# mem_wb_stage

### Drive-strength map, mem_wb_stage

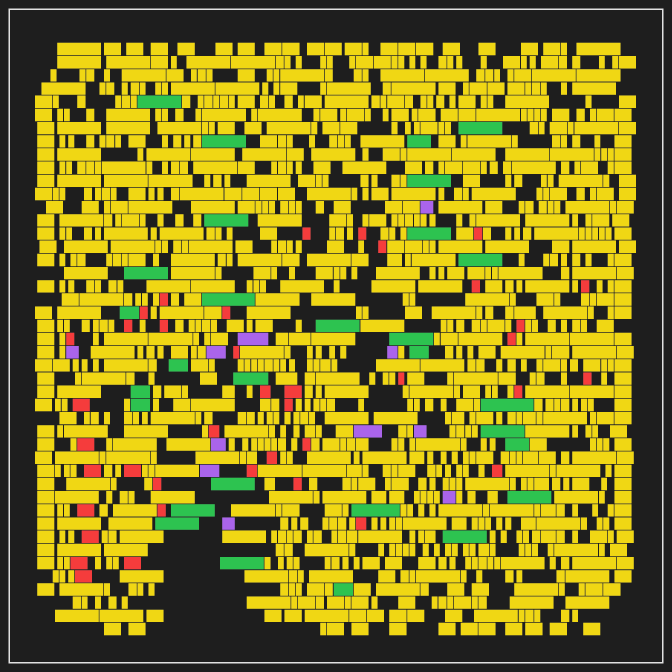

<file path="config.mk">
export PLATFORM = sky130hd
export DESIGN_NAME = mem_wb_stage
export DESIGN_NICKNAME = d
export VERILOG_FILES = /design/src/rtl/mem_wb_stage.sv
export SDC_FILE = /design/constraint.sdc
export NUM_CORES = 1
export LEC_CHECK = 0
export ABC_AREA = 1
export ABC_CLOCK_PERIOD_IN_PS = 10530
export CAP_MARGIN = 25
export CORE_MARGIN = 5
export CORE_UTILIZATION = 51
export DETAILED_ROUTE_END_ITERATION = 10
export GPL_TIMING_DRIVEN = 0
export HOLD_SLACK_MARGIN = 0.12
export PLACE_DENSITY_LB_ADDON = 0.15
export SLEW_MARGIN = 5
export SYNTH_ARGS = -nofsm -noshare
export SYNTH_HDL_FRONTEND = slang
export SYNTH_SLANG_ARGS = --single-unit
</file>
<file path="constraint.sdc">
create_clock -name clk -period 10.53 [get_ports clk]
set_input_delay 2.106 -clock clk [delete_from_list [all_inputs] [get_ports clk]]
set_output_delay 2.106 -clock clk [all_outputs]
set_load 0.02 [all_outputs]
</file>
<file path="src/rtl/mem_wb_stage.sv">
// MEM/WB pipeline stage: runs a single outstanding memory request with a timeout,
// freezes the pipeline while the request is in flight, and registers the write-back bundle.
module mem_wb_stage #(
  parameter logic [31:0] MEM_BASE = 32'd1024,
  parameter logic [7:0]  TIMEOUT  = 8'd255
) (
  input  logic        clk,
  input  logic        rst,
  input  logic        WB_EN_IN,
  input  logic        MEM_R_EN_IN,
  input  logic        MEM_W_EN_IN,
  input  logic [31:0] ALU_Res_IN,
  input  logic [31:0] VAL_RM_IN,
  input  logic [3:0]  Dest_IN,
  input  logic        mem_ready,
  input  logic [31:0] mem_rdata,
  output logic        mem_req,
  output logic        mem_we,
  output logic [31:0] mem_addr,
  output logic [31:0] mem_wdata,
  output logic        freeze,
  output logic        WB_EN,
  output logic        MEM_R_EN,
  output logic [31:0] ALU_Res,
  output logic [31:0] Mem_Res,
  output logic [3:0]  Dest,
  output logic        mem_err
);
  localparam int unsigned DW = 32;
  localparam int unsigned RW = 4;
  localparam int unsigned CW = 8;

  typedef enum logic [1:0] {
    IDLE   = 2'd0,
    ACCESS = 2'd1,
    DONE   = 2'd2
  } state_t;

  state_t        state, state_next;
  logic [CW-1:0] wait_cnt, wait_cnt_next, wait_inc;
  logic [DW-1:0] addr_q, addr_next;
  logic [DW-1:0] wdata_q, wdata_next;
  logic [DW-1:0] rbuf, rbuf_next;
  logic          we_q, we_next;
  logic          err_next;
  logic          access;

  assign access   = MEM_R_EN_IN | MEM_W_EN_IN;
  assign wait_inc = wait_cnt + CW'(1);

  // State, captured request and sticky error registers
  always_ff @(posedge clk or posedge rst) begin
    if (rst) begin
      state    <= IDLE;
      wait_cnt <= '0;
      addr_q   <= '0;
      wdata_q  <= '0;
      we_q     <= 1'b0;
      rbuf     <= '0;
      mem_err  <= 1'b0;
    end else begin
      state    <= state_next;
      wait_cnt <= wait_cnt_next;
      addr_q   <= addr_next;
      wdata_q  <= wdata_next;
      we_q     <= we_next;
      rbuf     <= rbuf_next;
      mem_err  <= err_next;
    end
  end

  // Next state and memory-side / freeze outputs
  always_comb begin
    state_next    = state;
    wait_cnt_next = wait_cnt;
    addr_next     = addr_q;
    wdata_next    = wdata_q;
    we_next       = we_q;
    rbuf_next     = rbuf;
    err_next      = mem_err;
    freeze        = 1'b0;
    mem_req       = 1'b0;
    mem_we        = 1'b0;
    mem_addr      = '0;
    mem_wdata     = '0;
    case (state)
      IDLE: begin
        freeze = access;
        if (access) begin
          addr_next     = ALU_Res_IN - MEM_BASE;
          wdata_next    = VAL_RM_IN;
          we_next       = MEM_W_EN_IN & ~MEM_R_EN_IN;
          wait_cnt_next = '0;
          state_next    = ACCESS;
        end
      end
      ACCESS: begin
        freeze    = 1'b1;
        mem_req   = 1'b1;
        mem_we    = we_q;
        mem_addr  = addr_q;
        mem_wdata = wdata_q;
        if (mem_ready) begin
          rbuf_next  = mem_rdata;
          state_next = DONE;
        end else begin
          wait_cnt_next = wait_inc;
          if (wait_inc == TIMEOUT) begin
            err_next   = 1'b1;
            rbuf_next  = '0;
            state_next = DONE;
          end
        end
      end
      DONE:    state_next = IDLE;
      default: state_next = IDLE;
    endcase
  end

  // Write-back register: advances whenever the pipeline is not frozen
  always_ff @(posedge clk or posedge rst) begin
    if (rst) begin
      WB_EN    <= 1'b0;
      MEM_R_EN <= 1'b0;
      ALU_Res  <= '0;
      Mem_Res  <= '0;
      Dest     <= RW'(0);
    end else if (!freeze) begin
      WB_EN    <= WB_EN_IN;
      MEM_R_EN <= MEM_R_EN_IN;
      ALU_Res  <= ALU_Res_IN;
      Dest     <= Dest_IN;
      Mem_Res  <= (state == DONE && !we_q) ? rbuf : '0;
    end
  end

endmodule

</file>
# alu_regfile_core

File: src/rtl/alu_regfile_core.sv
// rtl/alu_regfile_core.sv - register-file ALU core with single-cycle ops and iterative divide/modulo
// Results and flags are registered; DIV/MOD with a nonzero divisor run one quotient bit per cycle.
module alu_regfile_core #(
   parameter int WIDTH = 8,
   parameter int NREGS = 4,
   localparam int AW = $clog2(NREGS)
) (
   input  logic             clk,
   input  logic             rst,
   input  logic             in_valid,
   output logic             in_ready,
   input  logic [3:0]       op,
   input  logic [AW-1:0]    rd,
   input  logic [AW-1:0]    rs1,
   input  logic [AW-1:0]    rs2,
   input  logic [WIDTH-1:0] imm,
   output logic             out_valid,
   output logic [AW-1:0]    out_rd,
   output logic [WIDTH-1:0] result,
   output logic             zero_flag,
   output logic             carry_flag,
   output logic             overflow_flag,
   output logic             div_zero,
   output logic             busy
);
   localparam int CW = (WIDTH > 1) ? $clog2(WIDTH) : 1;

   localparam logic [3:0] OP_ADD = 4'd0,  OP_SUB = 4'd1,  OP_MUL = 4'd2,  OP_DIV = 4'd3;
   localparam logic [3:0] OP_MOD = 4'd4,  OP_AND = 4'd5,  OP_OR  = 4'd6,  OP_XOR = 4'd7;
   localparam logic [3:0] OP_NOT = 4'd8,  OP_GT  = 4'd9,  OP_GE  = 4'd10, OP_LT  = 4'd11;
   localparam logic [3:0] OP_LE  = 4'd12, OP_EQ  = 4'd13, OP_NE  = 4'd14, OP_LDI = 4'd15;

   typedef enum logic {S_IDLE, S_DIV} state_t;

   state_t           state_q, state_d;
   logic [WIDTH-1:0] reg_q [NREGS];
   logic [WIDTH-1:0] reg_d [NREGS];
   logic [WIDTH-1:0] rem_q, rem_d, quo_q, quo_d, dvs_q, dvs_d;
   logic [AW-1:0]    div_rd_q, div_rd_d;
   logic             div_mod_q, div_mod_d;
   logic [CW-1:0]    cnt_q, cnt_d;
   logic             out_valid_q, out_valid_d;
   logic [AW-1:0]    out_rd_q, out_rd_d;
   logic [WIDTH-1:0] result_q, result_d;
   logic             zero_q, zero_d, carry_q, carry_d, ovf_q, ovf_d, dz_q, dz_d;

   logic [WIDTH-1:0]   a, b, res, rem_next, quo_next;
   logic [WIDTH:0]     sum, diff, trial;
   logic [2*WIDTH-1:0] prod;
   logic               c, ov, dz, ge, is_div;

   always_comb begin
      a    = reg_q[rs1];
      b    = reg_q[rs2];
      sum  = {1'b0, a} + {1'b0, b};
      diff = {1'b0, a} - {1'b0, b};
      prod = {{WIDTH{1'b0}}, a} * {{WIDTH{1'b0}}, b};
      res  = '0;
      c    = 1'b0;
      ov   = 1'b0;
      dz   = 1'b0;
      case (op)
         OP_ADD: begin
            res = sum[WIDTH-1:0];
            c   = sum[WIDTH];
            ov  = (a[WIDTH-1] == b[WIDTH-1]) && (sum[WIDTH-1] != a[WIDTH-1]);
         end
         OP_SUB: begin
            res = diff[WIDTH-1:0];
            c   = diff[WIDTH];
            ov  = (a[WIDTH-1] != b[WIDTH-1]) && (diff[WIDTH-1] != a[WIDTH-1]);
         end
         OP_MUL: begin
            res = prod[WIDTH-1:0];
            c   = |prod[2*WIDTH-1:WIDTH];
         end
         // Only the divide-by-zero case completes here; nonzero divisors go to the iterative path.
         OP_DIV: begin res = '1; dz = 1'b1; end
         OP_MOD: begin res = a;  dz = 1'b1; end
         OP_AND: res = a & b;
         OP_OR:  res = a | b;
         OP_XOR: res = a ^ b;
         OP_NOT: res = ~a;
         OP_GT:  res = {{(WIDTH-1){1'b0}}, a >  b};
         OP_GE:  res = {{(WIDTH-1){1'b0}}, a >= b};
         OP_LT:  res = {{(WIDTH-1){1'b0}}, a <  b};
         OP_LE:  res = {{(WIDTH-1){1'b0}}, a <= b};
         OP_EQ:  res = {{(WIDTH-1){1'b0}}, a == b};
         OP_NE:  res = {{(WIDTH-1){1'b0}}, a != b};
         default: res = imm;
      endcase
      is_div = (op == OP_DIV) || (op == OP_MOD);

      // Restoring step: shift the next dividend bit into the partial remainder.
      trial    = {rem_q, quo_q[WIDTH-1]};
      ge       = trial >= {1'b0, dvs_q};
      rem_next = ge ? (trial[WIDTH-1:0] - dvs_q) : trial[WIDTH-1:0];
      quo_next = {quo_q[WIDTH-2:0], ge};
   end

   always_comb begin
      state_d     = state_q;
      reg_d       = reg_q;
      rem_d       = rem_q;
      quo_d       = quo_q;
      dvs_d       = dvs_q;
      div_rd_d    = div_rd_q;
      div_mod_d   = div_mod_q;
      cnt_d       = cnt_q;
      out_valid_d = 1'b0;
      out_rd_d    = out_rd_q;
      result_d    = result_q;
      zero_d      = zero_q;
      carry_d     = carry_q;
      ovf_d       = ovf_q;
      dz_d        = dz_q;
      case (state_q)
         S_IDLE: begin
            if (in_valid) begin
               if (is_div && (b != '0)) begin
                  state_d   = S_DIV;
                  rem_d     = '0;
                  quo_d     = a;
                  dvs_d     = b;
                  div_rd_d  = rd;
                  div_mod_d = (op == OP_MOD);
                  cnt_d     = '0;
               end else begin
                  reg_d[rd]   = res;
                  out_valid_d = 1'b1;
                  out_rd_d    = rd;
                  result_d    = res;
                  zero_d      = (res == '0);
                  carry_d     = c;
                  ovf_d       = ov;
                  dz_d        = dz;
               end
            end
         end
         default: begin
            rem_d = rem_next;
            quo_d = quo_next;
            cnt_d = cnt_q + 1'b1;
            if (cnt_q == CW'(WIDTH - 1)) begin
               state_d          = S_IDLE;
               reg_d[div_rd_q]  = div_mod_q ? rem_next : quo_next;
               out_valid_d      = 1'b1;
               out_rd_d         = div_rd_q;
               result_d         = div_mod_q ? rem_next : quo_next;
               zero_d           = ((div_mod_q ? rem_next : quo_next) == '0);
               carry_d          = 1'b0;
               ovf_d            = 1'b0;
               dz_d             = 1'b0;
            end
         end
      endcase
   end

   always_ff @(posedge clk or posedge rst) begin
      if (rst) begin
         state_q     <= S_IDLE;
         for (int i = 0; i < NREGS; i++) reg_q[i] <= '0;
         rem_q       <= '0;
         quo_q       <= '0;
         dvs_q       <= '0;
         div_rd_q    <= '0;
         div_mod_q   <= 1'b0;
         cnt_q       <= '0;
         out_valid_q <= 1'b0;
         out_rd_q    <= '0;
         result_q    <= '0;
         zero_q      <= 1'b0;
         carry_q     <= 1'b0;
         ovf_q       <= 1'b0;
         dz_q        <= 1'b0;
      end else begin
         state_q     <= state_d;
         reg_q       <= reg_d;
         rem_q       <= rem_d;
         quo_q       <= quo_d;
         dvs_q       <= dvs_d;
         div_rd_q    <= div_rd_d;
         div_mod_q   <= div_mod_d;
         cnt_q       <= cnt_d;
         out_valid_q <= out_valid_d;
         out_rd_q    <= out_rd_d;
         result_q    <= result_d;
         zero_q      <= zero_d;
         carry_q     <= carry_d;
         ovf_q       <= ovf_d;
         dz_q        <= dz_d;
      end
   end

   assign in_ready      = (state_q == S_IDLE);
   assign busy          = (state_q == S_DIV);
   assign out_valid     = out_valid_q;
   assign out_rd        = out_rd_q;
   assign result        = result_q;
   assign zero_flag     = zero_q;
   assign carry_flag    = carry_q;
   assign overflow_flag = ovf_q;
   assign div_zero      = dz_q;
endmodule

File: config.mk
export PLATFORM = sky130hd
export DESIGN_NAME = alu_regfile_core
export DESIGN_NICKNAME = d
export VERILOG_FILES = /design/src/rtl/alu_regfile_core.sv
export SDC_FILE = /design/constraint.sdc
export NUM_CORES = 1
export LEC_CHECK = 0
export CORE_UTILIZATION = 35
export CTS_CLUSTER_DIAMETER = 60
export DETAILED_ROUTE_END_ITERATION = 8
export SYNTH_ARGS = -nofsm -noshare
export SYNTH_HDL_FRONTEND = slang
export SYNTH_SLANG_ARGS = --single-unit
export TNS_END_PERCENT = 10
File: constraint.sdc
create_clock -name clk -period 6.51 [get_ports clk]
set_input_delay 0.651 -clock clk [delete_from_list [all_inputs] [get_ports clk]]
set_output_delay 0.651 -clock clk [all_outputs]
set_load 0.01 [all_outputs]
# iq_avg_snapshot_ctrl

## src/rtl/iq_avg_snapshot_ctrl_pkg.sv

```systemverilog
// Shared definitions for the IQ-average snapshot capture controller.
// Firmware decodes the status word with the same bit positions.
package iq_avg_snapshot_ctrl_pkg;

  typedef enum logic [1:0] {
    ST_IDLE    = 2'd0,
    ST_ARMED   = 2'd1,
    ST_CAPTURE = 2'd2,
    ST_DONE    = 2'd3
  } state_t;

  // Control register bit positions
  localparam int unsigned CTRL_ARM       = 0;
  localparam int unsigned CTRL_TRIG_MODE = 1;

  // Status word bit positions
  localparam int unsigned STAT_DONE        = 31;
  localparam int unsigned STAT_CAPTURING   = 30;
  localparam int unsigned STAT_ARMED       = 29;
  localparam int unsigned STAT_TRIG_MODE   = 28;
  localparam int unsigned STAT_ARM_CNT_MSB = 27;
  localparam int unsigned STAT_ARM_CNT_LSB = 20;
  localparam int unsigned STAT_COUNT_MSB   = 16;

endpackage

```

## src/rtl/iq_avg_snapshot_ctrl.sv

```systemverilog
// Capture sequencer: arms on a rising edge of ctrl_in[0], optionally waits
// for trig_in, then writes 2**ADDR_W averaged IQ words into the snapshot BRAM.
module iq_avg_snapshot_ctrl
  import iq_avg_snapshot_ctrl_pkg::*;
#(
  parameter int ADDR_W = 10,
  parameter int DATA_W = 64
) (
  input  logic              user_clk,
  input  logic              user_rst_n,
  input  logic [31:0]       ctrl_in,
  input  logic              trig_in,
  input  logic              data_valid,
  input  logic [DATA_W-1:0] data_in,
  output logic [ADDR_W-1:0] bram_addr,
  output logic [DATA_W-1:0] bram_din,
  output logic              bram_we,
  output logic [31:0]       status_out
);

  localparam logic [ADDR_W:0] LAST_IDX = {1'b0, {ADDR_W{1'b1}}};

  state_t            state, state_nxt;
  logic [ADDR_W:0]   count, count_nxt;
  logic [7:0]        arm_cnt, arm_cnt_nxt;
  logic              trig_mode, trig_mode_nxt;
  logic              arm_prev;
  logic              arm_edge;
  logic              we_nxt;
  logic [ADDR_W-1:0] addr_nxt;
  logic [DATA_W-1:0] din_nxt;
  logic [31:0]       status_nxt;
  logic              ctrl_unused;

  assign ctrl_unused = ^ctrl_in[31:2];
  assign arm_edge    = ctrl_in[CTRL_ARM] & ~arm_prev;

  // Arm edge history; resets high so a level already set at release is ignored
  always_ff @(posedge user_clk or negedge user_rst_n) begin
    if (!user_rst_n) arm_prev <= 1'b1;
    else             arm_prev <= ctrl_in[CTRL_ARM];
  end

  // FSM state register
  always_ff @(posedge user_clk or negedge user_rst_n) begin
    if (!user_rst_n) state <= ST_IDLE;
    else             state <= state_nxt;
  end

  // Next-state, counter and BRAM write decode; an arm edge overrides any write
  always_comb begin
    state_nxt     = state;
    count_nxt     = count;
    arm_cnt_nxt   = arm_cnt;
    trig_mode_nxt = trig_mode;
    we_nxt        = 1'b0;
    addr_nxt      = bram_addr;
    din_nxt       = bram_din;
    if (arm_edge) begin
      count_nxt     = '0;
      arm_cnt_nxt   = arm_cnt + 8'd1;
      trig_mode_nxt = ctrl_in[CTRL_TRIG_MODE];
      state_nxt     = ctrl_in[CTRL_TRIG_MODE] ? ST_ARMED : ST_CAPTURE;
    end else begin
      case (state)
        ST_ARMED: begin
          // Trigger cycle sample lands at address 0 (count is 0 here)
          if (trig_in) begin
            state_nxt = ST_CAPTURE;
            if (data_valid) begin
              we_nxt    = 1'b1;
              addr_nxt  = '0;
              din_nxt   = data_in;
              count_nxt = count + 1'b1;
            end
          end
        end
        ST_CAPTURE: begin
          if (data_valid) begin
            we_nxt    = 1'b1;
            addr_nxt  = count[ADDR_W-1:0];
            din_nxt   = data_in;
            count_nxt = count + 1'b1;
            if (count == LAST_IDX) state_nxt = ST_DONE;
          end
        end
        default: ;
      endcase
    end
  end

  // Status word packed from the current (pre-update) registers
  always_comb begin
    status_nxt                                     = '0;
    status_nxt[STAT_DONE]                          = (state == ST_DONE);
    status_nxt[STAT_CAPTURING]                     = (state == ST_CAPTURE);
    status_nxt[STAT_ARMED]                         = (state == ST_ARMED);
    status_nxt[STAT_TRIG_MODE]                     = trig_mode;
    status_nxt[STAT_ARM_CNT_MSB:STAT_ARM_CNT_LSB]  = arm_cnt;
    status_nxt[STAT_COUNT_MSB:0]                   = 17'(count);
  end

  // Datapath and output registers
  always_ff @(posedge user_clk or negedge user_rst_n) begin
    if (!user_rst_n) begin
      count      <= '0;
      arm_cnt    <= '0;
      trig_mode  <= 1'b0;
      bram_we    <= 1'b0;
      bram_addr  <= '0;
      bram_din   <= '0;
      status_out <= '0;
    end else begin
      count      <= count_nxt;
      arm_cnt    <= arm_cnt_nxt;
      trig_mode  <= trig_mode_nxt;
      bram_we    <= we_nxt;
      bram_addr  <= addr_nxt;
      bram_din   <= din_nxt;
      status_out <= status_nxt;
    end
  end

endmodule
```

## config.mk

```make
export PLATFORM = sky130hd
export DESIGN_NAME = iq_avg_snapshot_ctrl
export DESIGN_NICKNAME = d
export VERILOG_FILES = /design/src/rtl/iq_avg_snapshot_ctrl_pkg.sv /design/src/rtl/iq_avg_snapshot_ctrl.sv
export SDC_FILE = /design/constraint.sdc
export NUM_CORES = 1
export LEC_CHECK = 0
export ABC_CLOCK_PERIOD_IN_PS = 5500
export CORE_MARGIN = 2
export CORE_UTILIZATION = 43
export CTS_CLUSTER_SIZE = 24
export DETAILED_ROUTE_END_ITERATION = 12
export PLACE_DENSITY = 0.82
export SKIP_LAST_GASP = 1
export SYNTH_ARGS = -nofsm -noshare
export SYNTH_HDL_FRONTEND = slang
export SYNTH_SLANG_ARGS = --single-unit
```

## constraint.sdc

```tcl
create_clock -name user_clk -period 5.5 [get_ports user_clk]
set_input_delay 1.1 -clock user_clk [delete_from_list [all_inputs] [get_ports user_clk]]
set_output_delay 1.1 -clock user_clk [all_outputs]
set_load 0.02 [all_outputs]
```

### Routed clock nets over the placement, iq_avg_snapshot_ctrl

The bar under the picture is 20 microns long.
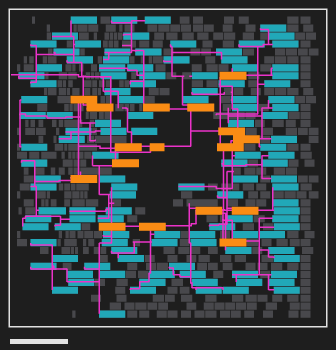
cyan -> flip-flops  # count 121
magenta -> clock wires  # length 1400 microns
orange -> cells driving clock nets  # count 17
flops lie = spread over the die

==> impl_metrics.py, iq_avg_snapshot_ctrl <==
# Physical implementation metrics
metrics = {
    "setup_path": {
        "critical_path.startpoint_type": "primary input",
        "critical_path_arrival_ns": 3.10,
        "critPathBufInv": 3,
        "worstReg2RegStart": "state[0]",
    },
    "clocking": {
        "cts-root-to-sink-buffers": 2,
        "clock_latency_ns": 0.50,
    },
    "logic_synthesis": {
        "yosys.cell_types.count": 35,
        "edf_count": 0,
    },
    "detailed_routing": {
        "detail_route.drc_violations": 0,
        "topRoutingLayerUsed": "met4",
    },
    "final_timing": {
        "timing.clock.skew_ns": 0.0120,
        "rsz_0062_raised_after_global_routing": "no",
    },
    "outcome": {
        "run_status": "finished clean",
    },
    "layout": {
        "area.share.combinational": 0.206,
    },
    "power": {
        "power.density_nw_per_um2": 577,
    },
    "die": {
        "coreArea_sq_um": 10700,
    },
    "global_route": {
        "track_usage": 0.183,
    },
}
[iq_avg_snapshot_ctrl: worst register-to-register path: cells and delay by family, from the launching register on]
family / cells / cell delay, ns
buf+inv: 2 / 0.56
compound gates: 2 / 0.48
simple gates: 1 / 0.35
fa+ha+maj: 1 / 0.35
flops: 1 / 0.37
[iq_avg_snapshot_ctrl: power by group]
group          internal (mW)  switching (mW)
logic                  0.771           0.761
clock network          0.753           0.396
registers               1.21           0.172
total                   2.73            1.33
[iq_avg_snapshot_ctrl: flip-flops by register name, summed over array words and instances, names as in the netlist]
name / count
bram_din: 64
status_out: 23
count: 11
bram_addr: 10
arm_cnt: 8
state: 2
arm_prev: 1
bram_we: 1
trig_mode: 1
[iq_avg_snapshot_ctrl: how the worst max path moves through the flow]
stage	endpoint	cells after the start
6_report	bram_addr[2]	6
5_1_grt	bram_addr[8]	6
4_1_cts	bram_addr[2]	6
3_5_place_dp	bram_addr[2]	6
3_3_place_gp	bram_addr[4]	6
2_1_floorplan	bram_din[13]	5
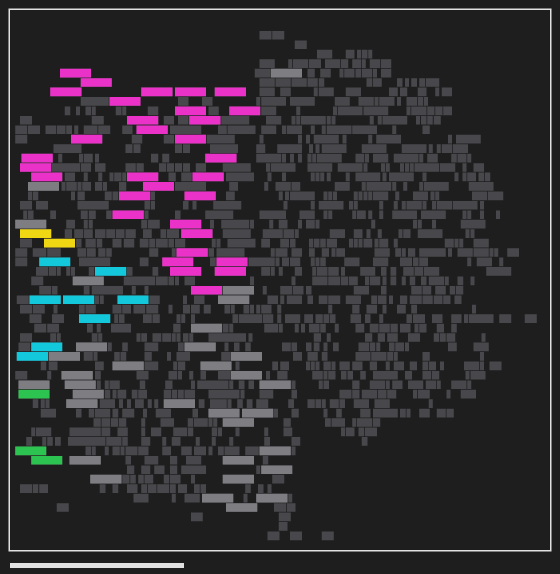
*Register map, names as in the netlist, alu_regfile_core*
The bar under the picture is 50 microns long. Other sequential cells in the stronger grey, the rest of the logic in the fainter grey.
green -> cnt_q  # flops 3
yellow -> div_rd_q  # flops 2
magenta -> reg_q  # flops 32
cyan -> result  # flops 8, where left middle
not coloured = 33

==> impl_metrics.py, alu_regfile_core <==
# Physical implementation metrics
metrics = {
    "layout": {
        "final-seq-area_sq_um": 1950,
        "area.share.combinational": 0.612,
        "layout.area.comb_sq_um": 5690,
        "fraction_of_final_layout_cells_sized_beyond_drive_strength_1": 0.0898,
        "largest_cell_class": "combinational gates",
        "fin_cells": 1304,
        "final_common_cell": "sky130_fd_sc_hd__nand2_1",
    },
    "power": {
        "combPwrFrac": 0.705,
        "sequentialPower_uw": 855,
    },
    "final_timing": {
        "finalClockPeriodUsage": 0.926,
        "setup_violations": 0,
        "rsz_0062_raised_after_global_routing": "no",
    },
    "global_route": {
        "number_of_global_route_vias_before_repair": 7135,
        "track_usage": 0.218,
    },
    "min_path": {
        "hold_path_depth": 2,
        "hold_path.startpoint": "result[3]",
    },
    "logic_synthesis": {
        "synthesis.area_per_instance_sq_um": 8.57,
        "ys_sh_aoi": 0.224,
        "area_leaders": "sky130_fd_sc_hd__dfrtp_1 (24%), sky130_fd_sc_hd__ha_1 (11%), sky130_fd_sc_hd__fa_1 (9.5%)",
        "synthXorXnorAreaFrac": 0.0191,
        "netlist_top_cells_count": "sky130_fd_sc_hd__nand2_1 (108), sky130_fd_sc_hd__inv_1 (95), sky130_fd_sc_hd__nor2_1 (86)",
        "postSynth.topFlopCell": "sky130_fd_sc_hd__dfrtp_1",
    },
    "die": {
        "rows": 55,
        "initCoreUtil": 0.361,
    },
    "setup_path": {
        "stages_on_the_worst_setup_path": 19,
        "worst_path_largest_cell_delay_ns": 0.76,
    },
    "outcome": {
        "run_status": "finished clean",
    },
    "detailed_routing": {
        "wl_met2_mm": 11.8,
        "dr_total_vias": 7494,
        "met3_wirelength_mm": 1.73,
    },
    "clocking": {
        "clock_buffers_created_by_tritoncts": 9,
        "postCtsSetupRepairBufs": 0,
        "clock_tree_from_tritoncts": "yes",
    },
    "place": {
        "gpl.final_weighted_congestion": 0.927,
    },
}
alu_regfile_core: sequential cells by signal, indices dropped and copies added (netlist names):
name and cells:
busy 1, carry_flag 1, cnt_q 3, div_mod_q 1
div_rd_q 2, div_zero 1, dvs_q 8, out_rd 2
out_valid 1, overflow_flag 1, quo_q 8, reg_q 32
rem_q 8, result 8, zero_flag 1
alu_regfile_core: kinds of logic (layout without fill, tap and decap cells):
kind of cell | Yosys count | after routing
simple gates | 301 | 301
compound gates | 268 | 268
buf+inv | 150 | 178
fa+ha+maj | 109 | 109
flops | 78 | 78
mux | 39 | 39
xor+xnor | 18 | 18
alu_regfile_core: stage by stage:
stage / util / total power [mW] / setup slack, ns / area (sq um)
6_report: 0.407 / 4.75 / 0.483 / 9300
4_1_cts: 0.407 / 4.72 / 0.471 / 9300
2_1_floorplan: - / 3.21 / 1.12 / 8250
3_5_place_dp: 0.393 / 4.15 / 0.131 / 8970
3_3_place_gp: 0.393 / 4.11 / 0.219 / 8970
5_1_grt: 0.407 / 5.15 / 0.119 / 9300
### Register map, names as in the netlist, mem_wb_stage

The bar under the picture is 50 microns long. Other sequential cells in the stronger grey, the rest of the logic in the fainter grey.
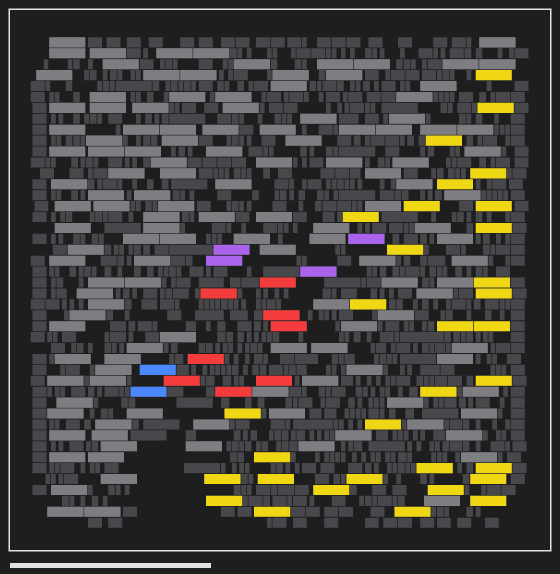
red -> wait_cnt  # flops 8, where middle
yellow -> ALU_Res  # flops 32
blue -> state  # flops 2
purple -> Dest  # flops 4, where middle
sequential cell area: 4450 sq um
final core utilization: 0.736
sequential share of cell area: 0.398
Seq power: 1.12 mW

### Routed clock nets over the placement, mem_wb_stage

The bar under the picture is 50 microns long.
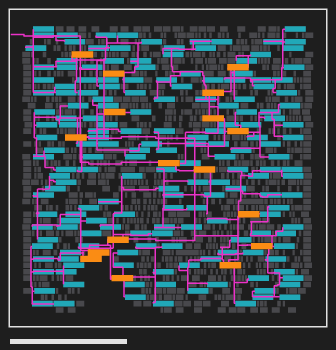
magenta -> clock wires  # length 2010 microns
orange -> cells driving clock nets  # count 17
cyan -> flip-flops  # count 178
routed clock nets = 18

Notes on 'Drive-strength map' of mem_wb_stage above:
red -> drive 2  # cells 39, share 3.2%, most used buf_2
purple -> drive 3 to 4  # cells 11, share 0.90%, most used clkinvlp_4
yellow -> drive 1 or less  # cells 1150, share 94%, most used nand2_1
green -> drive 6 and up  # cells 29, share 2.4%, most used clkbuf_16

==> impl_metrics.py, mem_wb_stage <==
# Physical implementation metrics
metrics = {
    "outcome": {
        "run_status": "finished clean",
    },
    "power": {
        "combPwrFrac": 0.468,
        "pwr-share-clk": 0.188,
    },
    "flow_run": {
        "log.warning_count": 29,
    },
    "layout": {
        "buf_share": 0.240,
        "clk_share": 0.0509,
    },
    "logic_synthesis": {
        "postSynth.topFlopCell": "sky130_fd_sc_hd__dfrtp_1",
        "ys_area_sq_um": 7910,
        "ys_cells": 955,
        "edf_count": 0,
    },
    "setup_path": {
        "worst_path_largest_cell_delay_ns": 0.57,
        "cp_max_fo": 10,
    },
    "place": {
        "pre_cts_slack_ns": 4.18,
    },
    "final_timing": {
        "final.setup.tns_ns": 0,
    },
    "global_route": {
        "number_of_global_route_vias_before_repair": 6986,
    },
    "detailed_routing": {
        "detail_route.drc_violations": 0,
    },
}
mem_wb_stage: per-layer routing:
| metal | wire [microns] | global-route usage | vias to the layer above |
|---|---|---|---|
| li1 | - | - | 3450 |
| met1 | 8930 | 0.308 | 3224 |
| met4 | 530 | 0.0820 | 0 |
| met3 | 1680 | 0.0730 | 39 |
| met5 | 0 | 0 | - |
| met2 | 10600 | 0.409 | 219 |
mem_wb_stage: how the worst min path moves through the flow:
stage	to	slack (ns)	cells after the start	from
after floorplan	addr_q[31]	0.45	2	addr_q[31]
after global placement	WB_EN	0.45	2	WB_EN
after detailed placement	MEM_R_EN	0.46	2	MEM_R_EN
after CTS	WB_EN	0.47	2	WB_EN
after global routing	MEM_R_EN	0.49	2	MEM_R_EN
final	WB_EN	0.47	2	WB_EN
mem_wb_stage: state kept, by name, summed over array words and instances, names as in the netlist:
register,flops
wdata_q,32
we_q,1
wait_cnt,8
rbuf,32
ALU_Res,32
Dest,4
WB_EN,1
mem_err,1
state,2
Mem_Res,32
MEM_R_EN,1
addr_q,32

==> gallery <==
Routed metal per tile.
shot_01.png
The die is cut into 31 by 31 equal tiles; dark blue is low, red is high, scaled to the fullest tile. Values are wire area over tile area, all layers added.
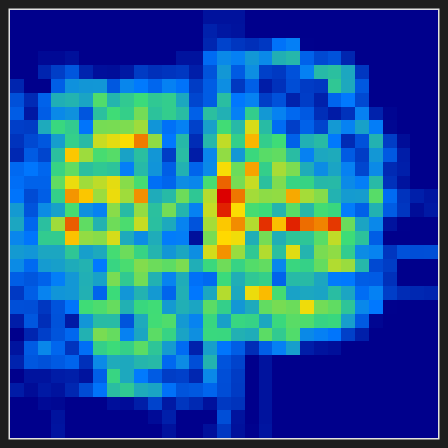
shot_02.png
The die is cut into 22 by 22 equal tiles; dark blue is low, red is high, scaled to the fullest tile. Values are wire area over tile area, all layers added.
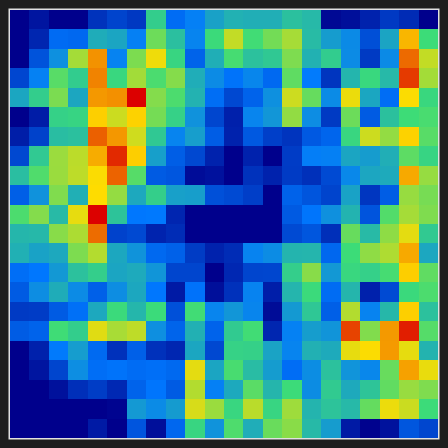
shot_03.png
The die is cut into 27 by 27 equal tiles; dark blue is low, red is high, scaled to the fullest tile. Values are wire area over tile area, all layers added.
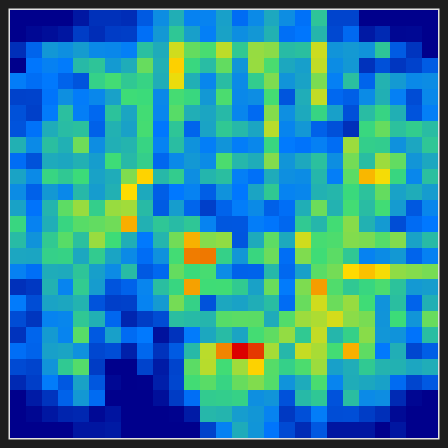
shot_03.png is mem_wb_stage.
shot_02.png is iq_avg_snapshot_ctrl.
shot_01.png is alu_regfile_core.


# inverse_result_serializer

### Routed metal per tile, inverse_result_serializer

The die is cut into 32 by 32 equal tiles; dark blue is low, red is high, scaled to the fullest tile. Values are wire area over tile area, all layers added.
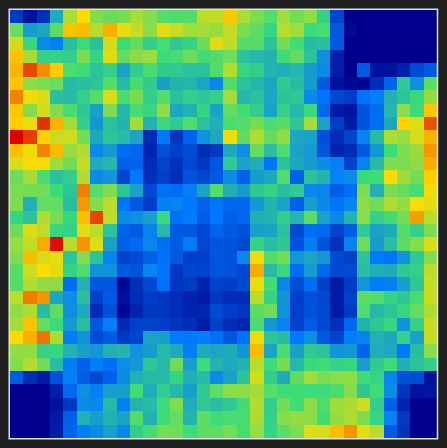

## src/rtl/matinv_pkg.sv

```systemverilog
// Shared constants and helpers for the 7x7 matrix inverse datapath.
package matinv_pkg;

  localparam int unsigned N  = 7;
  localparam int unsigned W  = 32;
  localparam int unsigned NE = N * N;
  localparam int unsigned IW = $clog2(NE);
  localparam int unsigned RW = ($clog2(N) > 0) ? $clog2(N) : 1;
  localparam int unsigned FW = NE * W;

  typedef enum logic {
    IDLE   = 1'b0,
    STREAM = 1'b1
  } state_t;

  // Element k (= row*N + col) of a flattened result bus.
  function automatic logic [W-1:0] flat_elem(input logic [FW-1:0] flat, input int unsigned k);
    return flat[k*W +: W];
  endfunction

endpackage

```

## src/rtl/rc_index_counter.sv

```systemverilog
// Linear index with row/column tracking over an N x N matrix in row-major order.
module rc_index_counter
  import matinv_pkg::*;
(
  input  logic          clk,
  input  logic          rst,
  input  logic          clr,
  input  logic          en,
  output logic [IW-1:0] idx,
  output logic [RW-1:0] row,
  output logic [RW-1:0] col,
  output logic          at_end_c
);

  // Clear wins over enable; column wraps into the next row.
  always_ff @(posedge clk) begin
    if (rst || clr) begin
      idx <= '0;
      row <= '0;
      col <= '0;
    end else if (en) begin
      idx <= IW'(idx + IW'(1));
      if (col == RW'(N - 1)) begin
        col <= '0;
        row <= RW'(row + RW'(1));
      end else begin
        col <= RW'(col + RW'(1));
      end
    end
  end

  // Current index is the final element.
  always_comb begin
    at_end_c = (idx == IW'(NE - 1));
  end

endmodule

```

## src/rtl/inverse_result_serializer.sv

```systemverilog
// Captures a full inverse result and streams it word by word in row-major order.
module inverse_result_serializer
  import matinv_pkg::*;
(
  input  logic          clk,
  input  logic          rst,
  input  logic          load,
  input  logic [FW-1:0] in_flat,
  output logic          busy,
  output logic          out_valid,
  input  logic          out_ready,
  output logic [W-1:0]  out_data,
  output logic [RW-1:0] out_row,
  output logic [RW-1:0] out_col,
  output logic          out_last,
  output logic          done,
  output logic          overrun
);

  state_t        state;
  logic [W-1:0]  buffer [NE];
  logic [IW-1:0] idx;
  logic [IW-1:0] nxt_idx;
  logic          at_end;
  logic          xfer;
  logic          last_xfer;
  logic          accept_load;
  logic          cnt_en;

  // Handshake and load acceptance decode.
  always_comb begin
    xfer        = out_valid && out_ready;
    last_xfer   = xfer && at_end;
    accept_load = load && ((state == IDLE) || last_xfer);
    cnt_en      = xfer && !at_end;
    nxt_idx     = IW'(idx + IW'(1));
  end

  rc_index_counter u_cnt (
    .clk      (clk),
    .rst      (rst),
    .clr      (accept_load),
    .en       (cnt_en),
    .idx      (idx),
    .row      (out_row),
    .col      (out_col),
    .at_end_c (at_end)
  );

  // Result buffer; contents are don't-care until a load lands.
  always_ff @(posedge clk) begin
    if (accept_load) begin
      for (int unsigned k = 0; k < NE; k++) begin
        buffer[k] <= flat_elem(in_flat, k);
      end
    end
  end

  // Stream control with registered outputs; element 0 bypasses the buffer.
  always_ff @(posedge clk) begin
    if (rst) begin
      state     <= IDLE;
      busy      <= 1'b0;
      out_valid <= 1'b0;
      out_data  <= '0;
      out_last  <= 1'b0;
      done      <= 1'b0;
      overrun   <= 1'b0;
    end else begin
      done <= last_xfer;
      if (load && !accept_load) begin
        overrun <= 1'b1;
      end
      case (state)
        IDLE: begin
          if (load) begin
            state     <= STREAM;
            busy      <= 1'b1;
            out_valid <= 1'b1;
            out_data  <= flat_elem(in_flat, 0);
            out_last  <= 1'b0;
          end
        end
        STREAM: begin
          if (last_xfer) begin
            if (load) begin
              out_data <= flat_elem(in_flat, 0);
              out_last <= 1'b0;
            end else begin
              state     <= IDLE;
              busy      <= 1'b0;
              out_valid <= 1'b0;
              out_last  <= 1'b0;
            end
          end else if (xfer) begin
            out_data <= buffer[nxt_idx];
            out_last <= (idx == IW'(NE - 2));
          end
        end
        default: state <= IDLE;
      endcase
    end
  end

endmodule

```

## config.mk

```make
export PLATFORM = sky130hd
export DESIGN_NAME = inverse_result_serializer
export DESIGN_NICKNAME = d
export VERILOG_FILES = /design/src/rtl/matinv_pkg.sv /design/src/rtl/rc_index_counter.sv /design/src/rtl/inverse_result_serializer.sv
export SDC_FILE = /design/constraint.sdc
export NUM_CORES = 2
export LEC_CHECK = 0
export CAP_MARGIN = 20
export CORE_AREA = 2 2 635 637
export DETAILED_ROUTE_END_ITERATION = 8
export DIE_AREA = 0 0 637 639
export GPL_ROUTABILITY_DRIVEN = 0
export PLACE_DENSITY_LB_ADDON = 0.1
export SLEW_MARGIN = 20
export SYNTH_ARGS = -nofsm -noshare
export SYNTH_HDL_FRONTEND = slang
export SYNTH_HIERARCHICAL = 1
export SYNTH_SLANG_ARGS = --single-unit
```

## constraint.sdc

```tcl
create_clock -name clk -period 104.3 [get_ports clk]
set_input_delay 20.86 -clock clk [delete_from_list [all_inputs] [get_ports clk]]
set_output_delay 20.86 -clock clk [all_outputs]
set_load 0.1 [all_outputs]
```

# az_sequencer_flat

$ cat src/rtl/az_sequencer_if.sv
// az_sequencer_if: configuration, ADC handshake and switch-control bundle of the auto-zero sequencer.
interface az_sequencer_if #(
    parameter int CNT_W  = 24,
    parameter int SCNT_W = 16
);
    logic              enable;
    logic [1:0]        mode;
    logic [CNT_W-1:0]  settle_cnt;
    logic [CNT_W-1:0]  aperture_cnt;
    logic [2:0]        az_sig_val;
    logic [2:0]        az_lo_val;
    logic              adc_ready;
    logic              sw_pc_ctl;
    logic [2:0]        mux_az;
    logic              adc_meas;
    logic              sample_valid;
    logic              sample_phase;
    logic [SCNT_W-1:0] sample_cnt;
    logic              busy;

    modport master (
        input  enable, mode, settle_cnt, aperture_cnt, az_sig_val, az_lo_val, adc_ready,
        output sw_pc_ctl, mux_az, adc_meas, sample_valid, sample_phase, sample_cnt, busy
    );

    modport slave (
        output enable, mode, settle_cnt, aperture_cnt, az_sig_val, az_lo_val, adc_ready,
        input  sw_pc_ctl, mux_az, adc_meas, sample_valid, sample_phase, sample_cnt, busy
    );
endinterface

$ cat src/rtl/az_sequencer.sv
// az_sequencer: auto-zero LO/SIG sequencer driving the AZ mux, precharge switch and ADC aperture.
module az_sequencer #(
    parameter int CNT_W  = 24,
    parameter int SCNT_W = 16
) (
    input  logic           clk,
    input  logic           reset,
    az_sequencer_if.master bus
);
    typedef enum logic [1:0] {IDLE, SETTLE, APERTURE, WAIT_ADC} state_t;

    state_t            state, state_n;
    logic [1:0]        mode_q, mode_n;
    logic [CNT_W-1:0]  settle_q, settle_n, aper_q, aper_n, cnt, cnt_n;
    logic [2:0]        sig_q, sig_n, lo_q, lo_n, mux_n;
    logic              phase, phase_n, pc_n, meas_n, valid_n, sphase_n;
    logic [SCNT_W-1:0] scnt_n;

    // Zero counts behave as one cycle: the counter is loaded with max(v,1)-1.
    function automatic logic [CNT_W-1:0] ld(input logic [CNT_W-1:0] v);
        return (v == '0) ? '0 : v - CNT_W'(1);
    endfunction

    always_comb begin
        state_n  = state;
        mode_n   = mode_q;
        settle_n = settle_q;
        aper_n   = aper_q;
        sig_n    = sig_q;
        lo_n     = lo_q;
        cnt_n    = cnt;
        phase_n  = phase;
        pc_n     = bus.sw_pc_ctl;
        mux_n    = bus.mux_az;
        meas_n   = bus.adc_meas;
        valid_n  = 1'b0;
        sphase_n = bus.sample_phase;
        scnt_n   = bus.sample_cnt;
        if (state != IDLE && !bus.enable) begin
            state_n = IDLE;
            pc_n    = 1'b0;
            mux_n   = 3'b000;
            meas_n  = 1'b0;
        end else begin
            case (state)
                IDLE: if (bus.enable && bus.mode != 2'd0) begin
                    state_n  = SETTLE;
                    mode_n   = bus.mode;
                    settle_n = bus.settle_cnt;
                    aper_n   = bus.aperture_cnt;
                    sig_n    = bus.az_sig_val;
                    lo_n     = bus.az_lo_val;
                    phase_n  = bus.mode == 2'd2;
                    cnt_n    = ld(bus.settle_cnt);
                    pc_n     = phase_n;
                    mux_n    = phase_n ? bus.az_sig_val : bus.az_lo_val;
                    scnt_n   = '0;
                end
                SETTLE: if (cnt == '0) begin
                    state_n = APERTURE;
                    cnt_n   = ld(aper_q);
                    meas_n  = 1'b1;
                end else begin
                    cnt_n = cnt - CNT_W'(1);
                end
                APERTURE: if (cnt == '0) begin
                    state_n = WAIT_ADC;
                    meas_n  = 1'b0;
                end else begin
                    cnt_n = cnt - CNT_W'(1);
                end
                WAIT_ADC: if (bus.adc_ready) begin
                    valid_n  = 1'b1;
                    sphase_n = phase;
                    scnt_n   = bus.sample_cnt + SCNT_W'(1);
                    if (mode_q == 2'd1) begin
                        state_n = SETTLE;
                        phase_n = !phase;
                        cnt_n   = ld(settle_q);
                        pc_n    = !phase;
                        mux_n   = phase ? lo_q : sig_q;
                    end else begin
                        state_n = APERTURE;
                        cnt_n   = ld(aper_q);
                        meas_n  = 1'b1;
                    end
                end
                default: state_n = IDLE;
            endcase
        end
    end

    always_ff @(posedge clk or negedge reset) begin
        if (!reset) begin
            state            <= IDLE;
            mode_q           <= 2'd0;
            settle_q         <= '0;
            aper_q           <= '0;
            sig_q            <= 3'b000;
            lo_q             <= 3'b000;
            cnt              <= '0;
            phase            <= 1'b0;
            bus.sw_pc_ctl    <= 1'b0;
            bus.mux_az       <= 3'b000;
            bus.adc_meas     <= 1'b0;
            bus.sample_valid <= 1'b0;
            bus.sample_phase <= 1'b0;
            bus.sample_cnt   <= '0;
            bus.busy         <= 1'b0;
        end else begin
            state            <= state_n;
            mode_q           <= mode_n;
            settle_q         <= settle_n;
            aper_q           <= aper_n;
            sig_q            <= sig_n;
            lo_q             <= lo_n;
            cnt              <= cnt_n;
            phase            <= phase_n;
            bus.sw_pc_ctl    <= pc_n;
            bus.mux_az       <= mux_n;
            bus.adc_meas     <= meas_n;
            bus.sample_valid <= valid_n;
            bus.sample_phase <= sphase_n;
            bus.sample_cnt   <= scnt_n;
            bus.busy         <= state_n != IDLE;
        end
    end
endmodule

$ cat src/flat_wrapper.sv
// flat-port wrapper written by rule: the top's interface ports become plain ports
module az_sequencer_flat 
#(
    parameter int CNT_W  = 24,
    parameter int SCNT_W = 16
)
  (clk, reset, bus_enable, bus_mode, bus_settle_cnt, bus_aperture_cnt, bus_az_sig_val, bus_az_lo_val, bus_adc_ready, bus_sw_pc_ctl, bus_mux_az, bus_adc_meas, bus_sample_valid, bus_sample_phase, bus_sample_cnt, bus_busy);
  az_sequencer_if #(.CNT_W(CNT_W), .SCNT_W(SCNT_W)) bus_i ();
  input  logic clk;
  input  logic reset;
  input wire logic [$bits(bus_i.enable)-1:0] bus_enable;
  input wire logic [$bits(bus_i.mode)-1:0] bus_mode;
  input wire logic [$bits(bus_i.settle_cnt)-1:0] bus_settle_cnt;
  input wire logic [$bits(bus_i.aperture_cnt)-1:0] bus_aperture_cnt;
  input wire logic [$bits(bus_i.az_sig_val)-1:0] bus_az_sig_val;
  input wire logic [$bits(bus_i.az_lo_val)-1:0] bus_az_lo_val;
  input wire logic [$bits(bus_i.adc_ready)-1:0] bus_adc_ready;
  output wire logic [$bits(bus_i.sw_pc_ctl)-1:0] bus_sw_pc_ctl;
  output wire logic [$bits(bus_i.mux_az)-1:0] bus_mux_az;
  output wire logic [$bits(bus_i.adc_meas)-1:0] bus_adc_meas;
  output wire logic [$bits(bus_i.sample_valid)-1:0] bus_sample_valid;
  output wire logic [$bits(bus_i.sample_phase)-1:0] bus_sample_phase;
  output wire logic [$bits(bus_i.sample_cnt)-1:0] bus_sample_cnt;
  output wire logic [$bits(bus_i.busy)-1:0] bus_busy;
  assign bus_i.enable = bus_enable;
  assign bus_i.mode = bus_mode;
  assign bus_i.settle_cnt = bus_settle_cnt;
  assign bus_i.aperture_cnt = bus_aperture_cnt;
  assign bus_i.az_sig_val = bus_az_sig_val;
  assign bus_i.az_lo_val = bus_az_lo_val;
  assign bus_i.adc_ready = bus_adc_ready;
  assign bus_sw_pc_ctl = bus_i.sw_pc_ctl;
  assign bus_mux_az = bus_i.mux_az;
  assign bus_adc_meas = bus_i.adc_meas;
  assign bus_sample_valid = bus_i.sample_valid;
  assign bus_sample_phase = bus_i.sample_phase;
  assign bus_sample_cnt = bus_i.sample_cnt;
  assign bus_busy = bus_i.busy;
  az_sequencer #(.CNT_W(CNT_W), .SCNT_W(SCNT_W)) u_core (.clk(clk), .reset(reset), .bus(bus_i));
endmodule
$ cat config.mk
export PLATFORM = sky130hd
export DESIGN_NAME = az_sequencer_flat
export DESIGN_NICKNAME = d
export VERILOG_FILES = /design/src/rtl/az_sequencer_if.sv /design/src/rtl/az_sequencer.sv /design/src/flat_wrapper.sv
export SDC_FILE = /design/constraint.sdc
export NUM_CORES = 1
export LEC_CHECK = 0
export ABC_CLOCK_PERIOD_IN_PS = 4600
export CAP_MARGIN = 40
export CORE_MARGIN = 2
export CORE_UTILIZATION = 30
export CTS_BUF_LIST = sky130_fd_sc_hd__clkbuf_4 sky130_fd_sc_hd__clkbuf_8
export DETAILED_ROUTE_END_ITERATION = 8
export PLACE_DENSITY_LB_ADDON = 0.15
export RECOVER_POWER = 100
export SLEW_MARGIN = 20
export SYNTH_ARGS = -nofsm -noshare
export SYNTH_HDL_FRONTEND = slang
export SYNTH_SLANG_ARGS = --single-unit
$ cat constraint.sdc
create_clock -name clk -period 4.6 [get_ports clk]
set_input_delay 0.69 -clock clk [delete_from_list [all_inputs] [get_ports clk]]
set_output_delay 0.69 -clock clk [all_outputs]
set_load 0.02 [all_outputs]
# ctrl_fsm_multiciclo

## src/rtl/ctrl_pkg.sv

```systemverilog
// rtl/ctrl_pkg.sv - shared state, opcode and mux-select encodings for the multicycle control unit
package ctrl_pkg;

  typedef enum logic [3:0] {
    S_FETCH    = 4'd0,
    S_DECODE   = 4'd1,
    S_MEMADR   = 4'd2,
    S_MEMREAD  = 4'd3,
    S_MEMWB    = 4'd4,
    S_MEMWRITE = 4'd5,
    S_EXECR    = 4'd6,
    S_EXECI    = 4'd7,
    S_ALUWB    = 4'd8,
    S_BEQ      = 4'd9,
    S_JAL      = 4'd10,
    S_TRAP     = 4'd11
  } state_t;

  localparam logic [6:0] OP_LW  = 7'b0000011;
  localparam logic [6:0] OP_SW  = 7'b0100011;
  localparam logic [6:0] OP_R   = 7'b0110011;
  localparam logic [6:0] OP_I   = 7'b0010011;
  localparam logic [6:0] OP_BEQ = 7'b1100011;
  localparam logic [6:0] OP_JAL = 7'b1101111;

  localparam logic [1:0] ALUOP_ADD   = 2'b00;
  localparam logic [1:0] ALUOP_SUB   = 2'b01;
  localparam logic [1:0] ALUOP_FUNCT = 2'b10;

  localparam logic [1:0] RES_ALUOUT    = 2'b00;
  localparam logic [1:0] RES_DATA      = 2'b01;
  localparam logic [1:0] RES_ALURESULT = 2'b10;

  localparam logic [1:0] SRCA_PC    = 2'b00;
  localparam logic [1:0] SRCA_OLDPC = 2'b01;
  localparam logic [1:0] SRCA_RS1   = 2'b10;

  localparam logic [1:0] SRCB_RS2  = 2'b00;
  localparam logic [1:0] SRCB_IMM  = 2'b01;
  localparam logic [1:0] SRCB_FOUR = 2'b10;

  localparam logic [1:0] IMM_I = 2'b00;
  localparam logic [1:0] IMM_S = 2'b01;
  localparam logic [1:0] IMM_B = 2'b10;
  localparam logic [1:0] IMM_J = 2'b11;

endpackage

```

## src/rtl/imm_src_deco.sv

```systemverilog
// rtl/imm_src_deco.sv - opcode to immediate-format select, independent of FSM state
module imm_src_deco
  import ctrl_pkg::*;
(
  input  logic [6:0] op,
  output logic [1:0] imm_src
);

  always_comb begin
    imm_src = IMM_I;
    case (op)
      OP_SW:   imm_src = IMM_S;
      OP_BEQ:  imm_src = IMM_B;
      OP_JAL:  imm_src = IMM_J;
      default: imm_src = IMM_I;
    endcase
  end

endmodule

```

## src/rtl/ctrl_fsm_multiciclo.sv

```systemverilog
// rtl/ctrl_fsm_multiciclo.sv - multicycle RV32I main control FSM with req/ready memory handshake
module ctrl_fsm_multiciclo
  import ctrl_pkg::*;
#(
  parameter int STATE_W = 4
) (
  input  logic               clk,
  input  logic               reset,
  input  logic [6:0]         op,
  input  logic               zero,
  input  logic               mem_ready,
  output logic               mem_req,
  output logic               AdrSrc,
  output logic               IRWrite,
  output logic               PCWrite,
  output logic               RegWrite,
  output logic               MemWrite,
  output logic [1:0]         ResultSrc,
  output logic [1:0]         ALUSrcA,
  output logic [1:0]         ALUSrcB,
  output logic [1:0]         ALUOp,
  output logic [1:0]         ImmSrc,
  output logic               illegal,
  output logic [STATE_W-1:0] state_dbg
);

  state_t state, state_next;
  logic   pc_update, branch;
  logic   mem_req_s, ir_write_s, reg_write_s, mem_write_s, illegal_s;

  always_ff @(posedge clk or posedge reset) begin
    if (reset) state <= S_FETCH;
    else       state <= state_next;
  end

  always_comb begin
    state_next  = state;
    mem_req_s   = 1'b0;
    AdrSrc      = 1'b0;
    ir_write_s  = 1'b0;
    pc_update   = 1'b0;
    branch      = 1'b0;
    reg_write_s = 1'b0;
    mem_write_s = 1'b0;
    illegal_s   = 1'b0;
    ResultSrc   = RES_ALUOUT;
    ALUSrcA     = SRCA_PC;
    ALUSrcB     = SRCB_RS2;
    ALUOp       = ALUOP_ADD;
    case (state)
      S_FETCH: begin
        mem_req_s  = 1'b1;
        ALUSrcB    = SRCB_FOUR;
        ResultSrc  = RES_ALURESULT;
        // IR and PC load only on the completing cycle, so a stall never repeats them
        ir_write_s = mem_ready;
        pc_update  = mem_ready;
        if (mem_ready) state_next = S_DECODE;
      end
      S_DECODE: begin
        ALUSrcA = SRCA_OLDPC;
        ALUSrcB = SRCB_IMM;
        case (op)
          OP_LW, OP_SW: state_next = S_MEMADR;
          OP_R:         state_next = S_EXECR;
          OP_I:         state_next = S_EXECI;
          OP_BEQ:       state_next = S_BEQ;
          OP_JAL:       state_next = S_JAL;
          default:      state_next = S_TRAP;
        endcase
      end
      S_MEMADR: begin
        ALUSrcA    = SRCA_RS1;
        ALUSrcB    = SRCB_IMM;
        state_next = (op == OP_LW) ? S_MEMREAD : S_MEMWRITE;
      end
      S_MEMREAD: begin
        mem_req_s = 1'b1;
        AdrSrc    = 1'b1;
        if (mem_ready) state_next = S_MEMWB;
      end
      S_MEMWB: begin
        ResultSrc   = RES_DATA;
        reg_write_s = 1'b1;
        state_next  = S_FETCH;
      end
      S_MEMWRITE: begin
        mem_req_s   = 1'b1;
        AdrSrc      = 1'b1;
        mem_write_s = 1'b1;
        if (mem_ready) state_next = S_FETCH;
      end
      S_EXECR: begin
        ALUSrcA    = SRCA_RS1;
        ALUOp      = ALUOP_FUNCT;
        state_next = S_ALUWB;
      end
      S_EXECI: begin
        ALUSrcA    = SRCA_RS1;
        ALUSrcB    = SRCB_IMM;
        ALUOp      = ALUOP_FUNCT;
        state_next = S_ALUWB;
      end
      S_ALUWB: begin
        reg_write_s = 1'b1;
        state_next  = S_FETCH;
      end
      S_BEQ: begin
        ALUSrcA    = SRCA_RS1;
        ALUOp      = ALUOP_SUB;
        branch     = 1'b1;
        state_next = S_FETCH;
      end
      S_JAL: begin
        ALUSrcA    = SRCA_OLDPC;
        ALUSrcB    = SRCB_FOUR;
        pc_update  = 1'b1;
        state_next = S_ALUWB;
      end
      S_TRAP: illegal_s = 1'b1;
      default: state_next = S_FETCH;
    endcase
  end

  // Reset forces state to FETCH asynchronously; gate strobes so nothing fires meanwhile
  assign mem_req   = mem_req_s & ~reset;
  assign IRWrite   = ir_write_s & ~reset;
  assign PCWrite   = (pc_update | (branch & zero)) & ~reset;
  assign RegWrite  = reg_write_s & ~reset;
  assign MemWrite  = mem_write_s & ~reset;
  assign illegal   = illegal_s & ~reset;
  assign state_dbg = STATE_W'(state);

  imm_src_deco u_imm_src_deco (
    .op      (op),
    .imm_src (ImmSrc)
  );

endmodule

```

## config.mk

```make
export PLATFORM = sky130hd
export DESIGN_NAME = ctrl_fsm_multiciclo
export DESIGN_NICKNAME = d
export VERILOG_FILES = /design/src/rtl/ctrl_pkg.sv /design/src/rtl/imm_src_deco.sv /design/src/rtl/ctrl_fsm_multiciclo.sv
export SDC_FILE = /design/constraint.sdc
export NUM_CORES = 1
export LEC_CHECK = 0
export ABC_CLOCK_PERIOD_IN_PS = 4950
export CAP_MARGIN = 20
export CORE_MARGIN = 2
export CORE_UTILIZATION = 39
export CTS_CLUSTER_SIZE = 14
export DETAILED_ROUTE_END_ITERATION = 12
export PLACE_DENSITY = 0.83
export SLEW_MARGIN = 30
export SYNTH_ARGS = -nofsm -noshare
export SYNTH_HDL_FRONTEND = slang
export SYNTH_SLANG_ARGS = --single-unit
```

## constraint.sdc

```tcl
create_clock -name clk -period 4.95 [get_ports clk]
set_clock_uncertainty 0.2 [all_clocks]
set_input_delay 0.99 -clock clk [delete_from_list [all_inputs] [get_ports clk]]
set_output_delay 0.99 -clock clk [all_outputs]
set_load 0.02 [all_outputs]
```

# matmul_sequencer

<file path="config.mk">
export PLATFORM = sky130hd
export DESIGN_NAME = matmul_sequencer
export DESIGN_NICKNAME = d
export VERILOG_FILES = /design/src/rtl/matmul_pkg.sv /design/src/rtl/matmul_mac.sv /design/src/rtl/matmul_sequencer.sv
export SDC_FILE = /design/constraint.sdc
export NUM_CORES = 1
export LEC_CHECK = 0
export CAP_MARGIN = 20
export CORE_MARGIN = 5
export CORE_UTILIZATION = 59
export DETAILED_ROUTE_END_ITERATION = 10
export PLACE_DENSITY = 0.85
export SLEW_MARGIN = 10
export SYNTH_ARGS = -nofsm -noshare
export SYNTH_HDL_FRONTEND = slang
export SYNTH_SLANG_ARGS = --single-unit
</file>
<file path="constraint.sdc">
create_clock -name CLOCK_100 -period 7.27 [get_ports CLOCK_100]
set_clock_uncertainty 0.2 [all_clocks]
set_input_delay 1.454 -clock CLOCK_100 [delete_from_list [all_inputs] [get_ports CLOCK_100]]
set_output_delay 1.454 -clock CLOCK_100 [all_outputs]
set_load 0.02 [all_outputs]
</file>
<file path="src/rtl/matmul_pkg.sv">
// Shared types and width helpers for the matrix-multiply sequencer.
package matmul_pkg;

    typedef enum logic [1:0] {
        IDLE  = 2'd0,
        RUN   = 2'd1,
        DRAIN = 2'd2,
        DONE  = 2'd3
    } state_t;

    localparam int N_DEF      = 4;
    localparam int DATA_W_DEF = 8;

    function automatic int addr_w(input int n);
        return $clog2(n * n);
    endfunction

    function automatic int acc_w(input int n, input int data_w);
        return 2 * data_w + $clog2(n);
    endfunction

endpackage

</file>
<file path="src/rtl/matmul_mac.sv">
// Registered multiply-accumulate; emits one C element when the last product of a dot product arrives.
module matmul_mac
    import matmul_pkg::*;
#(
    parameter int DATA_W = DATA_W_DEF,
    parameter int AW     = addr_w(N_DEF),
    parameter int ACC_W  = acc_w(N_DEF, DATA_W_DEF)
) (
    input  logic              clk_i,
    input  logic              reset_i,
    input  logic [DATA_W-1:0] a_i,
    input  logic [DATA_W-1:0] b_i,
    input  logic              first_i,
    input  logic              last_i,
    input  logic              valid_i,
    input  logic [AW-1:0]     dst_addr_i,
    output logic              c_we_o,
    output logic [AW-1:0]     c_addr_o,
    output logic [ACC_W-1:0]  c_wdata_o
);

    logic [2*DATA_W-1:0] prod;
    logic [ACC_W-1:0]    sum_d;
    logic [ACC_W-1:0]    acc_q;
    logic                c_we_q;
    logic [AW-1:0]       c_addr_q;
    logic [ACC_W-1:0]    c_wdata_q;

    assign prod  = {{DATA_W{1'b0}}, a_i} * {{DATA_W{1'b0}}, b_i};
    // The first product of a dot product replaces the accumulator instead of adding to it.
    assign sum_d = (first_i ? '0 : acc_q) + {{(ACC_W-2*DATA_W){1'b0}}, prod};

    always_ff @(posedge clk_i) begin
        if (reset_i) begin
            acc_q     <= '0;
            c_we_q    <= 1'b0;
            c_addr_q  <= '0;
            c_wdata_q <= '0;
        end else begin
            c_we_q <= 1'b0;
            if (valid_i) begin
                acc_q <= sum_d;
                if (last_i) begin
                    c_we_q    <= 1'b1;
                    c_addr_q  <= dst_addr_i;
                    c_wdata_q <= sum_d;
                end
            end
        end
    end

    assign c_we_o    = c_we_q;
    assign c_addr_o  = c_addr_q;
    assign c_wdata_o = c_wdata_q;

endmodule

</file>
<file path="src/rtl/matmul_sequencer.sv">
// Sequencer for C = A x B: walks (i,j,k) row-major, drives RAM addresses and feeds the MAC one cycle later.
module matmul_sequencer
    import matmul_pkg::*;
#(
    parameter  int N      = N_DEF,
    parameter  int DATA_W = DATA_W_DEF,
    localparam int AW     = addr_w(N),
    localparam int ACC_W  = acc_w(N, DATA_W)
) (
    input  logic              CLOCK_100,
    input  logic              reset,
    input  logic              start,
    output logic              busy,
    output logic              done,
    output logic [AW-1:0]     a_addr,
    output logic [AW-1:0]     b_addr,
    input  logic [DATA_W-1:0] a_rdata,
    input  logic [DATA_W-1:0] b_rdata,
    output logic              c_we,
    output logic [AW-1:0]     c_addr,
    output logic [ACC_W-1:0]  c_wdata
);

    localparam int LW = $clog2(N);

    state_t          state_q;
    logic [LW-1:0]   i_q, j_q, k_q;
    logic [LW-1:0]   i_d, j_d, k_d;
    logic            drain_q;
    logic            busy_q, done_q;
    logic [AW-1:0]   a_addr_q, b_addr_q;
    logic            v1_q, first1_q, last1_q;
    logic [AW-1:0]   dst1_q;
    logic            last_triple;

    // N is a power of two, so i*N+k is just {i,k} and counters wrap for free.
    always_comb begin
        k_d = k_q + 1'b1;
        j_d = j_q;
        i_d = i_q;
        if (k_q == '1) begin
            j_d = j_q + 1'b1;
            if (j_q == '1) begin
                i_d = i_q + 1'b1;
            end
        end
    end

    assign last_triple = (i_q == '1) && (j_q == '1) && (k_q == '1);

    // NOTE: sequential state uses non-blocking assignments so every register sees pre-edge values.
    always_ff @(posedge CLOCK_100) begin
        if (reset) begin
            state_q  <= IDLE;
            i_q      <= '0;
            j_q      <= '0;
            k_q      <= '0;
            drain_q  <= 1'b0;
            busy_q   <= 1'b0;
            done_q   <= 1'b0;
            a_addr_q <= '0;
            b_addr_q <= '0;
            v1_q     <= 1'b0;
            first1_q <= 1'b0;
            last1_q  <= 1'b0;
            dst1_q   <= '0;
        end else begin
            v1_q     <= 1'b0;
            first1_q <= 1'b0;
            last1_q  <= 1'b0;
            done_q   <= 1'b0;
            case (state_q)
                IDLE, DONE: begin
                    if (start) begin
                        state_q  <= RUN;
                        busy_q   <= 1'b1;
                        i_q      <= '0;
                        j_q      <= '0;
                        k_q      <= '0;
                        a_addr_q <= '0;
                        b_addr_q <= '0;
                    end else begin
                        state_q <= IDLE;
                    end
                end
                RUN: begin
                    // Tag the triple on the address bus so the MAC sees it alongside the RAM data.
                    v1_q     <= 1'b1;
                    first1_q <= (k_q == '0);
                    last1_q  <= (k_q == '1);
                    dst1_q   <= {i_q, j_q};
                    if (last_triple) begin
                        state_q <= DRAIN;
                        drain_q <= 1'b0;
                    end else begin
                        i_q      <= i_d;
                        j_q      <= j_d;
                        k_q      <= k_d;
                        a_addr_q <= {i_d, k_d};
                        b_addr_q <= {k_d, j_d};
                    end
                end
                DRAIN: begin
                    if (drain_q) begin
                        state_q <= DONE;
                        busy_q  <= 1'b0;
                        done_q  <= 1'b1;
                    end else begin
                        drain_q <= 1'b1;
                    end
                end
                default: state_q <= IDLE;
            endcase
        end
    end

    matmul_mac #(
        .DATA_W (DATA_W),
        .AW     (AW),
        .ACC_W  (ACC_W)
    ) u_mac (
        .clk_i      (CLOCK_100),
        .reset_i    (reset),
        .a_i        (a_rdata),
        .b_i        (b_rdata),
        .first_i    (first1_q),
        .last_i     (last1_q),
        .valid_i    (v1_q),
        .dst_addr_i (dst1_q),
        .c_we_o     (c_we),
        .c_addr_o   (c_addr),
        .c_wdata_o  (c_wdata)
    );

    assign busy   = busy_q;
    assign done   = done_q;
    assign a_addr = a_addr_q;
    assign b_addr = b_addr_q;

endmodule

</file>
### Register map, names as in the netlist, az_sequencer_flat

The bar under the picture is 50 microns long. Other sequential cells in the stronger grey, the rest of the logic in the fainter grey.
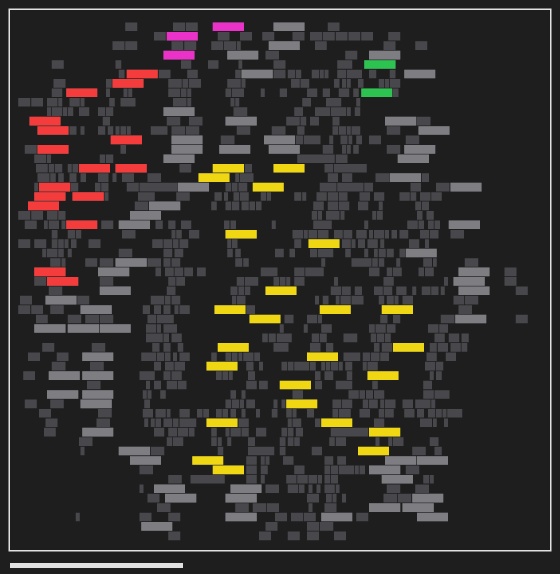
red -> u_core.bus.sample_cnt  # flops 16
yellow -> u_core.cnt  # flops 24
magenta -> u_core.bus.mux_az  # flops 3
green -> u_core.state  # flops 2

==> impl_metrics.py, az_sequencer_flat <==
# Physical implementation metrics
metrics = {
    "detailed_routing": {
        "met1_length_mm": 9.79,
        "routed_wl_mm": 20.6,
        "topRoutingLayerUsed": "met4",
        "viasPerCell": 5.50,
    },
    "layout": {
        "layout.area.comb_sq_um": 3990,
        "fraction_of_final_layout_cells_sized_beyond_drive_strength_1": 0.127,
        "final-seq-area_sq_um": 2680,
        "final_common_cell": "sky130_fd_sc_hd__dfrtp_1",
        "num-nonclk-inverters": 21,
    },
    "place": {
        "gpl.final_weighted_congestion": 0.900,
    },
    "clocking": {
        "clock_buffers_created_by_tritoncts": 9,
        "postCtsSetupRepairBufs": 0,
        "cts.reportedPaths.clkPinSlew_ns": 0.11,
        "htree_levels": 3,
    },
    "outcome": {
        "failing_checks": "capacitance limit, slew limit",
        "run_status": "finished, violations left",
    },
    "die": {
        "boundaryPins": 84,
        "die.size.x_microns": 156,
        "initCoreUtil": 0.305,
        "dieArea_sq_um": 24300,
    },
    "final_timing": {
        "fin_hold_ws_ns": 0.346,
        "maxSlewViolCount": 50,
        "rsz_0062_raised_after_global_routing": "no",
    },
    "global_route": {
        "number_of_global_route_vias_before_repair": 5984,
    },
    "flow_run": {
        "max_cap_violations": 1,
    },
    "logic_synthesis": {
        "edf_count": 0,
        "mappedNetlistNets": 796,
    },
    "setup_path": {
        "crit_path_cell_trace": "inv_1 > ha_1 > nor4b_1 > nand4_1 > o31a_1 > nor2_1 > a221oi_1 > o21ai_0",
        "critical_path.startpoint_type": "flop",
        "worst_path_largest_cell_delay_ns": 0.66,
    },
    "power": {
        "power.density_nw_per_um2": 499,
        "swShare": 0.409,
    },
}
==> az_sequencer_flat: state kept, by name, indices dropped and copies added, names as in the netlist, 2 cells and up <==
signal                 cells
u_core.aper_q             24
u_core.cnt                24
u_core.settle_q           24
u_core.bus.sample_cnt     16
u_core.bus.mux_az          3
u_core.lo_q                3
u_core.sig_q               3
u_core.mode_q              2
u_core.state               2
==> az_sequencer_flat: how the worst min path moves through the flow <==
stage                         startpoint              endpoint  slack (ns)  cells after the start
floorplan                          reset      u_core.aper_q[0]        0.39                      0
global placement    u_core.bus.sw_pc_ctl  u_core.bus.sw_pc_ctl        0.47                      2
detailed placement  u_core.bus.sw_pc_ctl  u_core.bus.sw_pc_ctl        0.48                      2
CTS                                reset      u_core.aper_q[2]        0.42                      2
global route                       reset      u_core.aper_q[6]        0.37                      2
finish                             reset      u_core.aper_q[4]        0.35                      2
==> az_sequencer_flat: stage by stage <==
step,util,setup slack (ns),cells
2_1_floorplan,-,2.05,723
3_3_place_gp,0.354,1.20,1074
3_5_place_dp,0.356,1.09,1077
4_1_cts,0.367,1.53,1093
5_1_grt,0.366,1.04,1094
6_report,0.366,1.31,1094
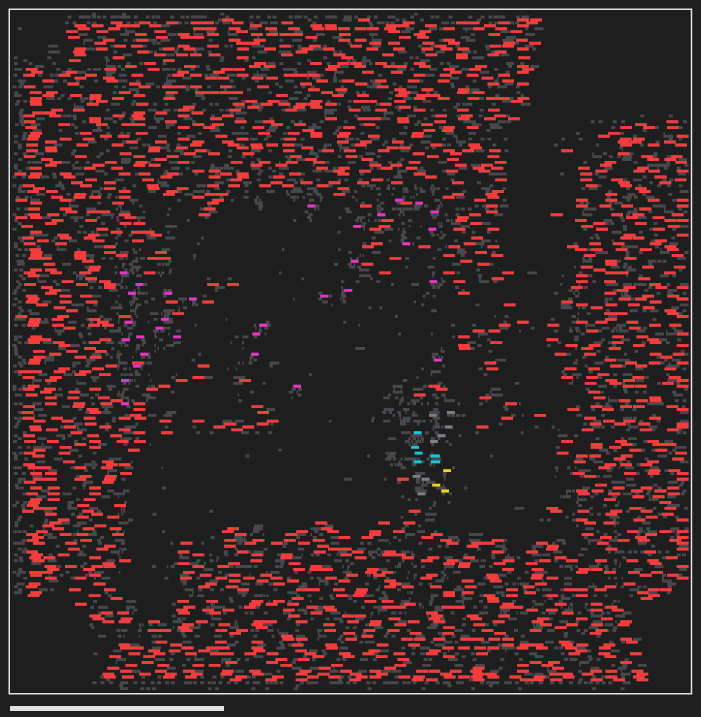
*Register map, names as in the netlist, inverse_result_serializer*
The bar under the picture is 200 microns long. Other sequential cells in the stronger grey, the rest of the logic in the fainter grey.
cyan -> u_cnt/idx  # flops 6
magenta -> out_data  # flops 32
red -> buffer  # flops 1568, where spread over the die
yellow -> u_cnt/row  # flops 3
not coloured = 8

About 'Routed metal per tile' of inverse_result_serializer:
nearly empty tiles = 5.0%
fullest tile = 0.38
tiles over half the peak = 33%
mean over tiles = 0.15

==> impl_metrics.py, inverse_result_serializer <==
# Physical implementation metrics
metrics = {
    "min_path": {
        "holdCritPathClass": "reg2reg",
    },
    "setup_path": {
        "worst-endpoint-required_ns": 104.83,
        "cp_max_fo": 75,
        "critPathBufInv": 5,
        "timing.critical_path.from": "out_ready",
    },
    "detailed_routing": {
        "wl_met2_mm": 194,
        "detail_route.drc_violations": 0,
    },
    "logic_synthesis": {
        "netlist_top_cells_count": "sky130_fd_sc_hd__edfxtp_1 (1568), sky130_fd_sc_hd__mux4_2 (384), sky130_fd_sc_hd__nand2_1 (180)",
        "yosys.cell_types.count": 51,
    },
    "final_timing": {
        "finalClockPeriodUsage": 0.246,
        "final.setup.tns_ns": 0,
    },
    "layout": {
        "finish.net_count": 6323,
        "num-nonclk-inverters": 6,
        "final_common_cell": "sky130_fd_sc_hd__clkdlybuf4s50_1",
        "comb_cells": 1193,
    },
    "place": {
        "post-place-cells": 9818,
        "post-dp-hpwl_mm": 284,
    },
    "global_route": {
        "track_usage": 0.171,
        "grt.overflow.total": 0,
    },
    "power": {
        "leakage_nw": 29.2,
        "power.density_nw_per_um2": 18.0,
    },
    "clocking": {
        "clock_latency_ns": 0.91,
        "cts_hold_buf": 0,
        "cts.reportedPaths.clkPinSlew_ns": 0.05,
    },
    "outcome": {
        "run_status": "finished clean",
    },
}
[inverse_result_serializer: cells by family (layout without fill, tap and decap cells)]
| family | Yosys count | count (layout) | synth area share |
|---|---|---|---|
| DFF | 1617 | 1617 | 0.763 |
| muxes | 483 | 483 | 0.153 |
| and+or+nand+nor | 387 | 387 | 0.0291 |
| AOI/OAI and AO/OA | 308 | 308 | 0.0376 |
| buffers and inverters | 197 | 2098 | 0.0145 |
| xor gates and xnor gates | 11 | 11 | 0.00153 |
| adders and majority gates | 4 | 4 | 0.000795 |
| other | 0 | 94 | 0 |
[inverse_result_serializer: worst min path at each step]
stage	endpoint	cells past startpoint	slack (ns)	startpoint
after global routing	overrun	2	0.53	overrun
after global placement	overrun	2	0.48	overrun
final	u_cnt/row[2]	2	0.49	u_cnt/row[2]
after CTS	u_cnt/row[2]	2	0.49	u_cnt/row[2]
after floorplan	u_cnt/idx[5]	2	0.51	u_cnt/idx[5]
after detailed placement	overrun	2	0.48	overrun
[inverse_result_serializer: report_power, final]
part | switching [mW] | leakage, nW | internal, mW
Clock | 0.311 | 3.23 | 0.415
Sequential | 0.0148 | 15.3 | 0.757
Combinational | 0.0855 | 10.7 | 0.0822
Total | 0.412 | 29.2 | 1.25
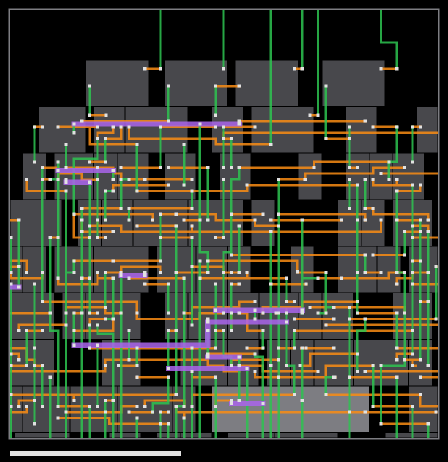
*A small window of the routed layout, ctrl_fsm_multiciclo*
The bar under the picture is 10 microns long. Window x 8 to 33, y 16 to 41 microns. Cells in grey, sequential cells in the stronger grey; small squares are vias.
orange -> met1
green -> met2
purple -> met3
netlist names of flops here include = state_dbg (1)
sequential cells in the window = 1
most frequent = nand2_1 (10), nor2_1 (8)
cells with their middle in the window = 65

==> impl_metrics.py, ctrl_fsm_multiciclo <==
# Physical implementation metrics
metrics = {
    "outcome": {
        "run_status": "finished clean",
    },
    "logic_synthesis": {
        "synth.ff_latch_count": 4,
        "ys_async_sr_fraction": 1.00,
        "yosys.cell_types.count": 26,
        "synthCells": 85,
    },
    "final_timing": {
        "worst-slew-pin-transition_ns": 0.569,
        "fin_hold_ws_ns": 0.613,
    },
    "setup_path": {
        "stages_on_the_worst_setup_path": 4,
        "crit_path_cell_trace": "clkdlybuf4s50_1 > or3_4 > a21oi_1 > clkdlybuf4s50_1",
        "timing_worst_setup_path_type": "in2out",
    },
    "detailed_routing": {
        "dr.pass1.iters": 4,
    },
    "layout": {
        "fin_cells": 127,
    },
    "global_route": {
        "antenna_found_initial": 0,
    },
    "die": {
        "die_height_microns": 41.2,
        "rows": 13,
        "die.size.x_microns": 41.2,
        "coreArea_sq_um": 1300,
    },
    "min_path": {
        "hold_path.startpoint": "state_dbg[2]",
    },
}
ctrl_fsm_multiciclo: routing by layer:
metal	wire length (microns)	up-vias	track usage
li1	-	366	-
met1	659	337	0.269
met2	768	47	0.387
met3	131	2	0.0380
met4	12	0	0.0968
met5	0	-	0
ctrl_fsm_multiciclo: power by group:
| part | switching (mW) | leakage, nW | internal [mW] |
|---|---|---|---|
| Sequential | 0.0599 | 0.0507 | 0.0464 |
| Clock | 0.0122 | 0.0138 | 0.0270 |
| Combinational | 0.185 | 0.257 | 0.171 |
ctrl_fsm_multiciclo: area by class of cell:
class,count,area (sq um)
tap,15,18.8
timing repair buffer,31,310
inverter,4,15.0
clock buffer,3,22.5
sequential,4,100
fill,129,435
multi-input combinational,70,399
ctrl_fsm_multiciclo: final timing paths:
check                               end
max                           ImmSrc[0]
min                        state_dbg[3]
max reg2reg                state_dbg[0]
min reg2reg                state_dbg[3]
max in group asynchronous  state_dbg[0]
min in group asynchronous  state_dbg[3]
ctrl_fsm_multiciclo: logic make-up after synthesis:
logic type,count (synthesis),share of synthesized area
AND/OR/NAND/NOR,47,0.449
flip-flops,4,0.185
AND-OR/OR-AND,21,0.257
buffers and inverters,11,0.0764
XOR/XNOR,2,0.0324
### Register map, names as in the netlist, matmul_sequencer

The bar under the picture is 20 microns long. Other sequential cells in the stronger grey, the rest of the logic in the fainter grey.
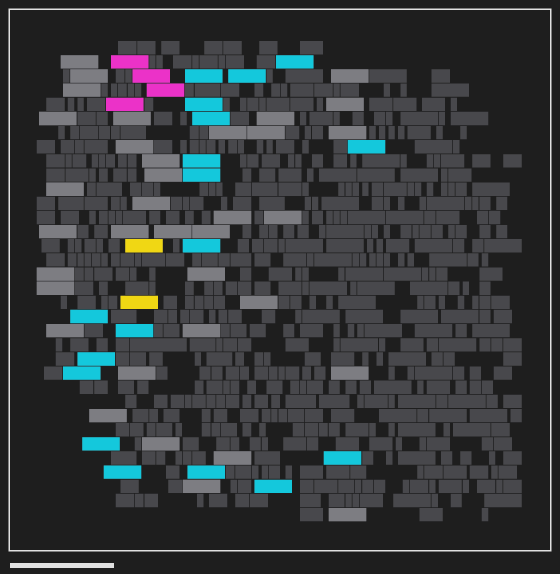
cyan -> u_mac.c_wdata_o  # flops 18
yellow -> state_q  # flops 2
magenta -> u_mac.c_addr_o  # flops 4, where top left
not coloured = 35
final core utilization: 0.686
Seq power: 387 uW
sequential share of cell area: 0.199
sequential cell area: 1180 sq um

==> impl_metrics.py, matmul_sequencer <==
# Physical implementation metrics
metrics = {
    "detailed_routing": {
        "dr.pass1.iters": 5,
        "routed_wl_mm": 11.7,
    },
    "layout": {
        "finish.net_count": 760,
        "buf_share": 0.0891,
        "layout.sequential_cells": 59,
        "fraction_of_final_layout_cells_sized_beyond_drive_strength_1": 0.0401,
        "clk_share": 0.0323,
    },
    "outcome": {
        "run_status": "finished clean",
    },
    "logic_synthesis": {
        "synth_area_sq_um": 5190,
    },
    "clocking": {
        "cts.reportedPaths.clkPinSlew_ns": 0.07,
        "postCtsSetupRepairBufs": 0,
        "clock_buffers_created_by_tritoncts": 9,
        "clock_latency_ns": 0.35,
    },
    "final_timing": {
        "worst-slew-pin-transition_ns": 0.892,
        "maxSlewViolCount": 0,
    },
    "die": {
        "coreArea_sq_um": 8640,
    },
    "power": {
        "internal-power_uw": 942,
    },
    "setup_path": {
        "worst-endpoint-required_ns": 7.32,
        "critPathTopFamily": "adder cells",
    },
    "place": {
        "gpl.final_weighted_congestion": 0.925,
    },
}
matmul_sequencer: how the worst max path moves through the flow:
| stage | slack [ns] | to | start |
|---|---|---|---|
| global route | 0.67 | u_mac.acc_q[12] | a_rdata[0] |
| finish | 0.93 | u_mac.c_wdata_o[17] | a_rdata[3] |
| floorplan | 1.46 | u_mac.acc_q[17] | b_rdata[1] |
| CTS | 0.94 | u_mac.acc_q[14] | b_rdata[7] |
| global placement | 0.65 | u_mac.c_wdata_o[17] | a_rdata[3] |
| detailed placement | 0.61 | u_mac.acc_q[14] | b_rdata[7] |
matmul_sequencer: routing by layer:
metal / vias up / global-route usage / wire length [microns]
li1: 2067 / - / -
met1: 2027 / 0.312 / 5340
met2: 144 / 0.354 / 5360
met3: 22 / 0.0609 / 765
met4: 0 / 0.0759 / 228
met5: - / 0 / 0
matmul_sequencer: logic make-up after synthesis:
family / count (synthesis) / share of synthesized area
compound gates: 101 / 0.129
flops: 59 / 0.227
simple gates: 218 / 0.223
fa+ha+maj: 96 / 0.304
xor+xnor: 3 / 0.00506
mux: 11 / 0.0212
buf+inv: 120 / 0.0904

==> layout pictures side by side <==
Routed clock nets over the placement.
(a)
The bar under the picture is 50 microns long.
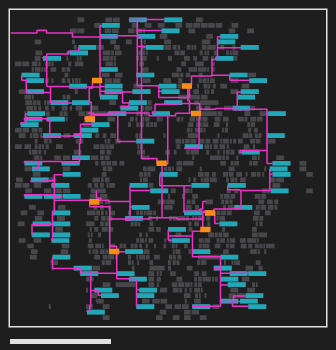
(b)
The bar under the picture is 200 microns long.
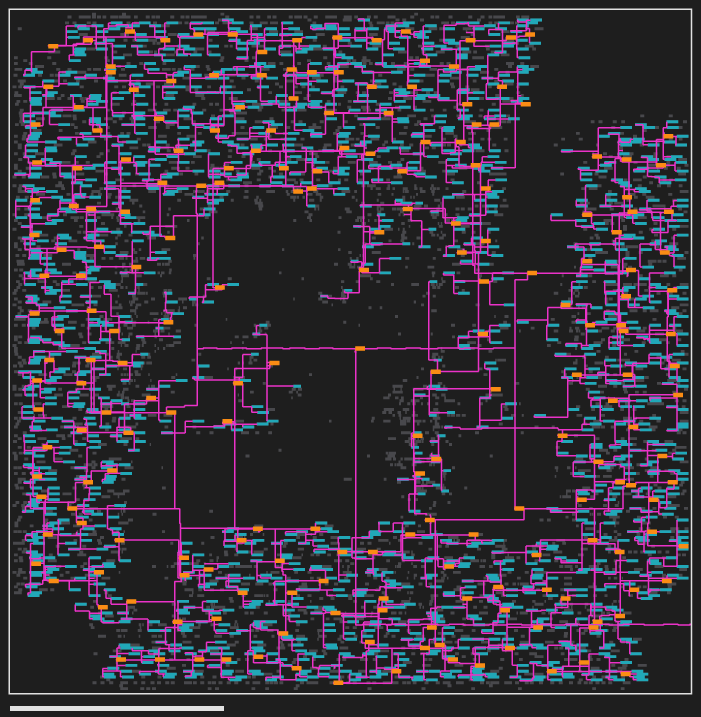
(c)
The bar under the picture is 20 microns long.
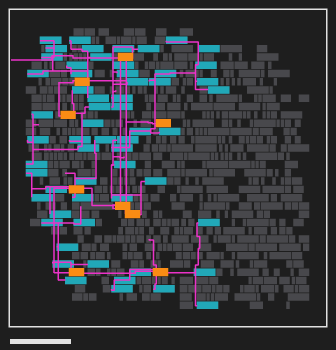
(d)
The bar under the picture is 10 microns long.
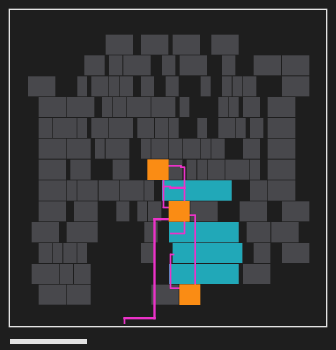
- most sequential cells: (b)
- fewest sequential cells: (d)
- (c) = matmul_sequencer
- (d) = ctrl_fsm_multiciclo
- (a) = az_sequencer_flat
- (b) = inverse_result_serializer


# j_jump

### Placed standard cells, j_jump

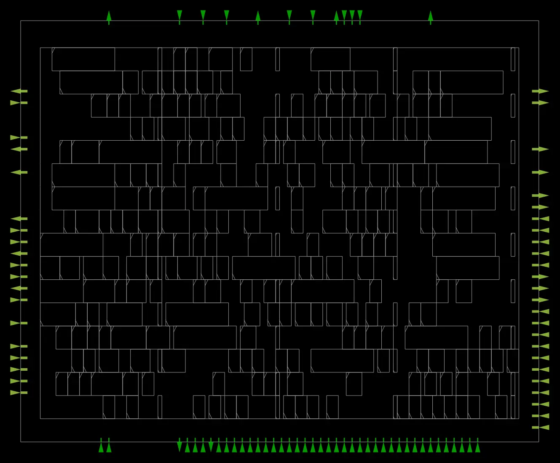

$ cat src/rtl/j_jump.sv
// Jump-decode stage: resolves J/JAL/JR/JALR targets, link address and target-range error,
// registering all results one clock after an en=1 sample.
module j_jump #(
  parameter int unsigned PC_W   = 9,
  parameter int unsigned INST_W = 32
) (
  input  logic              clk,
  input  logic              rst_n,
  input  logic              en,
  input  logic [INST_W-1:0] inst_reg,
  input  logic [PC_W-1:0]   PC,
  input  logic [INST_W-1:0] reg_1,
  output logic [PC_W-1:0]   new_PC,
  output logic [PC_W-1:0]   J_out,
  output logic              jump_taken,
  output logic              link_valid,
  output logic              addr_err
);

  localparam int unsigned OP_W    = 6;
  localparam int unsigned OP_LSB  = 26;
  localparam int unsigned TGT_MSB = 25;

  localparam logic [OP_W-1:0] OP_J    = 6'b000001;
  localparam logic [OP_W-1:0] OP_JR   = 6'b000010;
  localparam logic [OP_W-1:0] OP_JAL  = 6'b000011;
  localparam logic [OP_W-1:0] OP_JALR = 6'b000100;

  logic [OP_W-1:0] opcode;
  logic [PC_W-1:0] pc_inc;
  logic            direct_hi;
  logic            reg_hi;

  logic [PC_W-1:0] nxt_pc;
  logic [PC_W-1:0] nxt_link;
  logic            nxt_taken;
  logic            nxt_link_valid;
  logic            nxt_err;

  assign opcode    = inst_reg[OP_LSB +: OP_W];
  assign pc_inc    = PC + PC_W'(1);
  // Target bits that do not fit in the PC are dropped but flagged.
  assign direct_hi = |inst_reg[TGT_MSB:PC_W];
  assign reg_hi    = |reg_1[INST_W-1:PC_W];

  // Decode of the sampled instruction.
  always_comb begin
    nxt_pc         = pc_inc;
    nxt_link       = '0;
    nxt_taken      = 1'b0;
    nxt_link_valid = 1'b0;
    nxt_err        = 1'b0;
    unique case (opcode)
      OP_J: begin
        nxt_pc    = inst_reg[PC_W-1:0];
        nxt_taken = 1'b1;
        nxt_err   = direct_hi;
      end
      OP_JAL: begin
        nxt_pc         = inst_reg[PC_W-1:0];
        nxt_link       = pc_inc;
        nxt_taken      = 1'b1;
        nxt_link_valid = 1'b1;
        nxt_err        = direct_hi;
      end
      OP_JR: begin
        nxt_pc    = reg_1[PC_W-1:0];
        nxt_taken = 1'b1;
        nxt_err   = reg_hi;
      end
      OP_JALR: begin
        nxt_pc         = reg_1[PC_W-1:0];
        nxt_link       = pc_inc;
        nxt_taken      = 1'b1;
        nxt_link_valid = 1'b1;
        nxt_err        = reg_hi;
      end
      default: ;
    endcase
  end

  // Output registers; reset wins over en, en=0 holds.
  always_ff @(posedge clk) begin
    if (!rst_n) begin
      new_PC     <= '0;
      J_out      <= '0;
      jump_taken <= 1'b0;
      link_valid <= 1'b0;
      addr_err   <= 1'b0;
    end else if (en) begin
      new_PC     <= nxt_pc;
      J_out      <= nxt_link;
      jump_taken <= nxt_taken;
      link_valid <= nxt_link_valid;
      addr_err   <= nxt_err;
    end
  end

endmodule

$ cat config.mk
export PLATFORM = sky130hd
export DESIGN_NAME = j_jump
export DESIGN_NICKNAME = d
export VERILOG_FILES = /design/src/rtl/j_jump.sv
export SDC_FILE = /design/constraint.sdc
export NUM_CORES = 1
export LEC_CHECK = 0
export ABC_AREA = 1
export CORE_ASPECT_RATIO = 0.8
export CORE_MARGIN = 2
export CORE_UTILIZATION = 55
export DETAILED_ROUTE_END_ITERATION = 6
export DONT_BUFFER_PORTS = 1
export GPL_TIMING_DRIVEN = 1
export PLACE_DENSITY = 0.7
export SLEW_MARGIN = 10
export SYNTH_ARGS = -nofsm -noshare
export SYNTH_HDL_FRONTEND = slang
export SYNTH_SLANG_ARGS = --single-unit
export TNS_END_PERCENT = 1
$ cat constraint.sdc
create_clock -name clk -period 1.2 [get_ports clk]
set_input_delay 0.24 -clock clk [delete_from_list [all_inputs] [get_ports clk]]
set_output_delay 0.24 -clock clk [all_outputs]
set_load 0.02 [all_outputs]
# hold_adc_sampler

## src/rtl/sdhcal_daq_pkg.sv

```systemverilog
// Shared types and constants for the SDHCAL DAQ HOLD sampler.
// Provides the sampler state enum, flag bit indices and a shift clamp helper.
package sdhcal_daq_pkg;

  localparam int ADC_W_DEF = 12;

  localparam int FLG_EARLY = 0;
  localparam int FLG_OTR   = 1;
  localparam int FLG_TMO   = 2;
  localparam int FLG_OVR   = 3;

  typedef enum logic [2:0] {
    IDLE   = 3'd0,
    SETTLE = 3'd1,
    START  = 3'd2,
    WAIT   = 3'd3,
    EMIT   = 3'd4
  } state_t;

  function automatic logic [2:0] clamp_shift(
    input logic [2:0] s,
    input logic [2:0] mx
  );
    return (s > mx) ? mx : s;
  endfunction

endpackage

```

## src/rtl/sampler_accum.sv

```systemverilog
// Sample accumulator: sums ADC samples, counts them, divides by 2^shift.
// Ports: clk/rst, clr (start new burst), add (take din), shift, avg, last.
module sampler_accum
  import sdhcal_daq_pkg::*;
#(
  parameter int ADC_W     = ADC_W_DEF,
  parameter int MAX_SHIFT = 4
) (
  input  logic             clk,
  input  logic             rst,
  input  logic             clr,
  input  logic             add,
  input  logic [ADC_W-1:0] din,
  input  logic [2:0]       shift,
  output logic [ADC_W-1:0] avg,
  output logic             last
);

  localparam int AW = ADC_W + MAX_SHIFT;

  logic [AW-1:0]        acc_q, acc_d;
  logic [MAX_SHIFT-1:0] cnt_q, cnt_d;
  logic [MAX_SHIFT:0]   n_samp;
  logic [MAX_SHIFT-1:0] cnt_max;
  logic [AW-1:0]        quot;
  logic [MAX_SHIFT-1:0] unused_hi;

  always_comb begin
    acc_d = acc_q;
    cnt_d = cnt_q;
    if (clr) begin
      acc_d = '0;
      cnt_d = '0;
    end else if (add) begin
      acc_d = acc_q + AW'(din);
      cnt_d = cnt_q + MAX_SHIFT'(1);
    end
  end

  // Burst length is 2^shift; last marks the final sample index.
  assign n_samp  = (MAX_SHIFT+1)'(1) << shift;
  assign cnt_max = MAX_SHIFT'(n_samp - (MAX_SHIFT+1)'(1));
  assign last    = (cnt_q == cnt_max);

  // Partial bursts are still divided by the full 2^shift.
  assign quot      = acc_q >> shift;
  assign avg       = quot[ADC_W-1:0];
  assign unused_hi = quot[AW-1:ADC_W];

  always_ff @(posedge clk or posedge rst) begin
    if (rst) begin
      acc_q <= '0;
      cnt_q <= '0;
    end else begin
      acc_q <= acc_d;
      cnt_q <= cnt_d;
    end
  end

endmodule

```

## src/rtl/hold_adc_sampler.sv

```systemverilog
// HOLD-triggered ADC sampler: settle, convert 2^shift samples, average, emit.
// Ports: Clk/reset, Sample_en, HOLD, SettleDelay, SampleShift, Adc_* handshake,
// Data_out/Data_valid/Data_ready result handshake, Busy.
// Optional watchdog on Adc_Done enabled by macro ADC_TIMEOUT_EN.
module hold_adc_sampler
  import sdhcal_daq_pkg::*;
#(
  parameter int ADC_W     = ADC_W_DEF,
  parameter int MAX_SHIFT = 4,
  parameter int TMO_CYC   = 1023
) (
  input  logic             Clk,
  input  logic             reset,
  input  logic             Sample_en,
  input  logic             HOLD,
  input  logic [9:0]       SettleDelay,
  input  logic [2:0]       SampleShift,
  output logic             Adc_Start,
  input  logic             Adc_Done,
  input  logic [ADC_W-1:0] Adc_Data,
  input  logic             Adc_Otr,
  output logic [15:0]      Data_out,
  output logic             Data_valid,
  input  logic             Data_ready,
  output logic             Busy
);

  state_t      state_q, state_d;
  logic        hold_q;
  logic [9:0]  dly_q, dly_d;
  logic [9:0]  cnt_q, cnt_d;
  logic [2:0]  shift_q, shift_d;
  logic        early_q, early_d;
  logic        otr_q, otr_d;
  logic        ovr_q, ovr_d;
  logic [15:0] data_q, data_d;
  logic        valid_q, valid_d;
  logic        rise;
  logic        tmo_flag;
  logic [3:0]  flags;

  logic             acc_clr;
  logic             acc_add;
  logic [ADC_W-1:0] avg;
  logic             last;

`ifdef ADC_TIMEOUT_EN
  localparam int TW = $clog2(TMO_CYC + 1);
  logic [TW-1:0] wdog_q, wdog_d;
  logic          tmo_q, tmo_d;
  assign tmo_flag = tmo_q;
`else
  logic unused_tmo;
  assign unused_tmo = ^TMO_CYC;
  assign tmo_flag   = 1'b0;
`endif

  assign rise = HOLD & ~hold_q;

  sampler_accum #(
    .ADC_W     (ADC_W),
    .MAX_SHIFT (MAX_SHIFT)
  ) u_accum (
    .clk   (Clk),
    .rst   (reset),
    .clr   (acc_clr),
    .add   (acc_add),
    .din   (Adc_Data),
    .shift (shift_q),
    .avg   (avg),
    .last  (last)
  );

  always_comb begin
    state_d   = state_q;
    dly_d     = dly_q;
    cnt_d     = cnt_q;
    shift_d   = shift_q;
    early_d   = early_q;
    otr_d     = otr_q;
    ovr_d     = ovr_q;
    data_d    = data_q;
    valid_d   = valid_q;
    acc_clr   = 1'b0;
    acc_add   = 1'b0;
    Adc_Start = 1'b0;
    flags     = '0;
`ifdef ADC_TIMEOUT_EN
    wdog_d    = wdog_q;
    tmo_d     = tmo_q;
`endif

    // A trigger while busy is dropped, only remembered as overrun.
    if (rise && state_q != IDLE) ovr_d = 1'b1;

    unique case (state_q)
      IDLE: begin
        if (rise && Sample_en) begin
          dly_d   = SettleDelay;
          shift_d = clamp_shift(SampleShift, 3'(MAX_SHIFT));
          cnt_d   = '0;
          acc_clr = 1'b1;
          early_d = 1'b0;
          otr_d   = 1'b0;
          ovr_d   = 1'b0;
`ifdef ADC_TIMEOUT_EN
          tmo_d   = 1'b0;
`endif
          state_d = SETTLE;
        end
      end
      SETTLE: begin
        if (!HOLD) begin
          early_d = 1'b1;
          state_d = EMIT;
        end else if (cnt_q == dly_q) begin
          state_d = START;
        end else begin
          cnt_d = cnt_q + 10'd1;
        end
      end
      START: begin
        // No request goes out once HOLD is gone.
        if (!HOLD) begin
          early_d = 1'b1;
          state_d = EMIT;
        end else begin
          Adc_Start = 1'b1;
          state_d   = WAIT;
`ifdef ADC_TIMEOUT_EN
          wdog_d    = '0;
`endif
        end
      end
      WAIT: begin
        // A requested conversion always completes.
        if (!HOLD) early_d = 1'b1;
        if (Adc_Done) begin
          acc_add = 1'b1;
          otr_d   = otr_q | Adc_Otr;
          state_d = (last || early_d) ? EMIT : START;
        end
`ifdef ADC_TIMEOUT_EN
        else if (wdog_q == TW'(TMO_CYC - 1)) begin
          tmo_d   = 1'b1;
          state_d = EMIT;
        end else begin
          wdog_d = wdog_q + TW'(1);
        end
`endif
      end
      EMIT: begin
        if (!valid_q) begin
          flags[FLG_OVR]   = ovr_d;
          flags[FLG_TMO]   = tmo_flag;
          flags[FLG_OTR]   = otr_q;
          flags[FLG_EARLY] = early_q;
          data_d  = {flags, avg};
          valid_d = 1'b1;
        end else begin
          // Only the overrun bit may change on a held word.
          if (rise) data_d[12+FLG_OVR] = 1'b1;
          if (Data_ready) begin
            valid_d = 1'b0;
            state_d = IDLE;
          end
        end
      end
      default: state_d = IDLE;
    endcase
  end

  always_ff @(posedge Clk or posedge reset) begin
    if (reset) begin
      state_q <= IDLE;
      hold_q  <= 1'b0;
      dly_q   <= '0;
      cnt_q   <= '0;
      shift_q <= '0;
      early_q <= 1'b0;
      otr_q   <= 1'b0;
      ovr_q   <= 1'b0;
      data_q  <= '0;
      valid_q <= 1'b0;
`ifdef ADC_TIMEOUT_EN
      wdog_q  <= '0;
      tmo_q   <= 1'b0;
`endif
    end else begin
      state_q <= state_d;
      hold_q  <= HOLD;
      dly_q   <= dly_d;
      cnt_q   <= cnt_d;
      shift_q <= shift_d;
      early_q <= early_d;
      otr_q   <= otr_d;
      ovr_q   <= ovr_d;
      data_q  <= data_d;
      valid_q <= valid_d;
`ifdef ADC_TIMEOUT_EN
      wdog_q  <= wdog_d;
      tmo_q   <= tmo_d;
`endif
    end
  end

  assign Data_out   = data_q;
  assign Data_valid = valid_q;
  assign Busy       = (state_q != IDLE);

endmodule
```

## config.mk

```make
export PLATFORM = sky130hd
export DESIGN_NAME = hold_adc_sampler
export DESIGN_NICKNAME = d
export VERILOG_FILES = /design/src/rtl/sdhcal_daq_pkg.sv /design/src/rtl/sampler_accum.sv /design/src/rtl/hold_adc_sampler.sv
export SDC_FILE = /design/constraint.sdc
export NUM_CORES = 1
export LEC_CHECK = 0
export CAP_MARGIN = 40
export CORE_MARGIN = 2
export CORE_UTILIZATION = 51
export CTS_CLUSTER_SIZE = 16
export DETAILED_ROUTE_END_ITERATION = 7
export HOLD_SLACK_MARGIN = 0.03
export PLACE_DENSITY = 0.77
export REMOVE_ABC_BUFFERS = 1
export SLEW_MARGIN = 20
export SYNTH_ARGS = -nofsm -noshare
export SYNTH_HDL_FRONTEND = slang
export SYNTH_SLANG_ARGS = --single-unit
```

## constraint.sdc

```tcl
create_clock -name Clk -period 2.7 [get_ports Clk]
set_clock_uncertainty 0.05 [all_clocks]
set_input_delay 0.27 -clock Clk [delete_from_list [all_inputs] [get_ports Clk]]
set_output_delay 0.27 -clock Clk [all_outputs]
set_load 0.01 [all_outputs]
```

# imem_fetch_unit

<file path="src/rtl/imem_pkg.sv">
// Shared definitions for the instruction memory fetch unit: the default
// program loaded at reset, the NOP word and the fetch-unit FSM states.
package imem_pkg;

   localparam int DEFAULT_PROG_LEN = 6;

   // Word 0 of the default program sits in the most significant byte.
   localparam logic [DEFAULT_PROG_LEN*8-1:0] DEFAULT_PROG =
      {8'h15, 8'h51, 8'h2a, 8'hc5, 8'h6b, 8'h0d};

   localparam logic [7:0] NOP_INSTR = 8'h00;

   typedef enum logic {
      INIT = 1'b0,
      RUN  = 1'b1
   } state_e;

   // Returns word idx of the default program, or NOP past its end.
   function automatic logic [7:0] default_prog_word(input int idx);
      logic [7:0] word;
      word = NOP_INSTR;
      if ((idx >= 0) && (idx < DEFAULT_PROG_LEN)) begin
         word = DEFAULT_PROG[(DEFAULT_PROG_LEN - 1 - idx) * 8 +: 8];
      end
      return word;
   endfunction

endpackage

</file>
<file path="src/rtl/imem_ram.sv">
// DEPTH x WIDTH word array, one synchronous write port and one registered
// read port. A read and a write to the same address in the same cycle
// return the old word (read-before-write). The read register has no reset
// so the array maps onto block RAM.
module imem_ram #(
   parameter int WIDTH = 8,
   parameter int DEPTH = 8,
   parameter int AW    = 3
) (
   input  logic             clk,
   input  logic             we,
   input  logic [AW-1:0]    waddr,
   input  logic [WIDTH-1:0] wdata,
   input  logic             re,
   input  logic [AW-1:0]    raddr,
   output logic [WIDTH-1:0] rdata
);

   logic [WIDTH-1:0] mem [DEPTH];

   // Write port and registered read port; both nonblocking, so the read sees the pre-write word.
   always_ff @(posedge clk) begin
      if (we) begin
         mem[waddr] <= wdata;
      end
      if (re) begin
         rdata <= mem[raddr];
      end
   end

endmodule

</file>
<file path="src/rtl/imem_fetch_unit.sv">
// Instruction memory fetch unit: reset-time loader of the default program,
// program-load write port, and a registered fetch port (1-cycle latency)
// with valid/ready handshake and downstream stall.
// Optional build macro IMEM_FETCH_CNT_EN adds a saturating 16-bit count
// of accepted fetches on output fetch_cnt.
module imem_fetch_unit
   import imem_pkg::*;
#(
   parameter int INSTR_W = 8,
   parameter int ADDR_W  = 8,
   parameter int DEPTH   = 8
) (
   input  logic               clk,
   input  logic               reset,
   input  logic               fetch_req,
   input  logic [ADDR_W-1:0]  fetch_addr,
   output logic               fetch_ready,
   input  logic               stall,
   output logic               instr_valid,
   output logic [INSTR_W-1:0] instr_code,
   output logic               addr_err,
   input  logic               prog_we,
   input  logic [ADDR_W-1:0]  prog_addr,
   input  logic [INSTR_W-1:0] prog_data,
   output logic               init_done
`ifdef IMEM_FETCH_CNT_EN
   ,
   output logic [15:0]        fetch_cnt
`endif
);

   localparam int RAM_AW = (DEPTH > 1) ? $clog2(DEPTH) : 1;
   localparam logic [ADDR_W:0] DEPTH_L = (ADDR_W + 1)'(DEPTH);
   localparam logic [RAM_AW-1:0] LAST_IDX = RAM_AW'(DEPTH - 1);

   state_e              state_reg, state_next;
   logic [RAM_AW-1:0]   cnt_reg, cnt_next;
   logic                valid_reg, valid_next;
   logic                err_reg, err_next;
   // Forces instr_code to zero after reset and after an out-of-range fetch,
   // since the RAM read register itself is never reset.
   logic                zero_reg, zero_next;

   logic                accept;
   logic                fetch_in_range;
   logic                prog_in_range;

   logic                ram_we;
   logic [RAM_AW-1:0]   ram_waddr;
   logic [INSTR_W-1:0]  ram_wdata;
   logic                ram_re;
   logic [RAM_AW-1:0]   ram_rdata_unused_guard;
   logic [INSTR_W-1:0]  ram_rdata;

   assign fetch_in_range = ({1'b0, fetch_addr} < DEPTH_L);
   assign prog_in_range  = ({1'b0, prog_addr} < DEPTH_L);

   assign init_done   = (state_reg == RUN);
   assign fetch_ready = (state_reg == RUN) && !(valid_reg && stall);
   assign accept      = fetch_req && fetch_ready;

   assign instr_valid = valid_reg;
   assign addr_err    = err_reg;
   assign instr_code  = zero_reg ? '0 : ram_rdata;

   assign ram_rdata_unused_guard = fetch_addr[RAM_AW-1:0];

   // State, init counter and handshake registers.
   always_ff @(posedge clk) begin
      if (reset) begin
         state_reg <= INIT;
         cnt_reg   <= '0;
         valid_reg <= 1'b0;
         err_reg   <= 1'b0;
         zero_reg  <= 1'b1;
      end else begin
         state_reg <= state_next;
         cnt_reg   <= cnt_next;
         valid_reg <= valid_next;
         err_reg   <= err_next;
         zero_reg  <= zero_next;
      end
   end

   // Next-state, handshake and RAM port control.
   always_comb begin
      state_next = state_reg;
      cnt_next   = cnt_reg;
      valid_next = valid_reg;
      err_next   = err_reg;
      zero_next  = zero_reg;
      ram_we     = 1'b0;
      ram_waddr  = prog_addr[RAM_AW-1:0];
      ram_wdata  = prog_data;
      ram_re     = 1'b0;

      case (state_reg)
         INIT: begin
            // Load one default-program word per cycle; fetches and
            // program writes are ignored until the array is filled.
            ram_we    = 1'b1;
            ram_waddr = cnt_reg;
            if (int'(cnt_reg) < DEFAULT_PROG_LEN) begin
               ram_wdata = INSTR_W'(default_prog_word(int'(cnt_reg)));
            end else begin
               ram_wdata = INSTR_W'(NOP_INSTR);
            end
            cnt_next   = cnt_reg + 1'b1;
            valid_next = 1'b0;
            if (cnt_reg == LAST_IDX) begin
               state_next = RUN;
            end
         end
         RUN: begin
            ram_we = prog_we && prog_in_range;
            if (accept) begin
               valid_next = 1'b1;
               err_next   = !fetch_in_range;
               zero_next  = !fetch_in_range;
               ram_re     = fetch_in_range;
            end else if (!(valid_reg && stall)) begin
               valid_next = 1'b0;
            end
         end
         default: begin
            state_next = INIT;
         end
      endcase
   end

   imem_ram #(
      .WIDTH (INSTR_W),
      .DEPTH (DEPTH),
      .AW    (RAM_AW)
   ) u_ram (
      .clk   (clk),
      .we    (ram_we),
      .waddr (ram_waddr),
      .wdata (ram_wdata),
      .re    (ram_re),
      .raddr (ram_rdata_unused_guard),
      .rdata (ram_rdata)
   );

`ifdef IMEM_FETCH_CNT_EN
   logic [15:0] fetch_cnt_reg;

   // Saturating count of accepted fetches, cleared while loading.
   always_ff @(posedge clk) begin
      if (reset || (state_reg == INIT)) begin
         fetch_cnt_reg <= '0;
      end else if (accept && (fetch_cnt_reg != 16'hFFFF)) begin
         fetch_cnt_reg <= fetch_cnt_reg + 16'd1;
      end
   end

   assign fetch_cnt = fetch_cnt_reg;
`endif

endmodule
</file>
<file path="config.mk">
export PLATFORM = sky130hd
export DESIGN_NAME = imem_fetch_unit
export DESIGN_NICKNAME = d
export VERILOG_FILES = /design/src/rtl/imem_pkg.sv /design/src/rtl/imem_ram.sv /design/src/rtl/imem_fetch_unit.sv
export SDC_FILE = /design/constraint.sdc
export NUM_CORES = 1
export LEC_CHECK = 0
export ABC_AREA = 1
export CORE_MARGIN = 2
export CORE_UTILIZATION = 25
export DETAILED_ROUTE_END_ITERATION = 8
export SYNTH_ARGS = -nofsm -noshare
export SYNTH_HDL_FRONTEND = slang
export SYNTH_SLANG_ARGS = --single-unit
</file>
<file path="constraint.sdc">
create_clock -name clk -period 5.35 [get_ports clk]
set_clock_uncertainty 0.2 [all_clocks]
set_input_delay 0.8025 -clock clk [delete_from_list [all_inputs] [get_ports clk]]
set_output_delay 0.8025 -clock clk [all_outputs]
set_load 0.005 [all_outputs]
</file>
# color_quantizer

## config.mk

```make
export PLATFORM = sky130hd
export DESIGN_NAME = color_quantizer
export DESIGN_NICKNAME = d
export VERILOG_FILES = /design/src/rtl/color_quantizer.sv
export SDC_FILE = /design/constraint.sdc
export NUM_CORES = 1
export LEC_CHECK = 0
export ABC_AREA = 1
export CAP_MARGIN = 20
export CORE_MARGIN = 4
export CORE_UTILIZATION = 60
export CTS_CLUSTER_SIZE = 40
export DETAILED_ROUTE_END_ITERATION = 7
export PLACE_DENSITY = 0.79
export SETUP_SLACK_MARGIN = 0.2
export SYNTH_ARGS = -nofsm -noshare
export SYNTH_HDL_FRONTEND = slang
export SYNTH_SLANG_ARGS = --single-unit
```

## constraint.sdc

```tcl
create_clock -name clk -period 6.9 [get_ports clk]
set_input_delay 1.035 -clock clk [delete_from_list [all_inputs] [get_ports clk]]
set_output_delay 1.035 -clock clk [all_outputs]
set_load 0.02 [all_outputs]
```

## src/rtl/color_quantizer.sv

```systemverilog
// Maps an RGB888 pixel onto the 7-entry RGB333 track palette. The search is
// sequential, one entry per cycle, and the nearest entry wins by L1 distance.
module color_quantizer #(
  parameter int ALLOW_NEAREST = 1,
  parameter int DIST_W        = 10
) (
  input  logic        clk,
  input  logic        reset,
  input  logic        in_valid,
  output logic        in_ready,
  input  logic [23:0] pixel_24bit,
  output logic        out_valid,
  input  logic        out_ready,
  output logic [8:0]  pixel_9bit,
  output logic [2:0]  pal_index,
  output logic        exact_hit
);

  localparam logic [1:0] S_IDLE   = 2'd0;
  localparam logic [1:0] S_SEARCH = 2'd1;
  localparam logic [1:0] S_DONE   = 2'd2;

  localparam logic [2:0] LAST_IDX  = 3'd6;
  localparam logic [2:0] BLACK_IDX = 3'd4;

  function automatic logic [23:0] pal_rgb(input logic [2:0] i);
    case (i)
      3'd0:    pal_rgb = 24'h006600;
      3'd1:    pal_rgb = 24'h333333;
      3'd2:    pal_rgb = 24'h663319;
      3'd3:    pal_rgb = 24'hFFFFFF;
      3'd4:    pal_rgb = 24'h000000;
      3'd5:    pal_rgb = 24'hFF0000;
      3'd6:    pal_rgb = 24'h0000FF;
      default: pal_rgb = 24'h000000;
    endcase
  endfunction

  function automatic logic [8:0] pal_code(input logic [2:0] i);
    case (i)
      3'd0:    pal_code = 9'b000_100_000;
      3'd1:    pal_code = 9'b010_010_010;
      3'd2:    pal_code = 9'b100_010_001;
      3'd3:    pal_code = 9'b111_111_111;
      3'd4:    pal_code = 9'b000_000_000;
      3'd5:    pal_code = 9'b111_000_000;
      3'd6:    pal_code = 9'b000_000_111;
      default: pal_code = 9'b000_000_000;
    endcase
  endfunction

  function automatic logic [7:0] absdiff(input logic [7:0] a, input logic [7:0] b);
    absdiff = (a >= b) ? (a - b) : (b - a);
  endfunction

  logic [1:0]        r_state;
  logic [23:0]       r_pix;
  logic [2:0]        r_idx;
  logic [DIST_W-1:0] r_best_dist;
  logic [2:0]        r_best_idx;
  logic              r_hit;
  logic              r_out_valid;
  logic [8:0]        r_code;
  logic [2:0]        r_pidx;
  logic              r_ohit;

  logic [23:0]       w_ent;
  logic [DIST_W-1:0] w_dr, w_dg, w_db, w_d;

  assign w_ent = pal_rgb(r_idx);
  assign w_dr  = DIST_W'(absdiff(r_pix[23:16], w_ent[23:16]));
  assign w_dg  = DIST_W'(absdiff(r_pix[15:8],  w_ent[15:8]));
  assign w_db  = DIST_W'(absdiff(r_pix[7:0],   w_ent[7:0]));
  assign w_d   = w_dr + w_dg + w_db;

  always_ff @(posedge clk) begin
    if (reset) begin
      r_state     <= S_IDLE;
      r_pix       <= '0;
      r_idx       <= '0;
      r_best_dist <= '1;
      r_best_idx  <= '0;
      r_hit       <= 1'b0;
      r_out_valid <= 1'b0;
      r_code      <= '0;
      r_pidx      <= '0;
      r_ohit      <= 1'b0;
    end else begin
      case (r_state)
        S_IDLE: begin
          if (in_valid) begin
            r_pix       <= pixel_24bit;
            r_best_dist <= '1;
            r_best_idx  <= '0;
            r_idx       <= '0;
            r_hit       <= 1'b0;
            r_state     <= S_SEARCH;
          end
        end
        S_SEARCH: begin
          // strict compare keeps the lower index on ties
          if (w_d < r_best_dist) begin
            r_best_dist <= w_d;
            r_best_idx  <= r_idx;
          end
          if (w_d == '0) r_hit <= 1'b1;
          if (r_idx == LAST_IDX) r_state <= S_DONE;
          else                   r_idx   <= r_idx + 3'd1;
        end
        S_DONE: begin
          // first DONE cycle registers the result; then hold until accepted
          if (!r_out_valid) begin
            r_out_valid <= 1'b1;
            if (r_hit || (ALLOW_NEAREST != 0)) begin
              r_code <= pal_code(r_best_idx);
              r_pidx <= r_best_idx;
              r_ohit <= r_hit;
            end else begin
              r_code <= 9'h000;
              r_pidx <= BLACK_IDX;
              r_ohit <= 1'b0;
            end
          end else if (out_ready) begin
            r_out_valid <= 1'b0;
            r_state     <= S_IDLE;
          end
        end
        default: r_state <= S_IDLE;
      endcase
    end
  end

  assign in_ready   = (r_state == S_IDLE);
  assign out_valid  = r_out_valid;
  assign pixel_9bit = r_code;
  assign pal_index  = r_pidx;
  assign exact_hit  = r_ohit;

endmodule

```

### Drive-strength map, color_quantizer

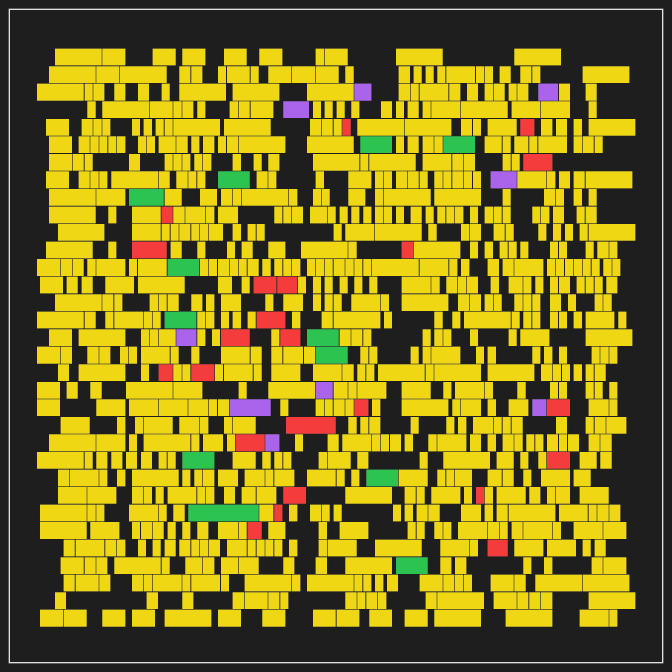
yellow -> drive 1 or less  # cells 763, share 95%, most used nand2_1
purple -> drive 3 to 4  # cells 9, share 1.1%
red -> drive 2  # cells 23, share 2.9%
green -> drive 6 and up  # cells 12, share 1.5%, most used clkbuf_8
Non-clk bufs: 44
final setup margin: 0.759 ns
Post-Layout Inst Area: 5880 sq um

==> impl_metrics.py, color_quantizer <==
# Physical implementation metrics
metrics = {
    "die": {
        "die_height_microns": 101,
        "tap-cell-count": 105,
    },
    "detailed_routing": {
        "detail_route.drc_violations": 0,
        "routed_wl_mm": 12.8,
    },
    "layout": {
        "num-nonclk-inverters": 146,
        "layout.area.comb_sq_um": 3410,
        "buf_share": 0.0754,
        "finish.net_count": 913,
    },
    "setup_path": {
        "r2r_setup_slack_ns": 0.76,
        "critical-path-top-cell-by-count": "sky130_fd_sc_hd__nand2_1",
    },
    "flow_run": {
        "log.warning_count": 51,
    },
    "outcome": {
        "run_status": "finished clean",
    },
    "logic_synthesis": {
        "topCombFamilyByArea": "simple AND/OR/NAND/NOR gates",
        "yosys.cell_types.count": 43,
    },
}
[color_quantizer: per-layer routing]
layer  vias up  part of all wire  track usage
li1       2495                 -            -
met1      2229              0.45        0.335
met2       162              0.46        0.449
met3        40             0.057       0.0461
met4         0             0.030        0.103
met5         -                 0            0
[color_quantizer: cells in the final DEF, fill, tap and decap left out, drive strengths merged]
cell,synthesis,final
a21oi,72,72
o31ai,1,1
nand3,35,35
nor2,55,55
o211a,1,1
nand2,182,182
nor3b,1,1
clkbuf,9,10
buf,13,2
o21ai,63,63
nor3,3,3
o21bai,4,4
xor2,19,19
dfxtp,57,57
clkinvlp,0,1
bufinv,0,1
a21boi,1,1
nand3b,1,1
nand4,5,5
clkdlybuf4s50,0,42
xnor2,2,2
a21o,4,4
clkinv,0,4
or2,1,1
a211oi,2,2
o211ai,3,3
inv,146,145
fa,15,15
mux2i,2,2
ha,67,67
o21a,1,1
a31oi,5,5
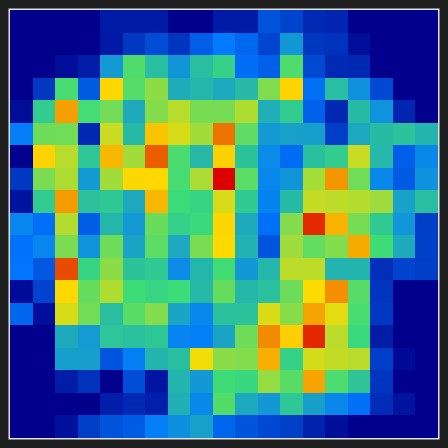
*Routed metal per tile, hold_adc_sampler*
The die is cut into 19 by 19 equal tiles; dark blue is low, red is high, scaled to the fullest tile. Values are wire area over tile area, all layers added.
nearly empty tiles = 15%
fullest tile = 0.47
tiles over half the peak = 31%
mean over tiles = 0.16
emptiest ninth of the die = top right

### Drive-strength map, hold_adc_sampler

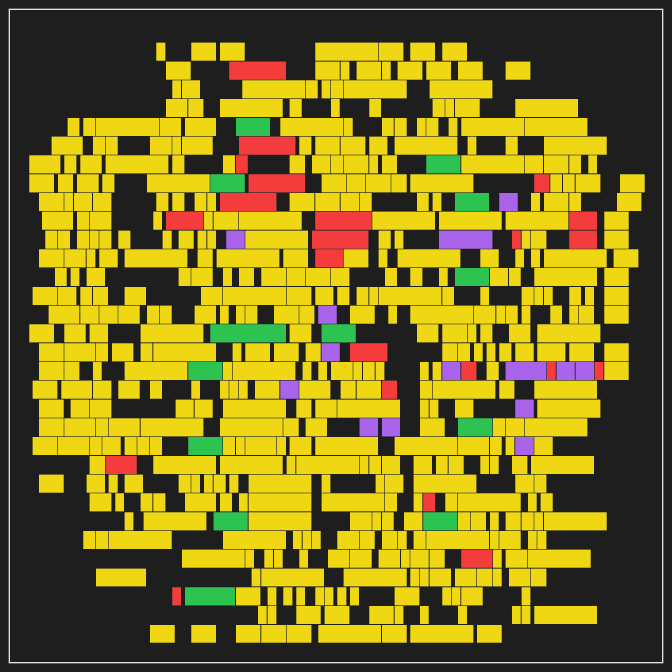
green -> drive 6 and up  # cells 13, share 2.6%, most used clkbuf_8
yellow -> drive 1 or less  # cells 458, share 90%, most used nand2_1
red -> drive 2  # cells 22, share 4.3%, most used mux4_2
purple -> drive 3 to 4  # cells 14, share 2.8%, most used buf_4

==> impl_metrics.py, hold_adc_sampler <==
# Physical implementation metrics
metrics = {
    "outcome": {
        "run_status": "finished clean",
    },
    "setup_path": {
        "crit_path_cell_trace": "or3_1 > ha_1 > xnor2_1 > mux2i_1 > a2111oi_2 > o21ai_1 > a221o_1 > o21bai_1",
        "worst_path_largest_cell_delay_ns": 0.43,
    },
    "logic_synthesis": {
        "synthDominantCellAreaShare": 0.396,
        "ys_cells": 456,
        "yosysSeqAreaShare": 0.396,
        "edf_count": 0,
        "postSynth.topFlopCell": "sky130_fd_sc_hd__dfrtp_1",
        "synthesis.area_per_instance_sq_um": 9.15,
    },
    "layout": {
        "largest_cell_class": "combinational gates",
        "seq_area_frac": 0.334,
    },
    "detailed_routing": {
        "detail_route.drc_violations": 0,
    },
    "final_timing": {
        "finalClockPeriodUsage": 0.913,
        "worst-slew-pin-transition_ns": 0.560,
    },
    "clocking": {
        "cts_hold_buf": 0,
    },
    "global_route": {
        "antenna_found_initial": 0,
        "gr-usage-met3": 0.0407,
    },
}
[hold_adc_sampler: cells by family (layout without fill, tap and decap cells)]
kind of cell | count (synthesis) | count (layout) | synth area share
fa+ha+maj | 16 | 16 | 0.0498
xor+xnor | 24 | 24 | 0.0504
buf+inv | 38 | 89 | 0.0465
other cells | 1 | 1 | 0.000899
flops | 66 | 66 | 0.396
mux | 29 | 29 | 0.0885
simple gates | 170 | 170 | 0.196
compound gates | 112 | 112 | 0.172
[hold_adc_sampler: flip-flops by register name, summed over array words and instances, names as in the netlist]
name and flops:
u_accum.cnt_q 4, Data_out 15, early_q 1, state_q 3
cnt_q 10, hold_q 1, Data_valid 1, shift_q 3
otr_q 1, u_accum.acc_q 16, dly_q 10, ovr_q 1
[hold_adc_sampler: per-layer routing]
metal	wire (microns)	up-vias
met3	428	15
met2	4430	92
met4	201	0
met5	0	-
li1	-	1732
met1	4140	1670
### Drive-strength map, j_jump

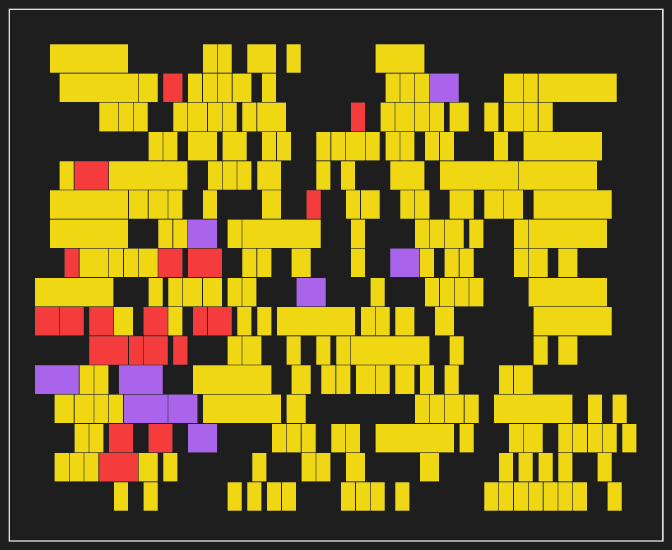
purple -> drive 3 to 4  # cells 9, share 3.8%
red -> drive 2  # cells 20, share 8.3%
yellow -> drive 1 or less  # cells 211, share 88%, most used nand2_1
Post-Layout Inst Area: 1460 sq um
Non-clk bufs: 3
Area growth syn-to-layout: 3.27%
final setup margin: 0.152 ns

## Picture notes: 'Placed standard cells' of j_jump
Final Non-Filler Cells: 276
final core utilization: 0.599
Tap Cells: 36

==> impl_metrics.py, j_jump <==
# Physical implementation metrics
metrics = {
    "setup_path": {
        "crit_path_end_kind": "output port",
        "critical_path.startpoint_type": "flop",
        "timing.critical_path.from": "addr_err",
        "worst-endpoint-required_ns": 0.96,
        "worstReg2RegStart": "new_PC[7]",
        "r2r_setup_slack_ns": 0.27,
        "critical_path_arrival_ns": 0.81,
    },
    "final_timing": {
        "final-hold-violation-count": 0,
        "max_clock_freq_mhz": 954,
        "min_period_ns": 1.05,
        "timing.clock.skew_ns": 0,
        "worst-slew-pin-transition_ns": 0.400,
        "finalClockPeriodUsage": 0.873,
    },
    "place": {
        "post-dp-hpwl_mm": 2.90,
        "postPlaceCellArea_sq_um": 1440,
        "post-place-cells": 272,
    },
    "die": {
        "die.size.x_microns": 60.8,
        "boundaryPins": 97,
    },
    "clocking": {
        "clock_buffers_created_by_tritoncts": 3,
        "cts_hold_buf": 0,
    },
    "logic_synthesis": {
        "postSynth.topFlopCell": "sky130_fd_sc_hd__dfxtp_1",
        "synthesis.area_per_instance_sq_um": 5.91,
        "edf_count": 0,
    },
    "detailed_routing": {
        "detail_route.drc_violations": 0,
        "ant_nets": 0,
        "routed_wire_length_per_instance_microns": 12.4,
    },
    "min_path": {
        "holdCritPathClass": "in2reg",
    },
    "global_route": {
        "antenna_found_initial": 0,
        "track_usage": 0.242,
    },
    "outcome": {
        "run_status": "finished clean",
    },
}
j_jump: final cells by class:
type / count / area (sq um) / share of cell area
repair buffers: 3 / 22.5 / 0.0154
multi-input cells: 188 / 858 / 0.586
clock inverters: 1 / 5.00 / 0.00342
flip-flops and latches: 21 / 420 / 0.287
inverters: 24 / 90.1 / 0.0615
clock buffers: 3 / 22.5 / 0.0154
well taps: 36 / 45.0 / 0.0308
j_jump: sequential cells by signal, summed over array words and instances (netlist names):
name / cells
jump_taken: 1
J_out: 9
link_valid: 1
addr_err: 1
new_PC: 9
j_jump: routing by layer:
metal	global-route usage	up-vias	wire, microns
li1	-	744	-
met3	0.0955	9	400
met4	0.0797	0	70
met1	0.292	615	1410
met2	0.387	64	1550
met5	0	-	0
j_jump: kinds of logic (layout without fill, tap and decap cells):
logic type / after synthesis / count (layout) / share of synthesized area
simple gates: 154 / 154 / 0.467
compound gates: 32 / 32 / 0.124
buf+inv: 31 / 31 / 0.0980
flops: 21 / 21 / 0.297
fa+ha+maj: 1 / 1 / 0.00882
xor+xnor: 1 / 1 / 0.00618
### Routed metal per tile, imem_fetch_unit

The die is cut into 25 by 25 equal tiles; dark blue is low, red is high, scaled to the fullest tile. Values are wire area over tile area, all layers added.
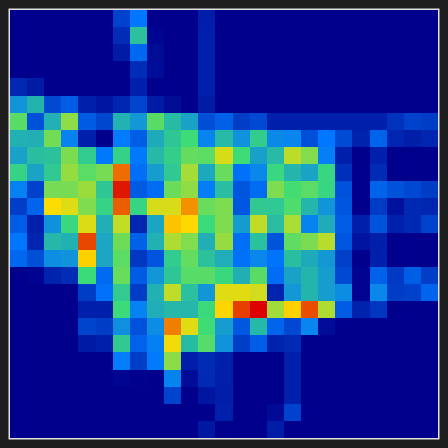
tiles over half the peak = 12%
mean over tiles = 0.077
emptiest ninth of the die = top right
fullest tile = 0.43
nearly empty tiles = 45%

==> impl_metrics.py, imem_fetch_unit <==
# Physical implementation metrics
metrics = {
    "final_timing": {
        "setup_violations": 0,
    },
    "detailed_routing": {
        "detail_route.iter0.violations": 143,
        "routed_wire_length_per_instance_microns": 12.0,
    },
    "setup_path": {
        "worst_path_largest_cell_delay_ns": 0.48,
        "r2r_setup_slack_ns": 2.75,
        "timing.critical_path.from": "stall",
        "r2r-end": "u_ram.mem[4][3]",
        "worstReg2RegStart": "init_done",
    },
    "die": {
        "boundaryPins": 41,
    },
    "logic_synthesis": {
        "mux_area_frac": 0,
        "mappedNetlistNets": 450,
        "synthAdderAreaFrac": 0.0168,
        "synthDominantCellAreaShare": 0.580,
        "synthXorXnorAreaFrac": 0,
        "synth.most_common_cell": "sky130_fd_sc_hd__nand2_1",
    },
    "layout": {
        "largest_reg_flops": 64,
        "postLayoutCellArea_sq_um": 4590,
    },
    "clocking": {
        "clock-root-buffer": "sky130_fd_sc_hd__clkbuf_16",
        "cts_hold_buf": 0,
    },
    "outcome": {
        "run_status": "finished clean",
    },
}
==> imem_fetch_unit: worst min-delay path, cell delays in order (launching register included) <==
cell and delay, ns:
sky130_fd_sc_hd__dfxtp_1 0.32, sky130_fd_sc_hd__inv_1 0.05, sky130_fd_sc_hd__nand2_1 0.04, sky130_fd_sc_hd__nand2_1 0.05, sky130_fd_sc_hd__nor2_1 0.04
==> imem_fetch_unit: through the flow <==
stage,setup slack [ns],instances
2_1_floorplan,3.24,416
3_3_place_gp,2.38,627
3_5_place_dp,2.37,627
4_1_cts,2.39,643
5_1_grt,2.32,643
6_report,2.39,643
==> imem_fetch_unit: final cells by class <==
cell class | count | area, sq um | share of cell area
flip-flops and latches | 79 | 2300 | 0.501
multi-input cells | 235 | 1020 | 0.223
repair buffers | 41 | 408 | 0.0889
inverters | 88 | 330 | 0.0720
clock buffers | 11 | 264 | 0.0575
well taps | 184 | 230 | 0.0501
clock inverters | 5 | 33.8 | 0.00736
==> imem_fetch_unit: per-layer routing <==
layer,wire (microns),up-vias,part of all wire,track usage
met1,3680,1187,0.48,0.137
li1,-,1375,-,-
met5,0,-,0,0
met3,456,4,0.059,0.0310
met2,3560,76,0.46,0.164
met4,42,0,0.0054,0.0265


## Gallery

Routed metal per tile.
picture 1
The die is cut into 20 by 20 equal tiles; dark blue is low, red is high, scaled to the fullest tile. Values are wire area over tile area, all layers added.
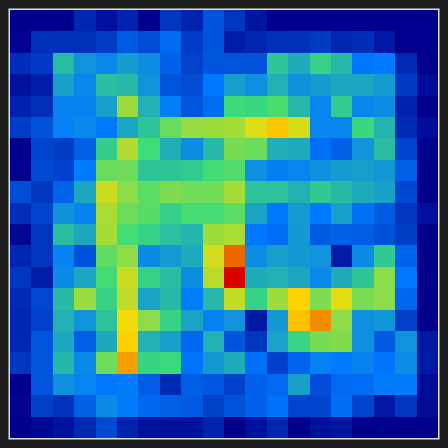
picture 2
The die is cut into 21 by 21 equal tiles; dark blue is low, red is high, scaled to the fullest tile. Values are wire area over tile area, all layers added.
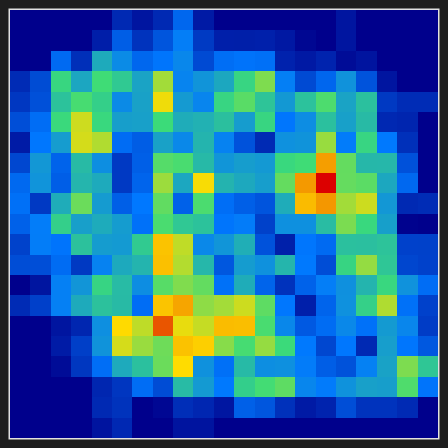
picture 3
The die is cut into 8 by 8 equal tiles; dark blue is low, red is high, scaled to the fullest tile. Values are wire area over tile area, all layers added.
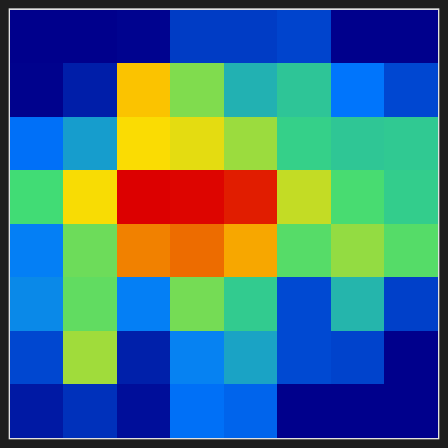
picture 4
The die is cut into 12 by 10 equal tiles; dark blue is low, red is high, scaled to the fullest tile. Values are wire area over tile area, all layers added.
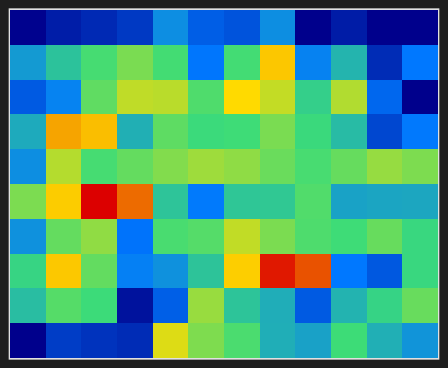
picture 5
The die is cut into 31 by 31 equal tiles; dark blue is low, red is high, scaled to the fullest tile. Values are wire area over tile area, all layers added.
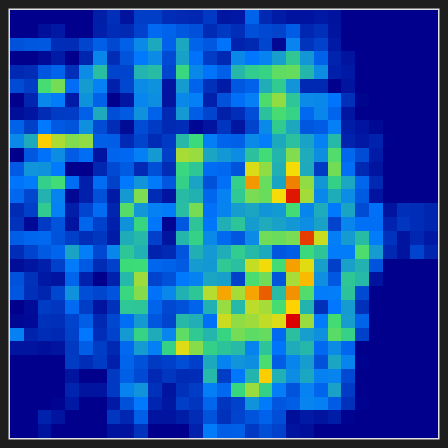
picture 5: az_sequencer_flat
picture 3: ctrl_fsm_multiciclo
picture 1: color_quantizer
picture 4: j_jump
picture 2: matmul_sequencer

Key to picture 5:
nearly empty tiles = 22%
densest ninth of the die = middle
emptiest ninth of the die = top right
mean over tiles = 0.13
tiles over half the peak = 8.4%
fullest tile = 0.66


==> gallery <==
Placed standard cells.
panel A
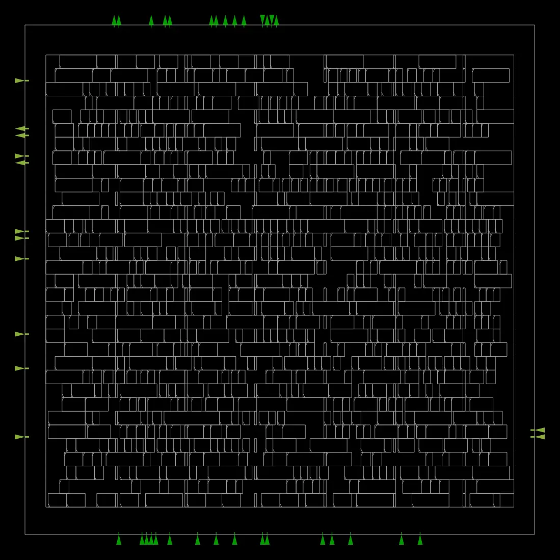
panel B
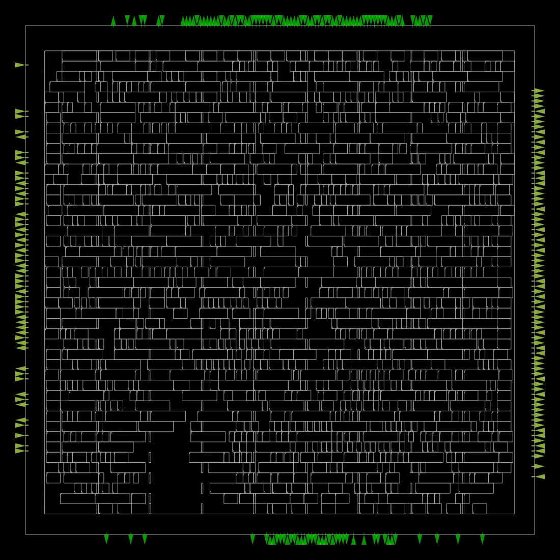
panel C
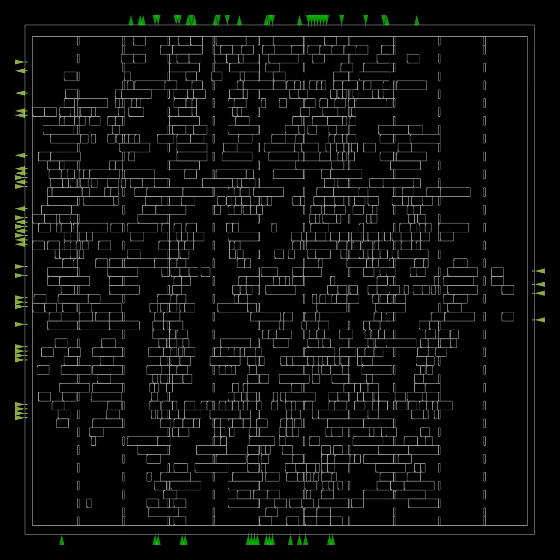
panel D
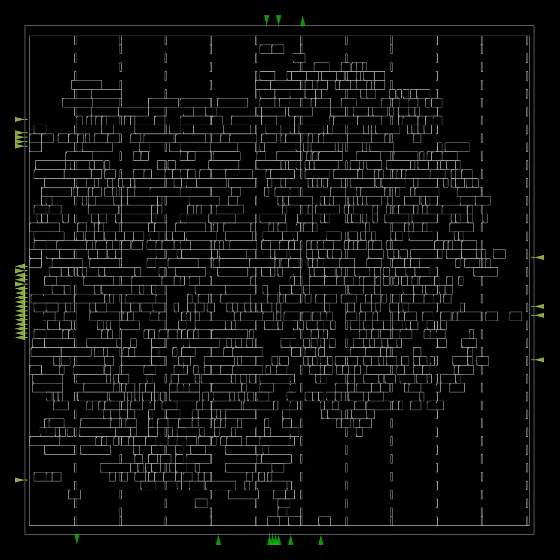
panel E
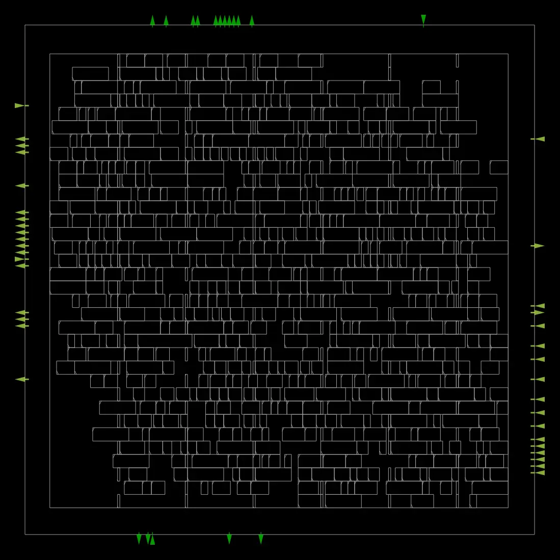
panel F
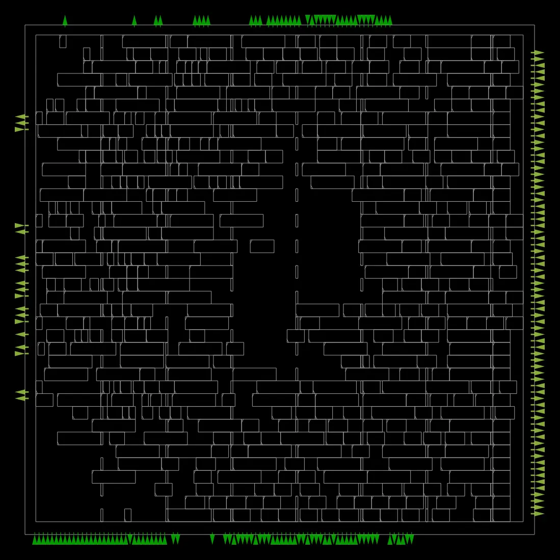
- matmul_sequencer = panel E
- az_sequencer_flat = panel C
- color_quantizer = panel A
- iq_avg_snapshot_ctrl = panel F
- mem_wb_stage = panel B
- alu_regfile_core = panel D
Of these, most sequential cells: panel B

No activity file was given, so power comes from the tool's default toggle rates.
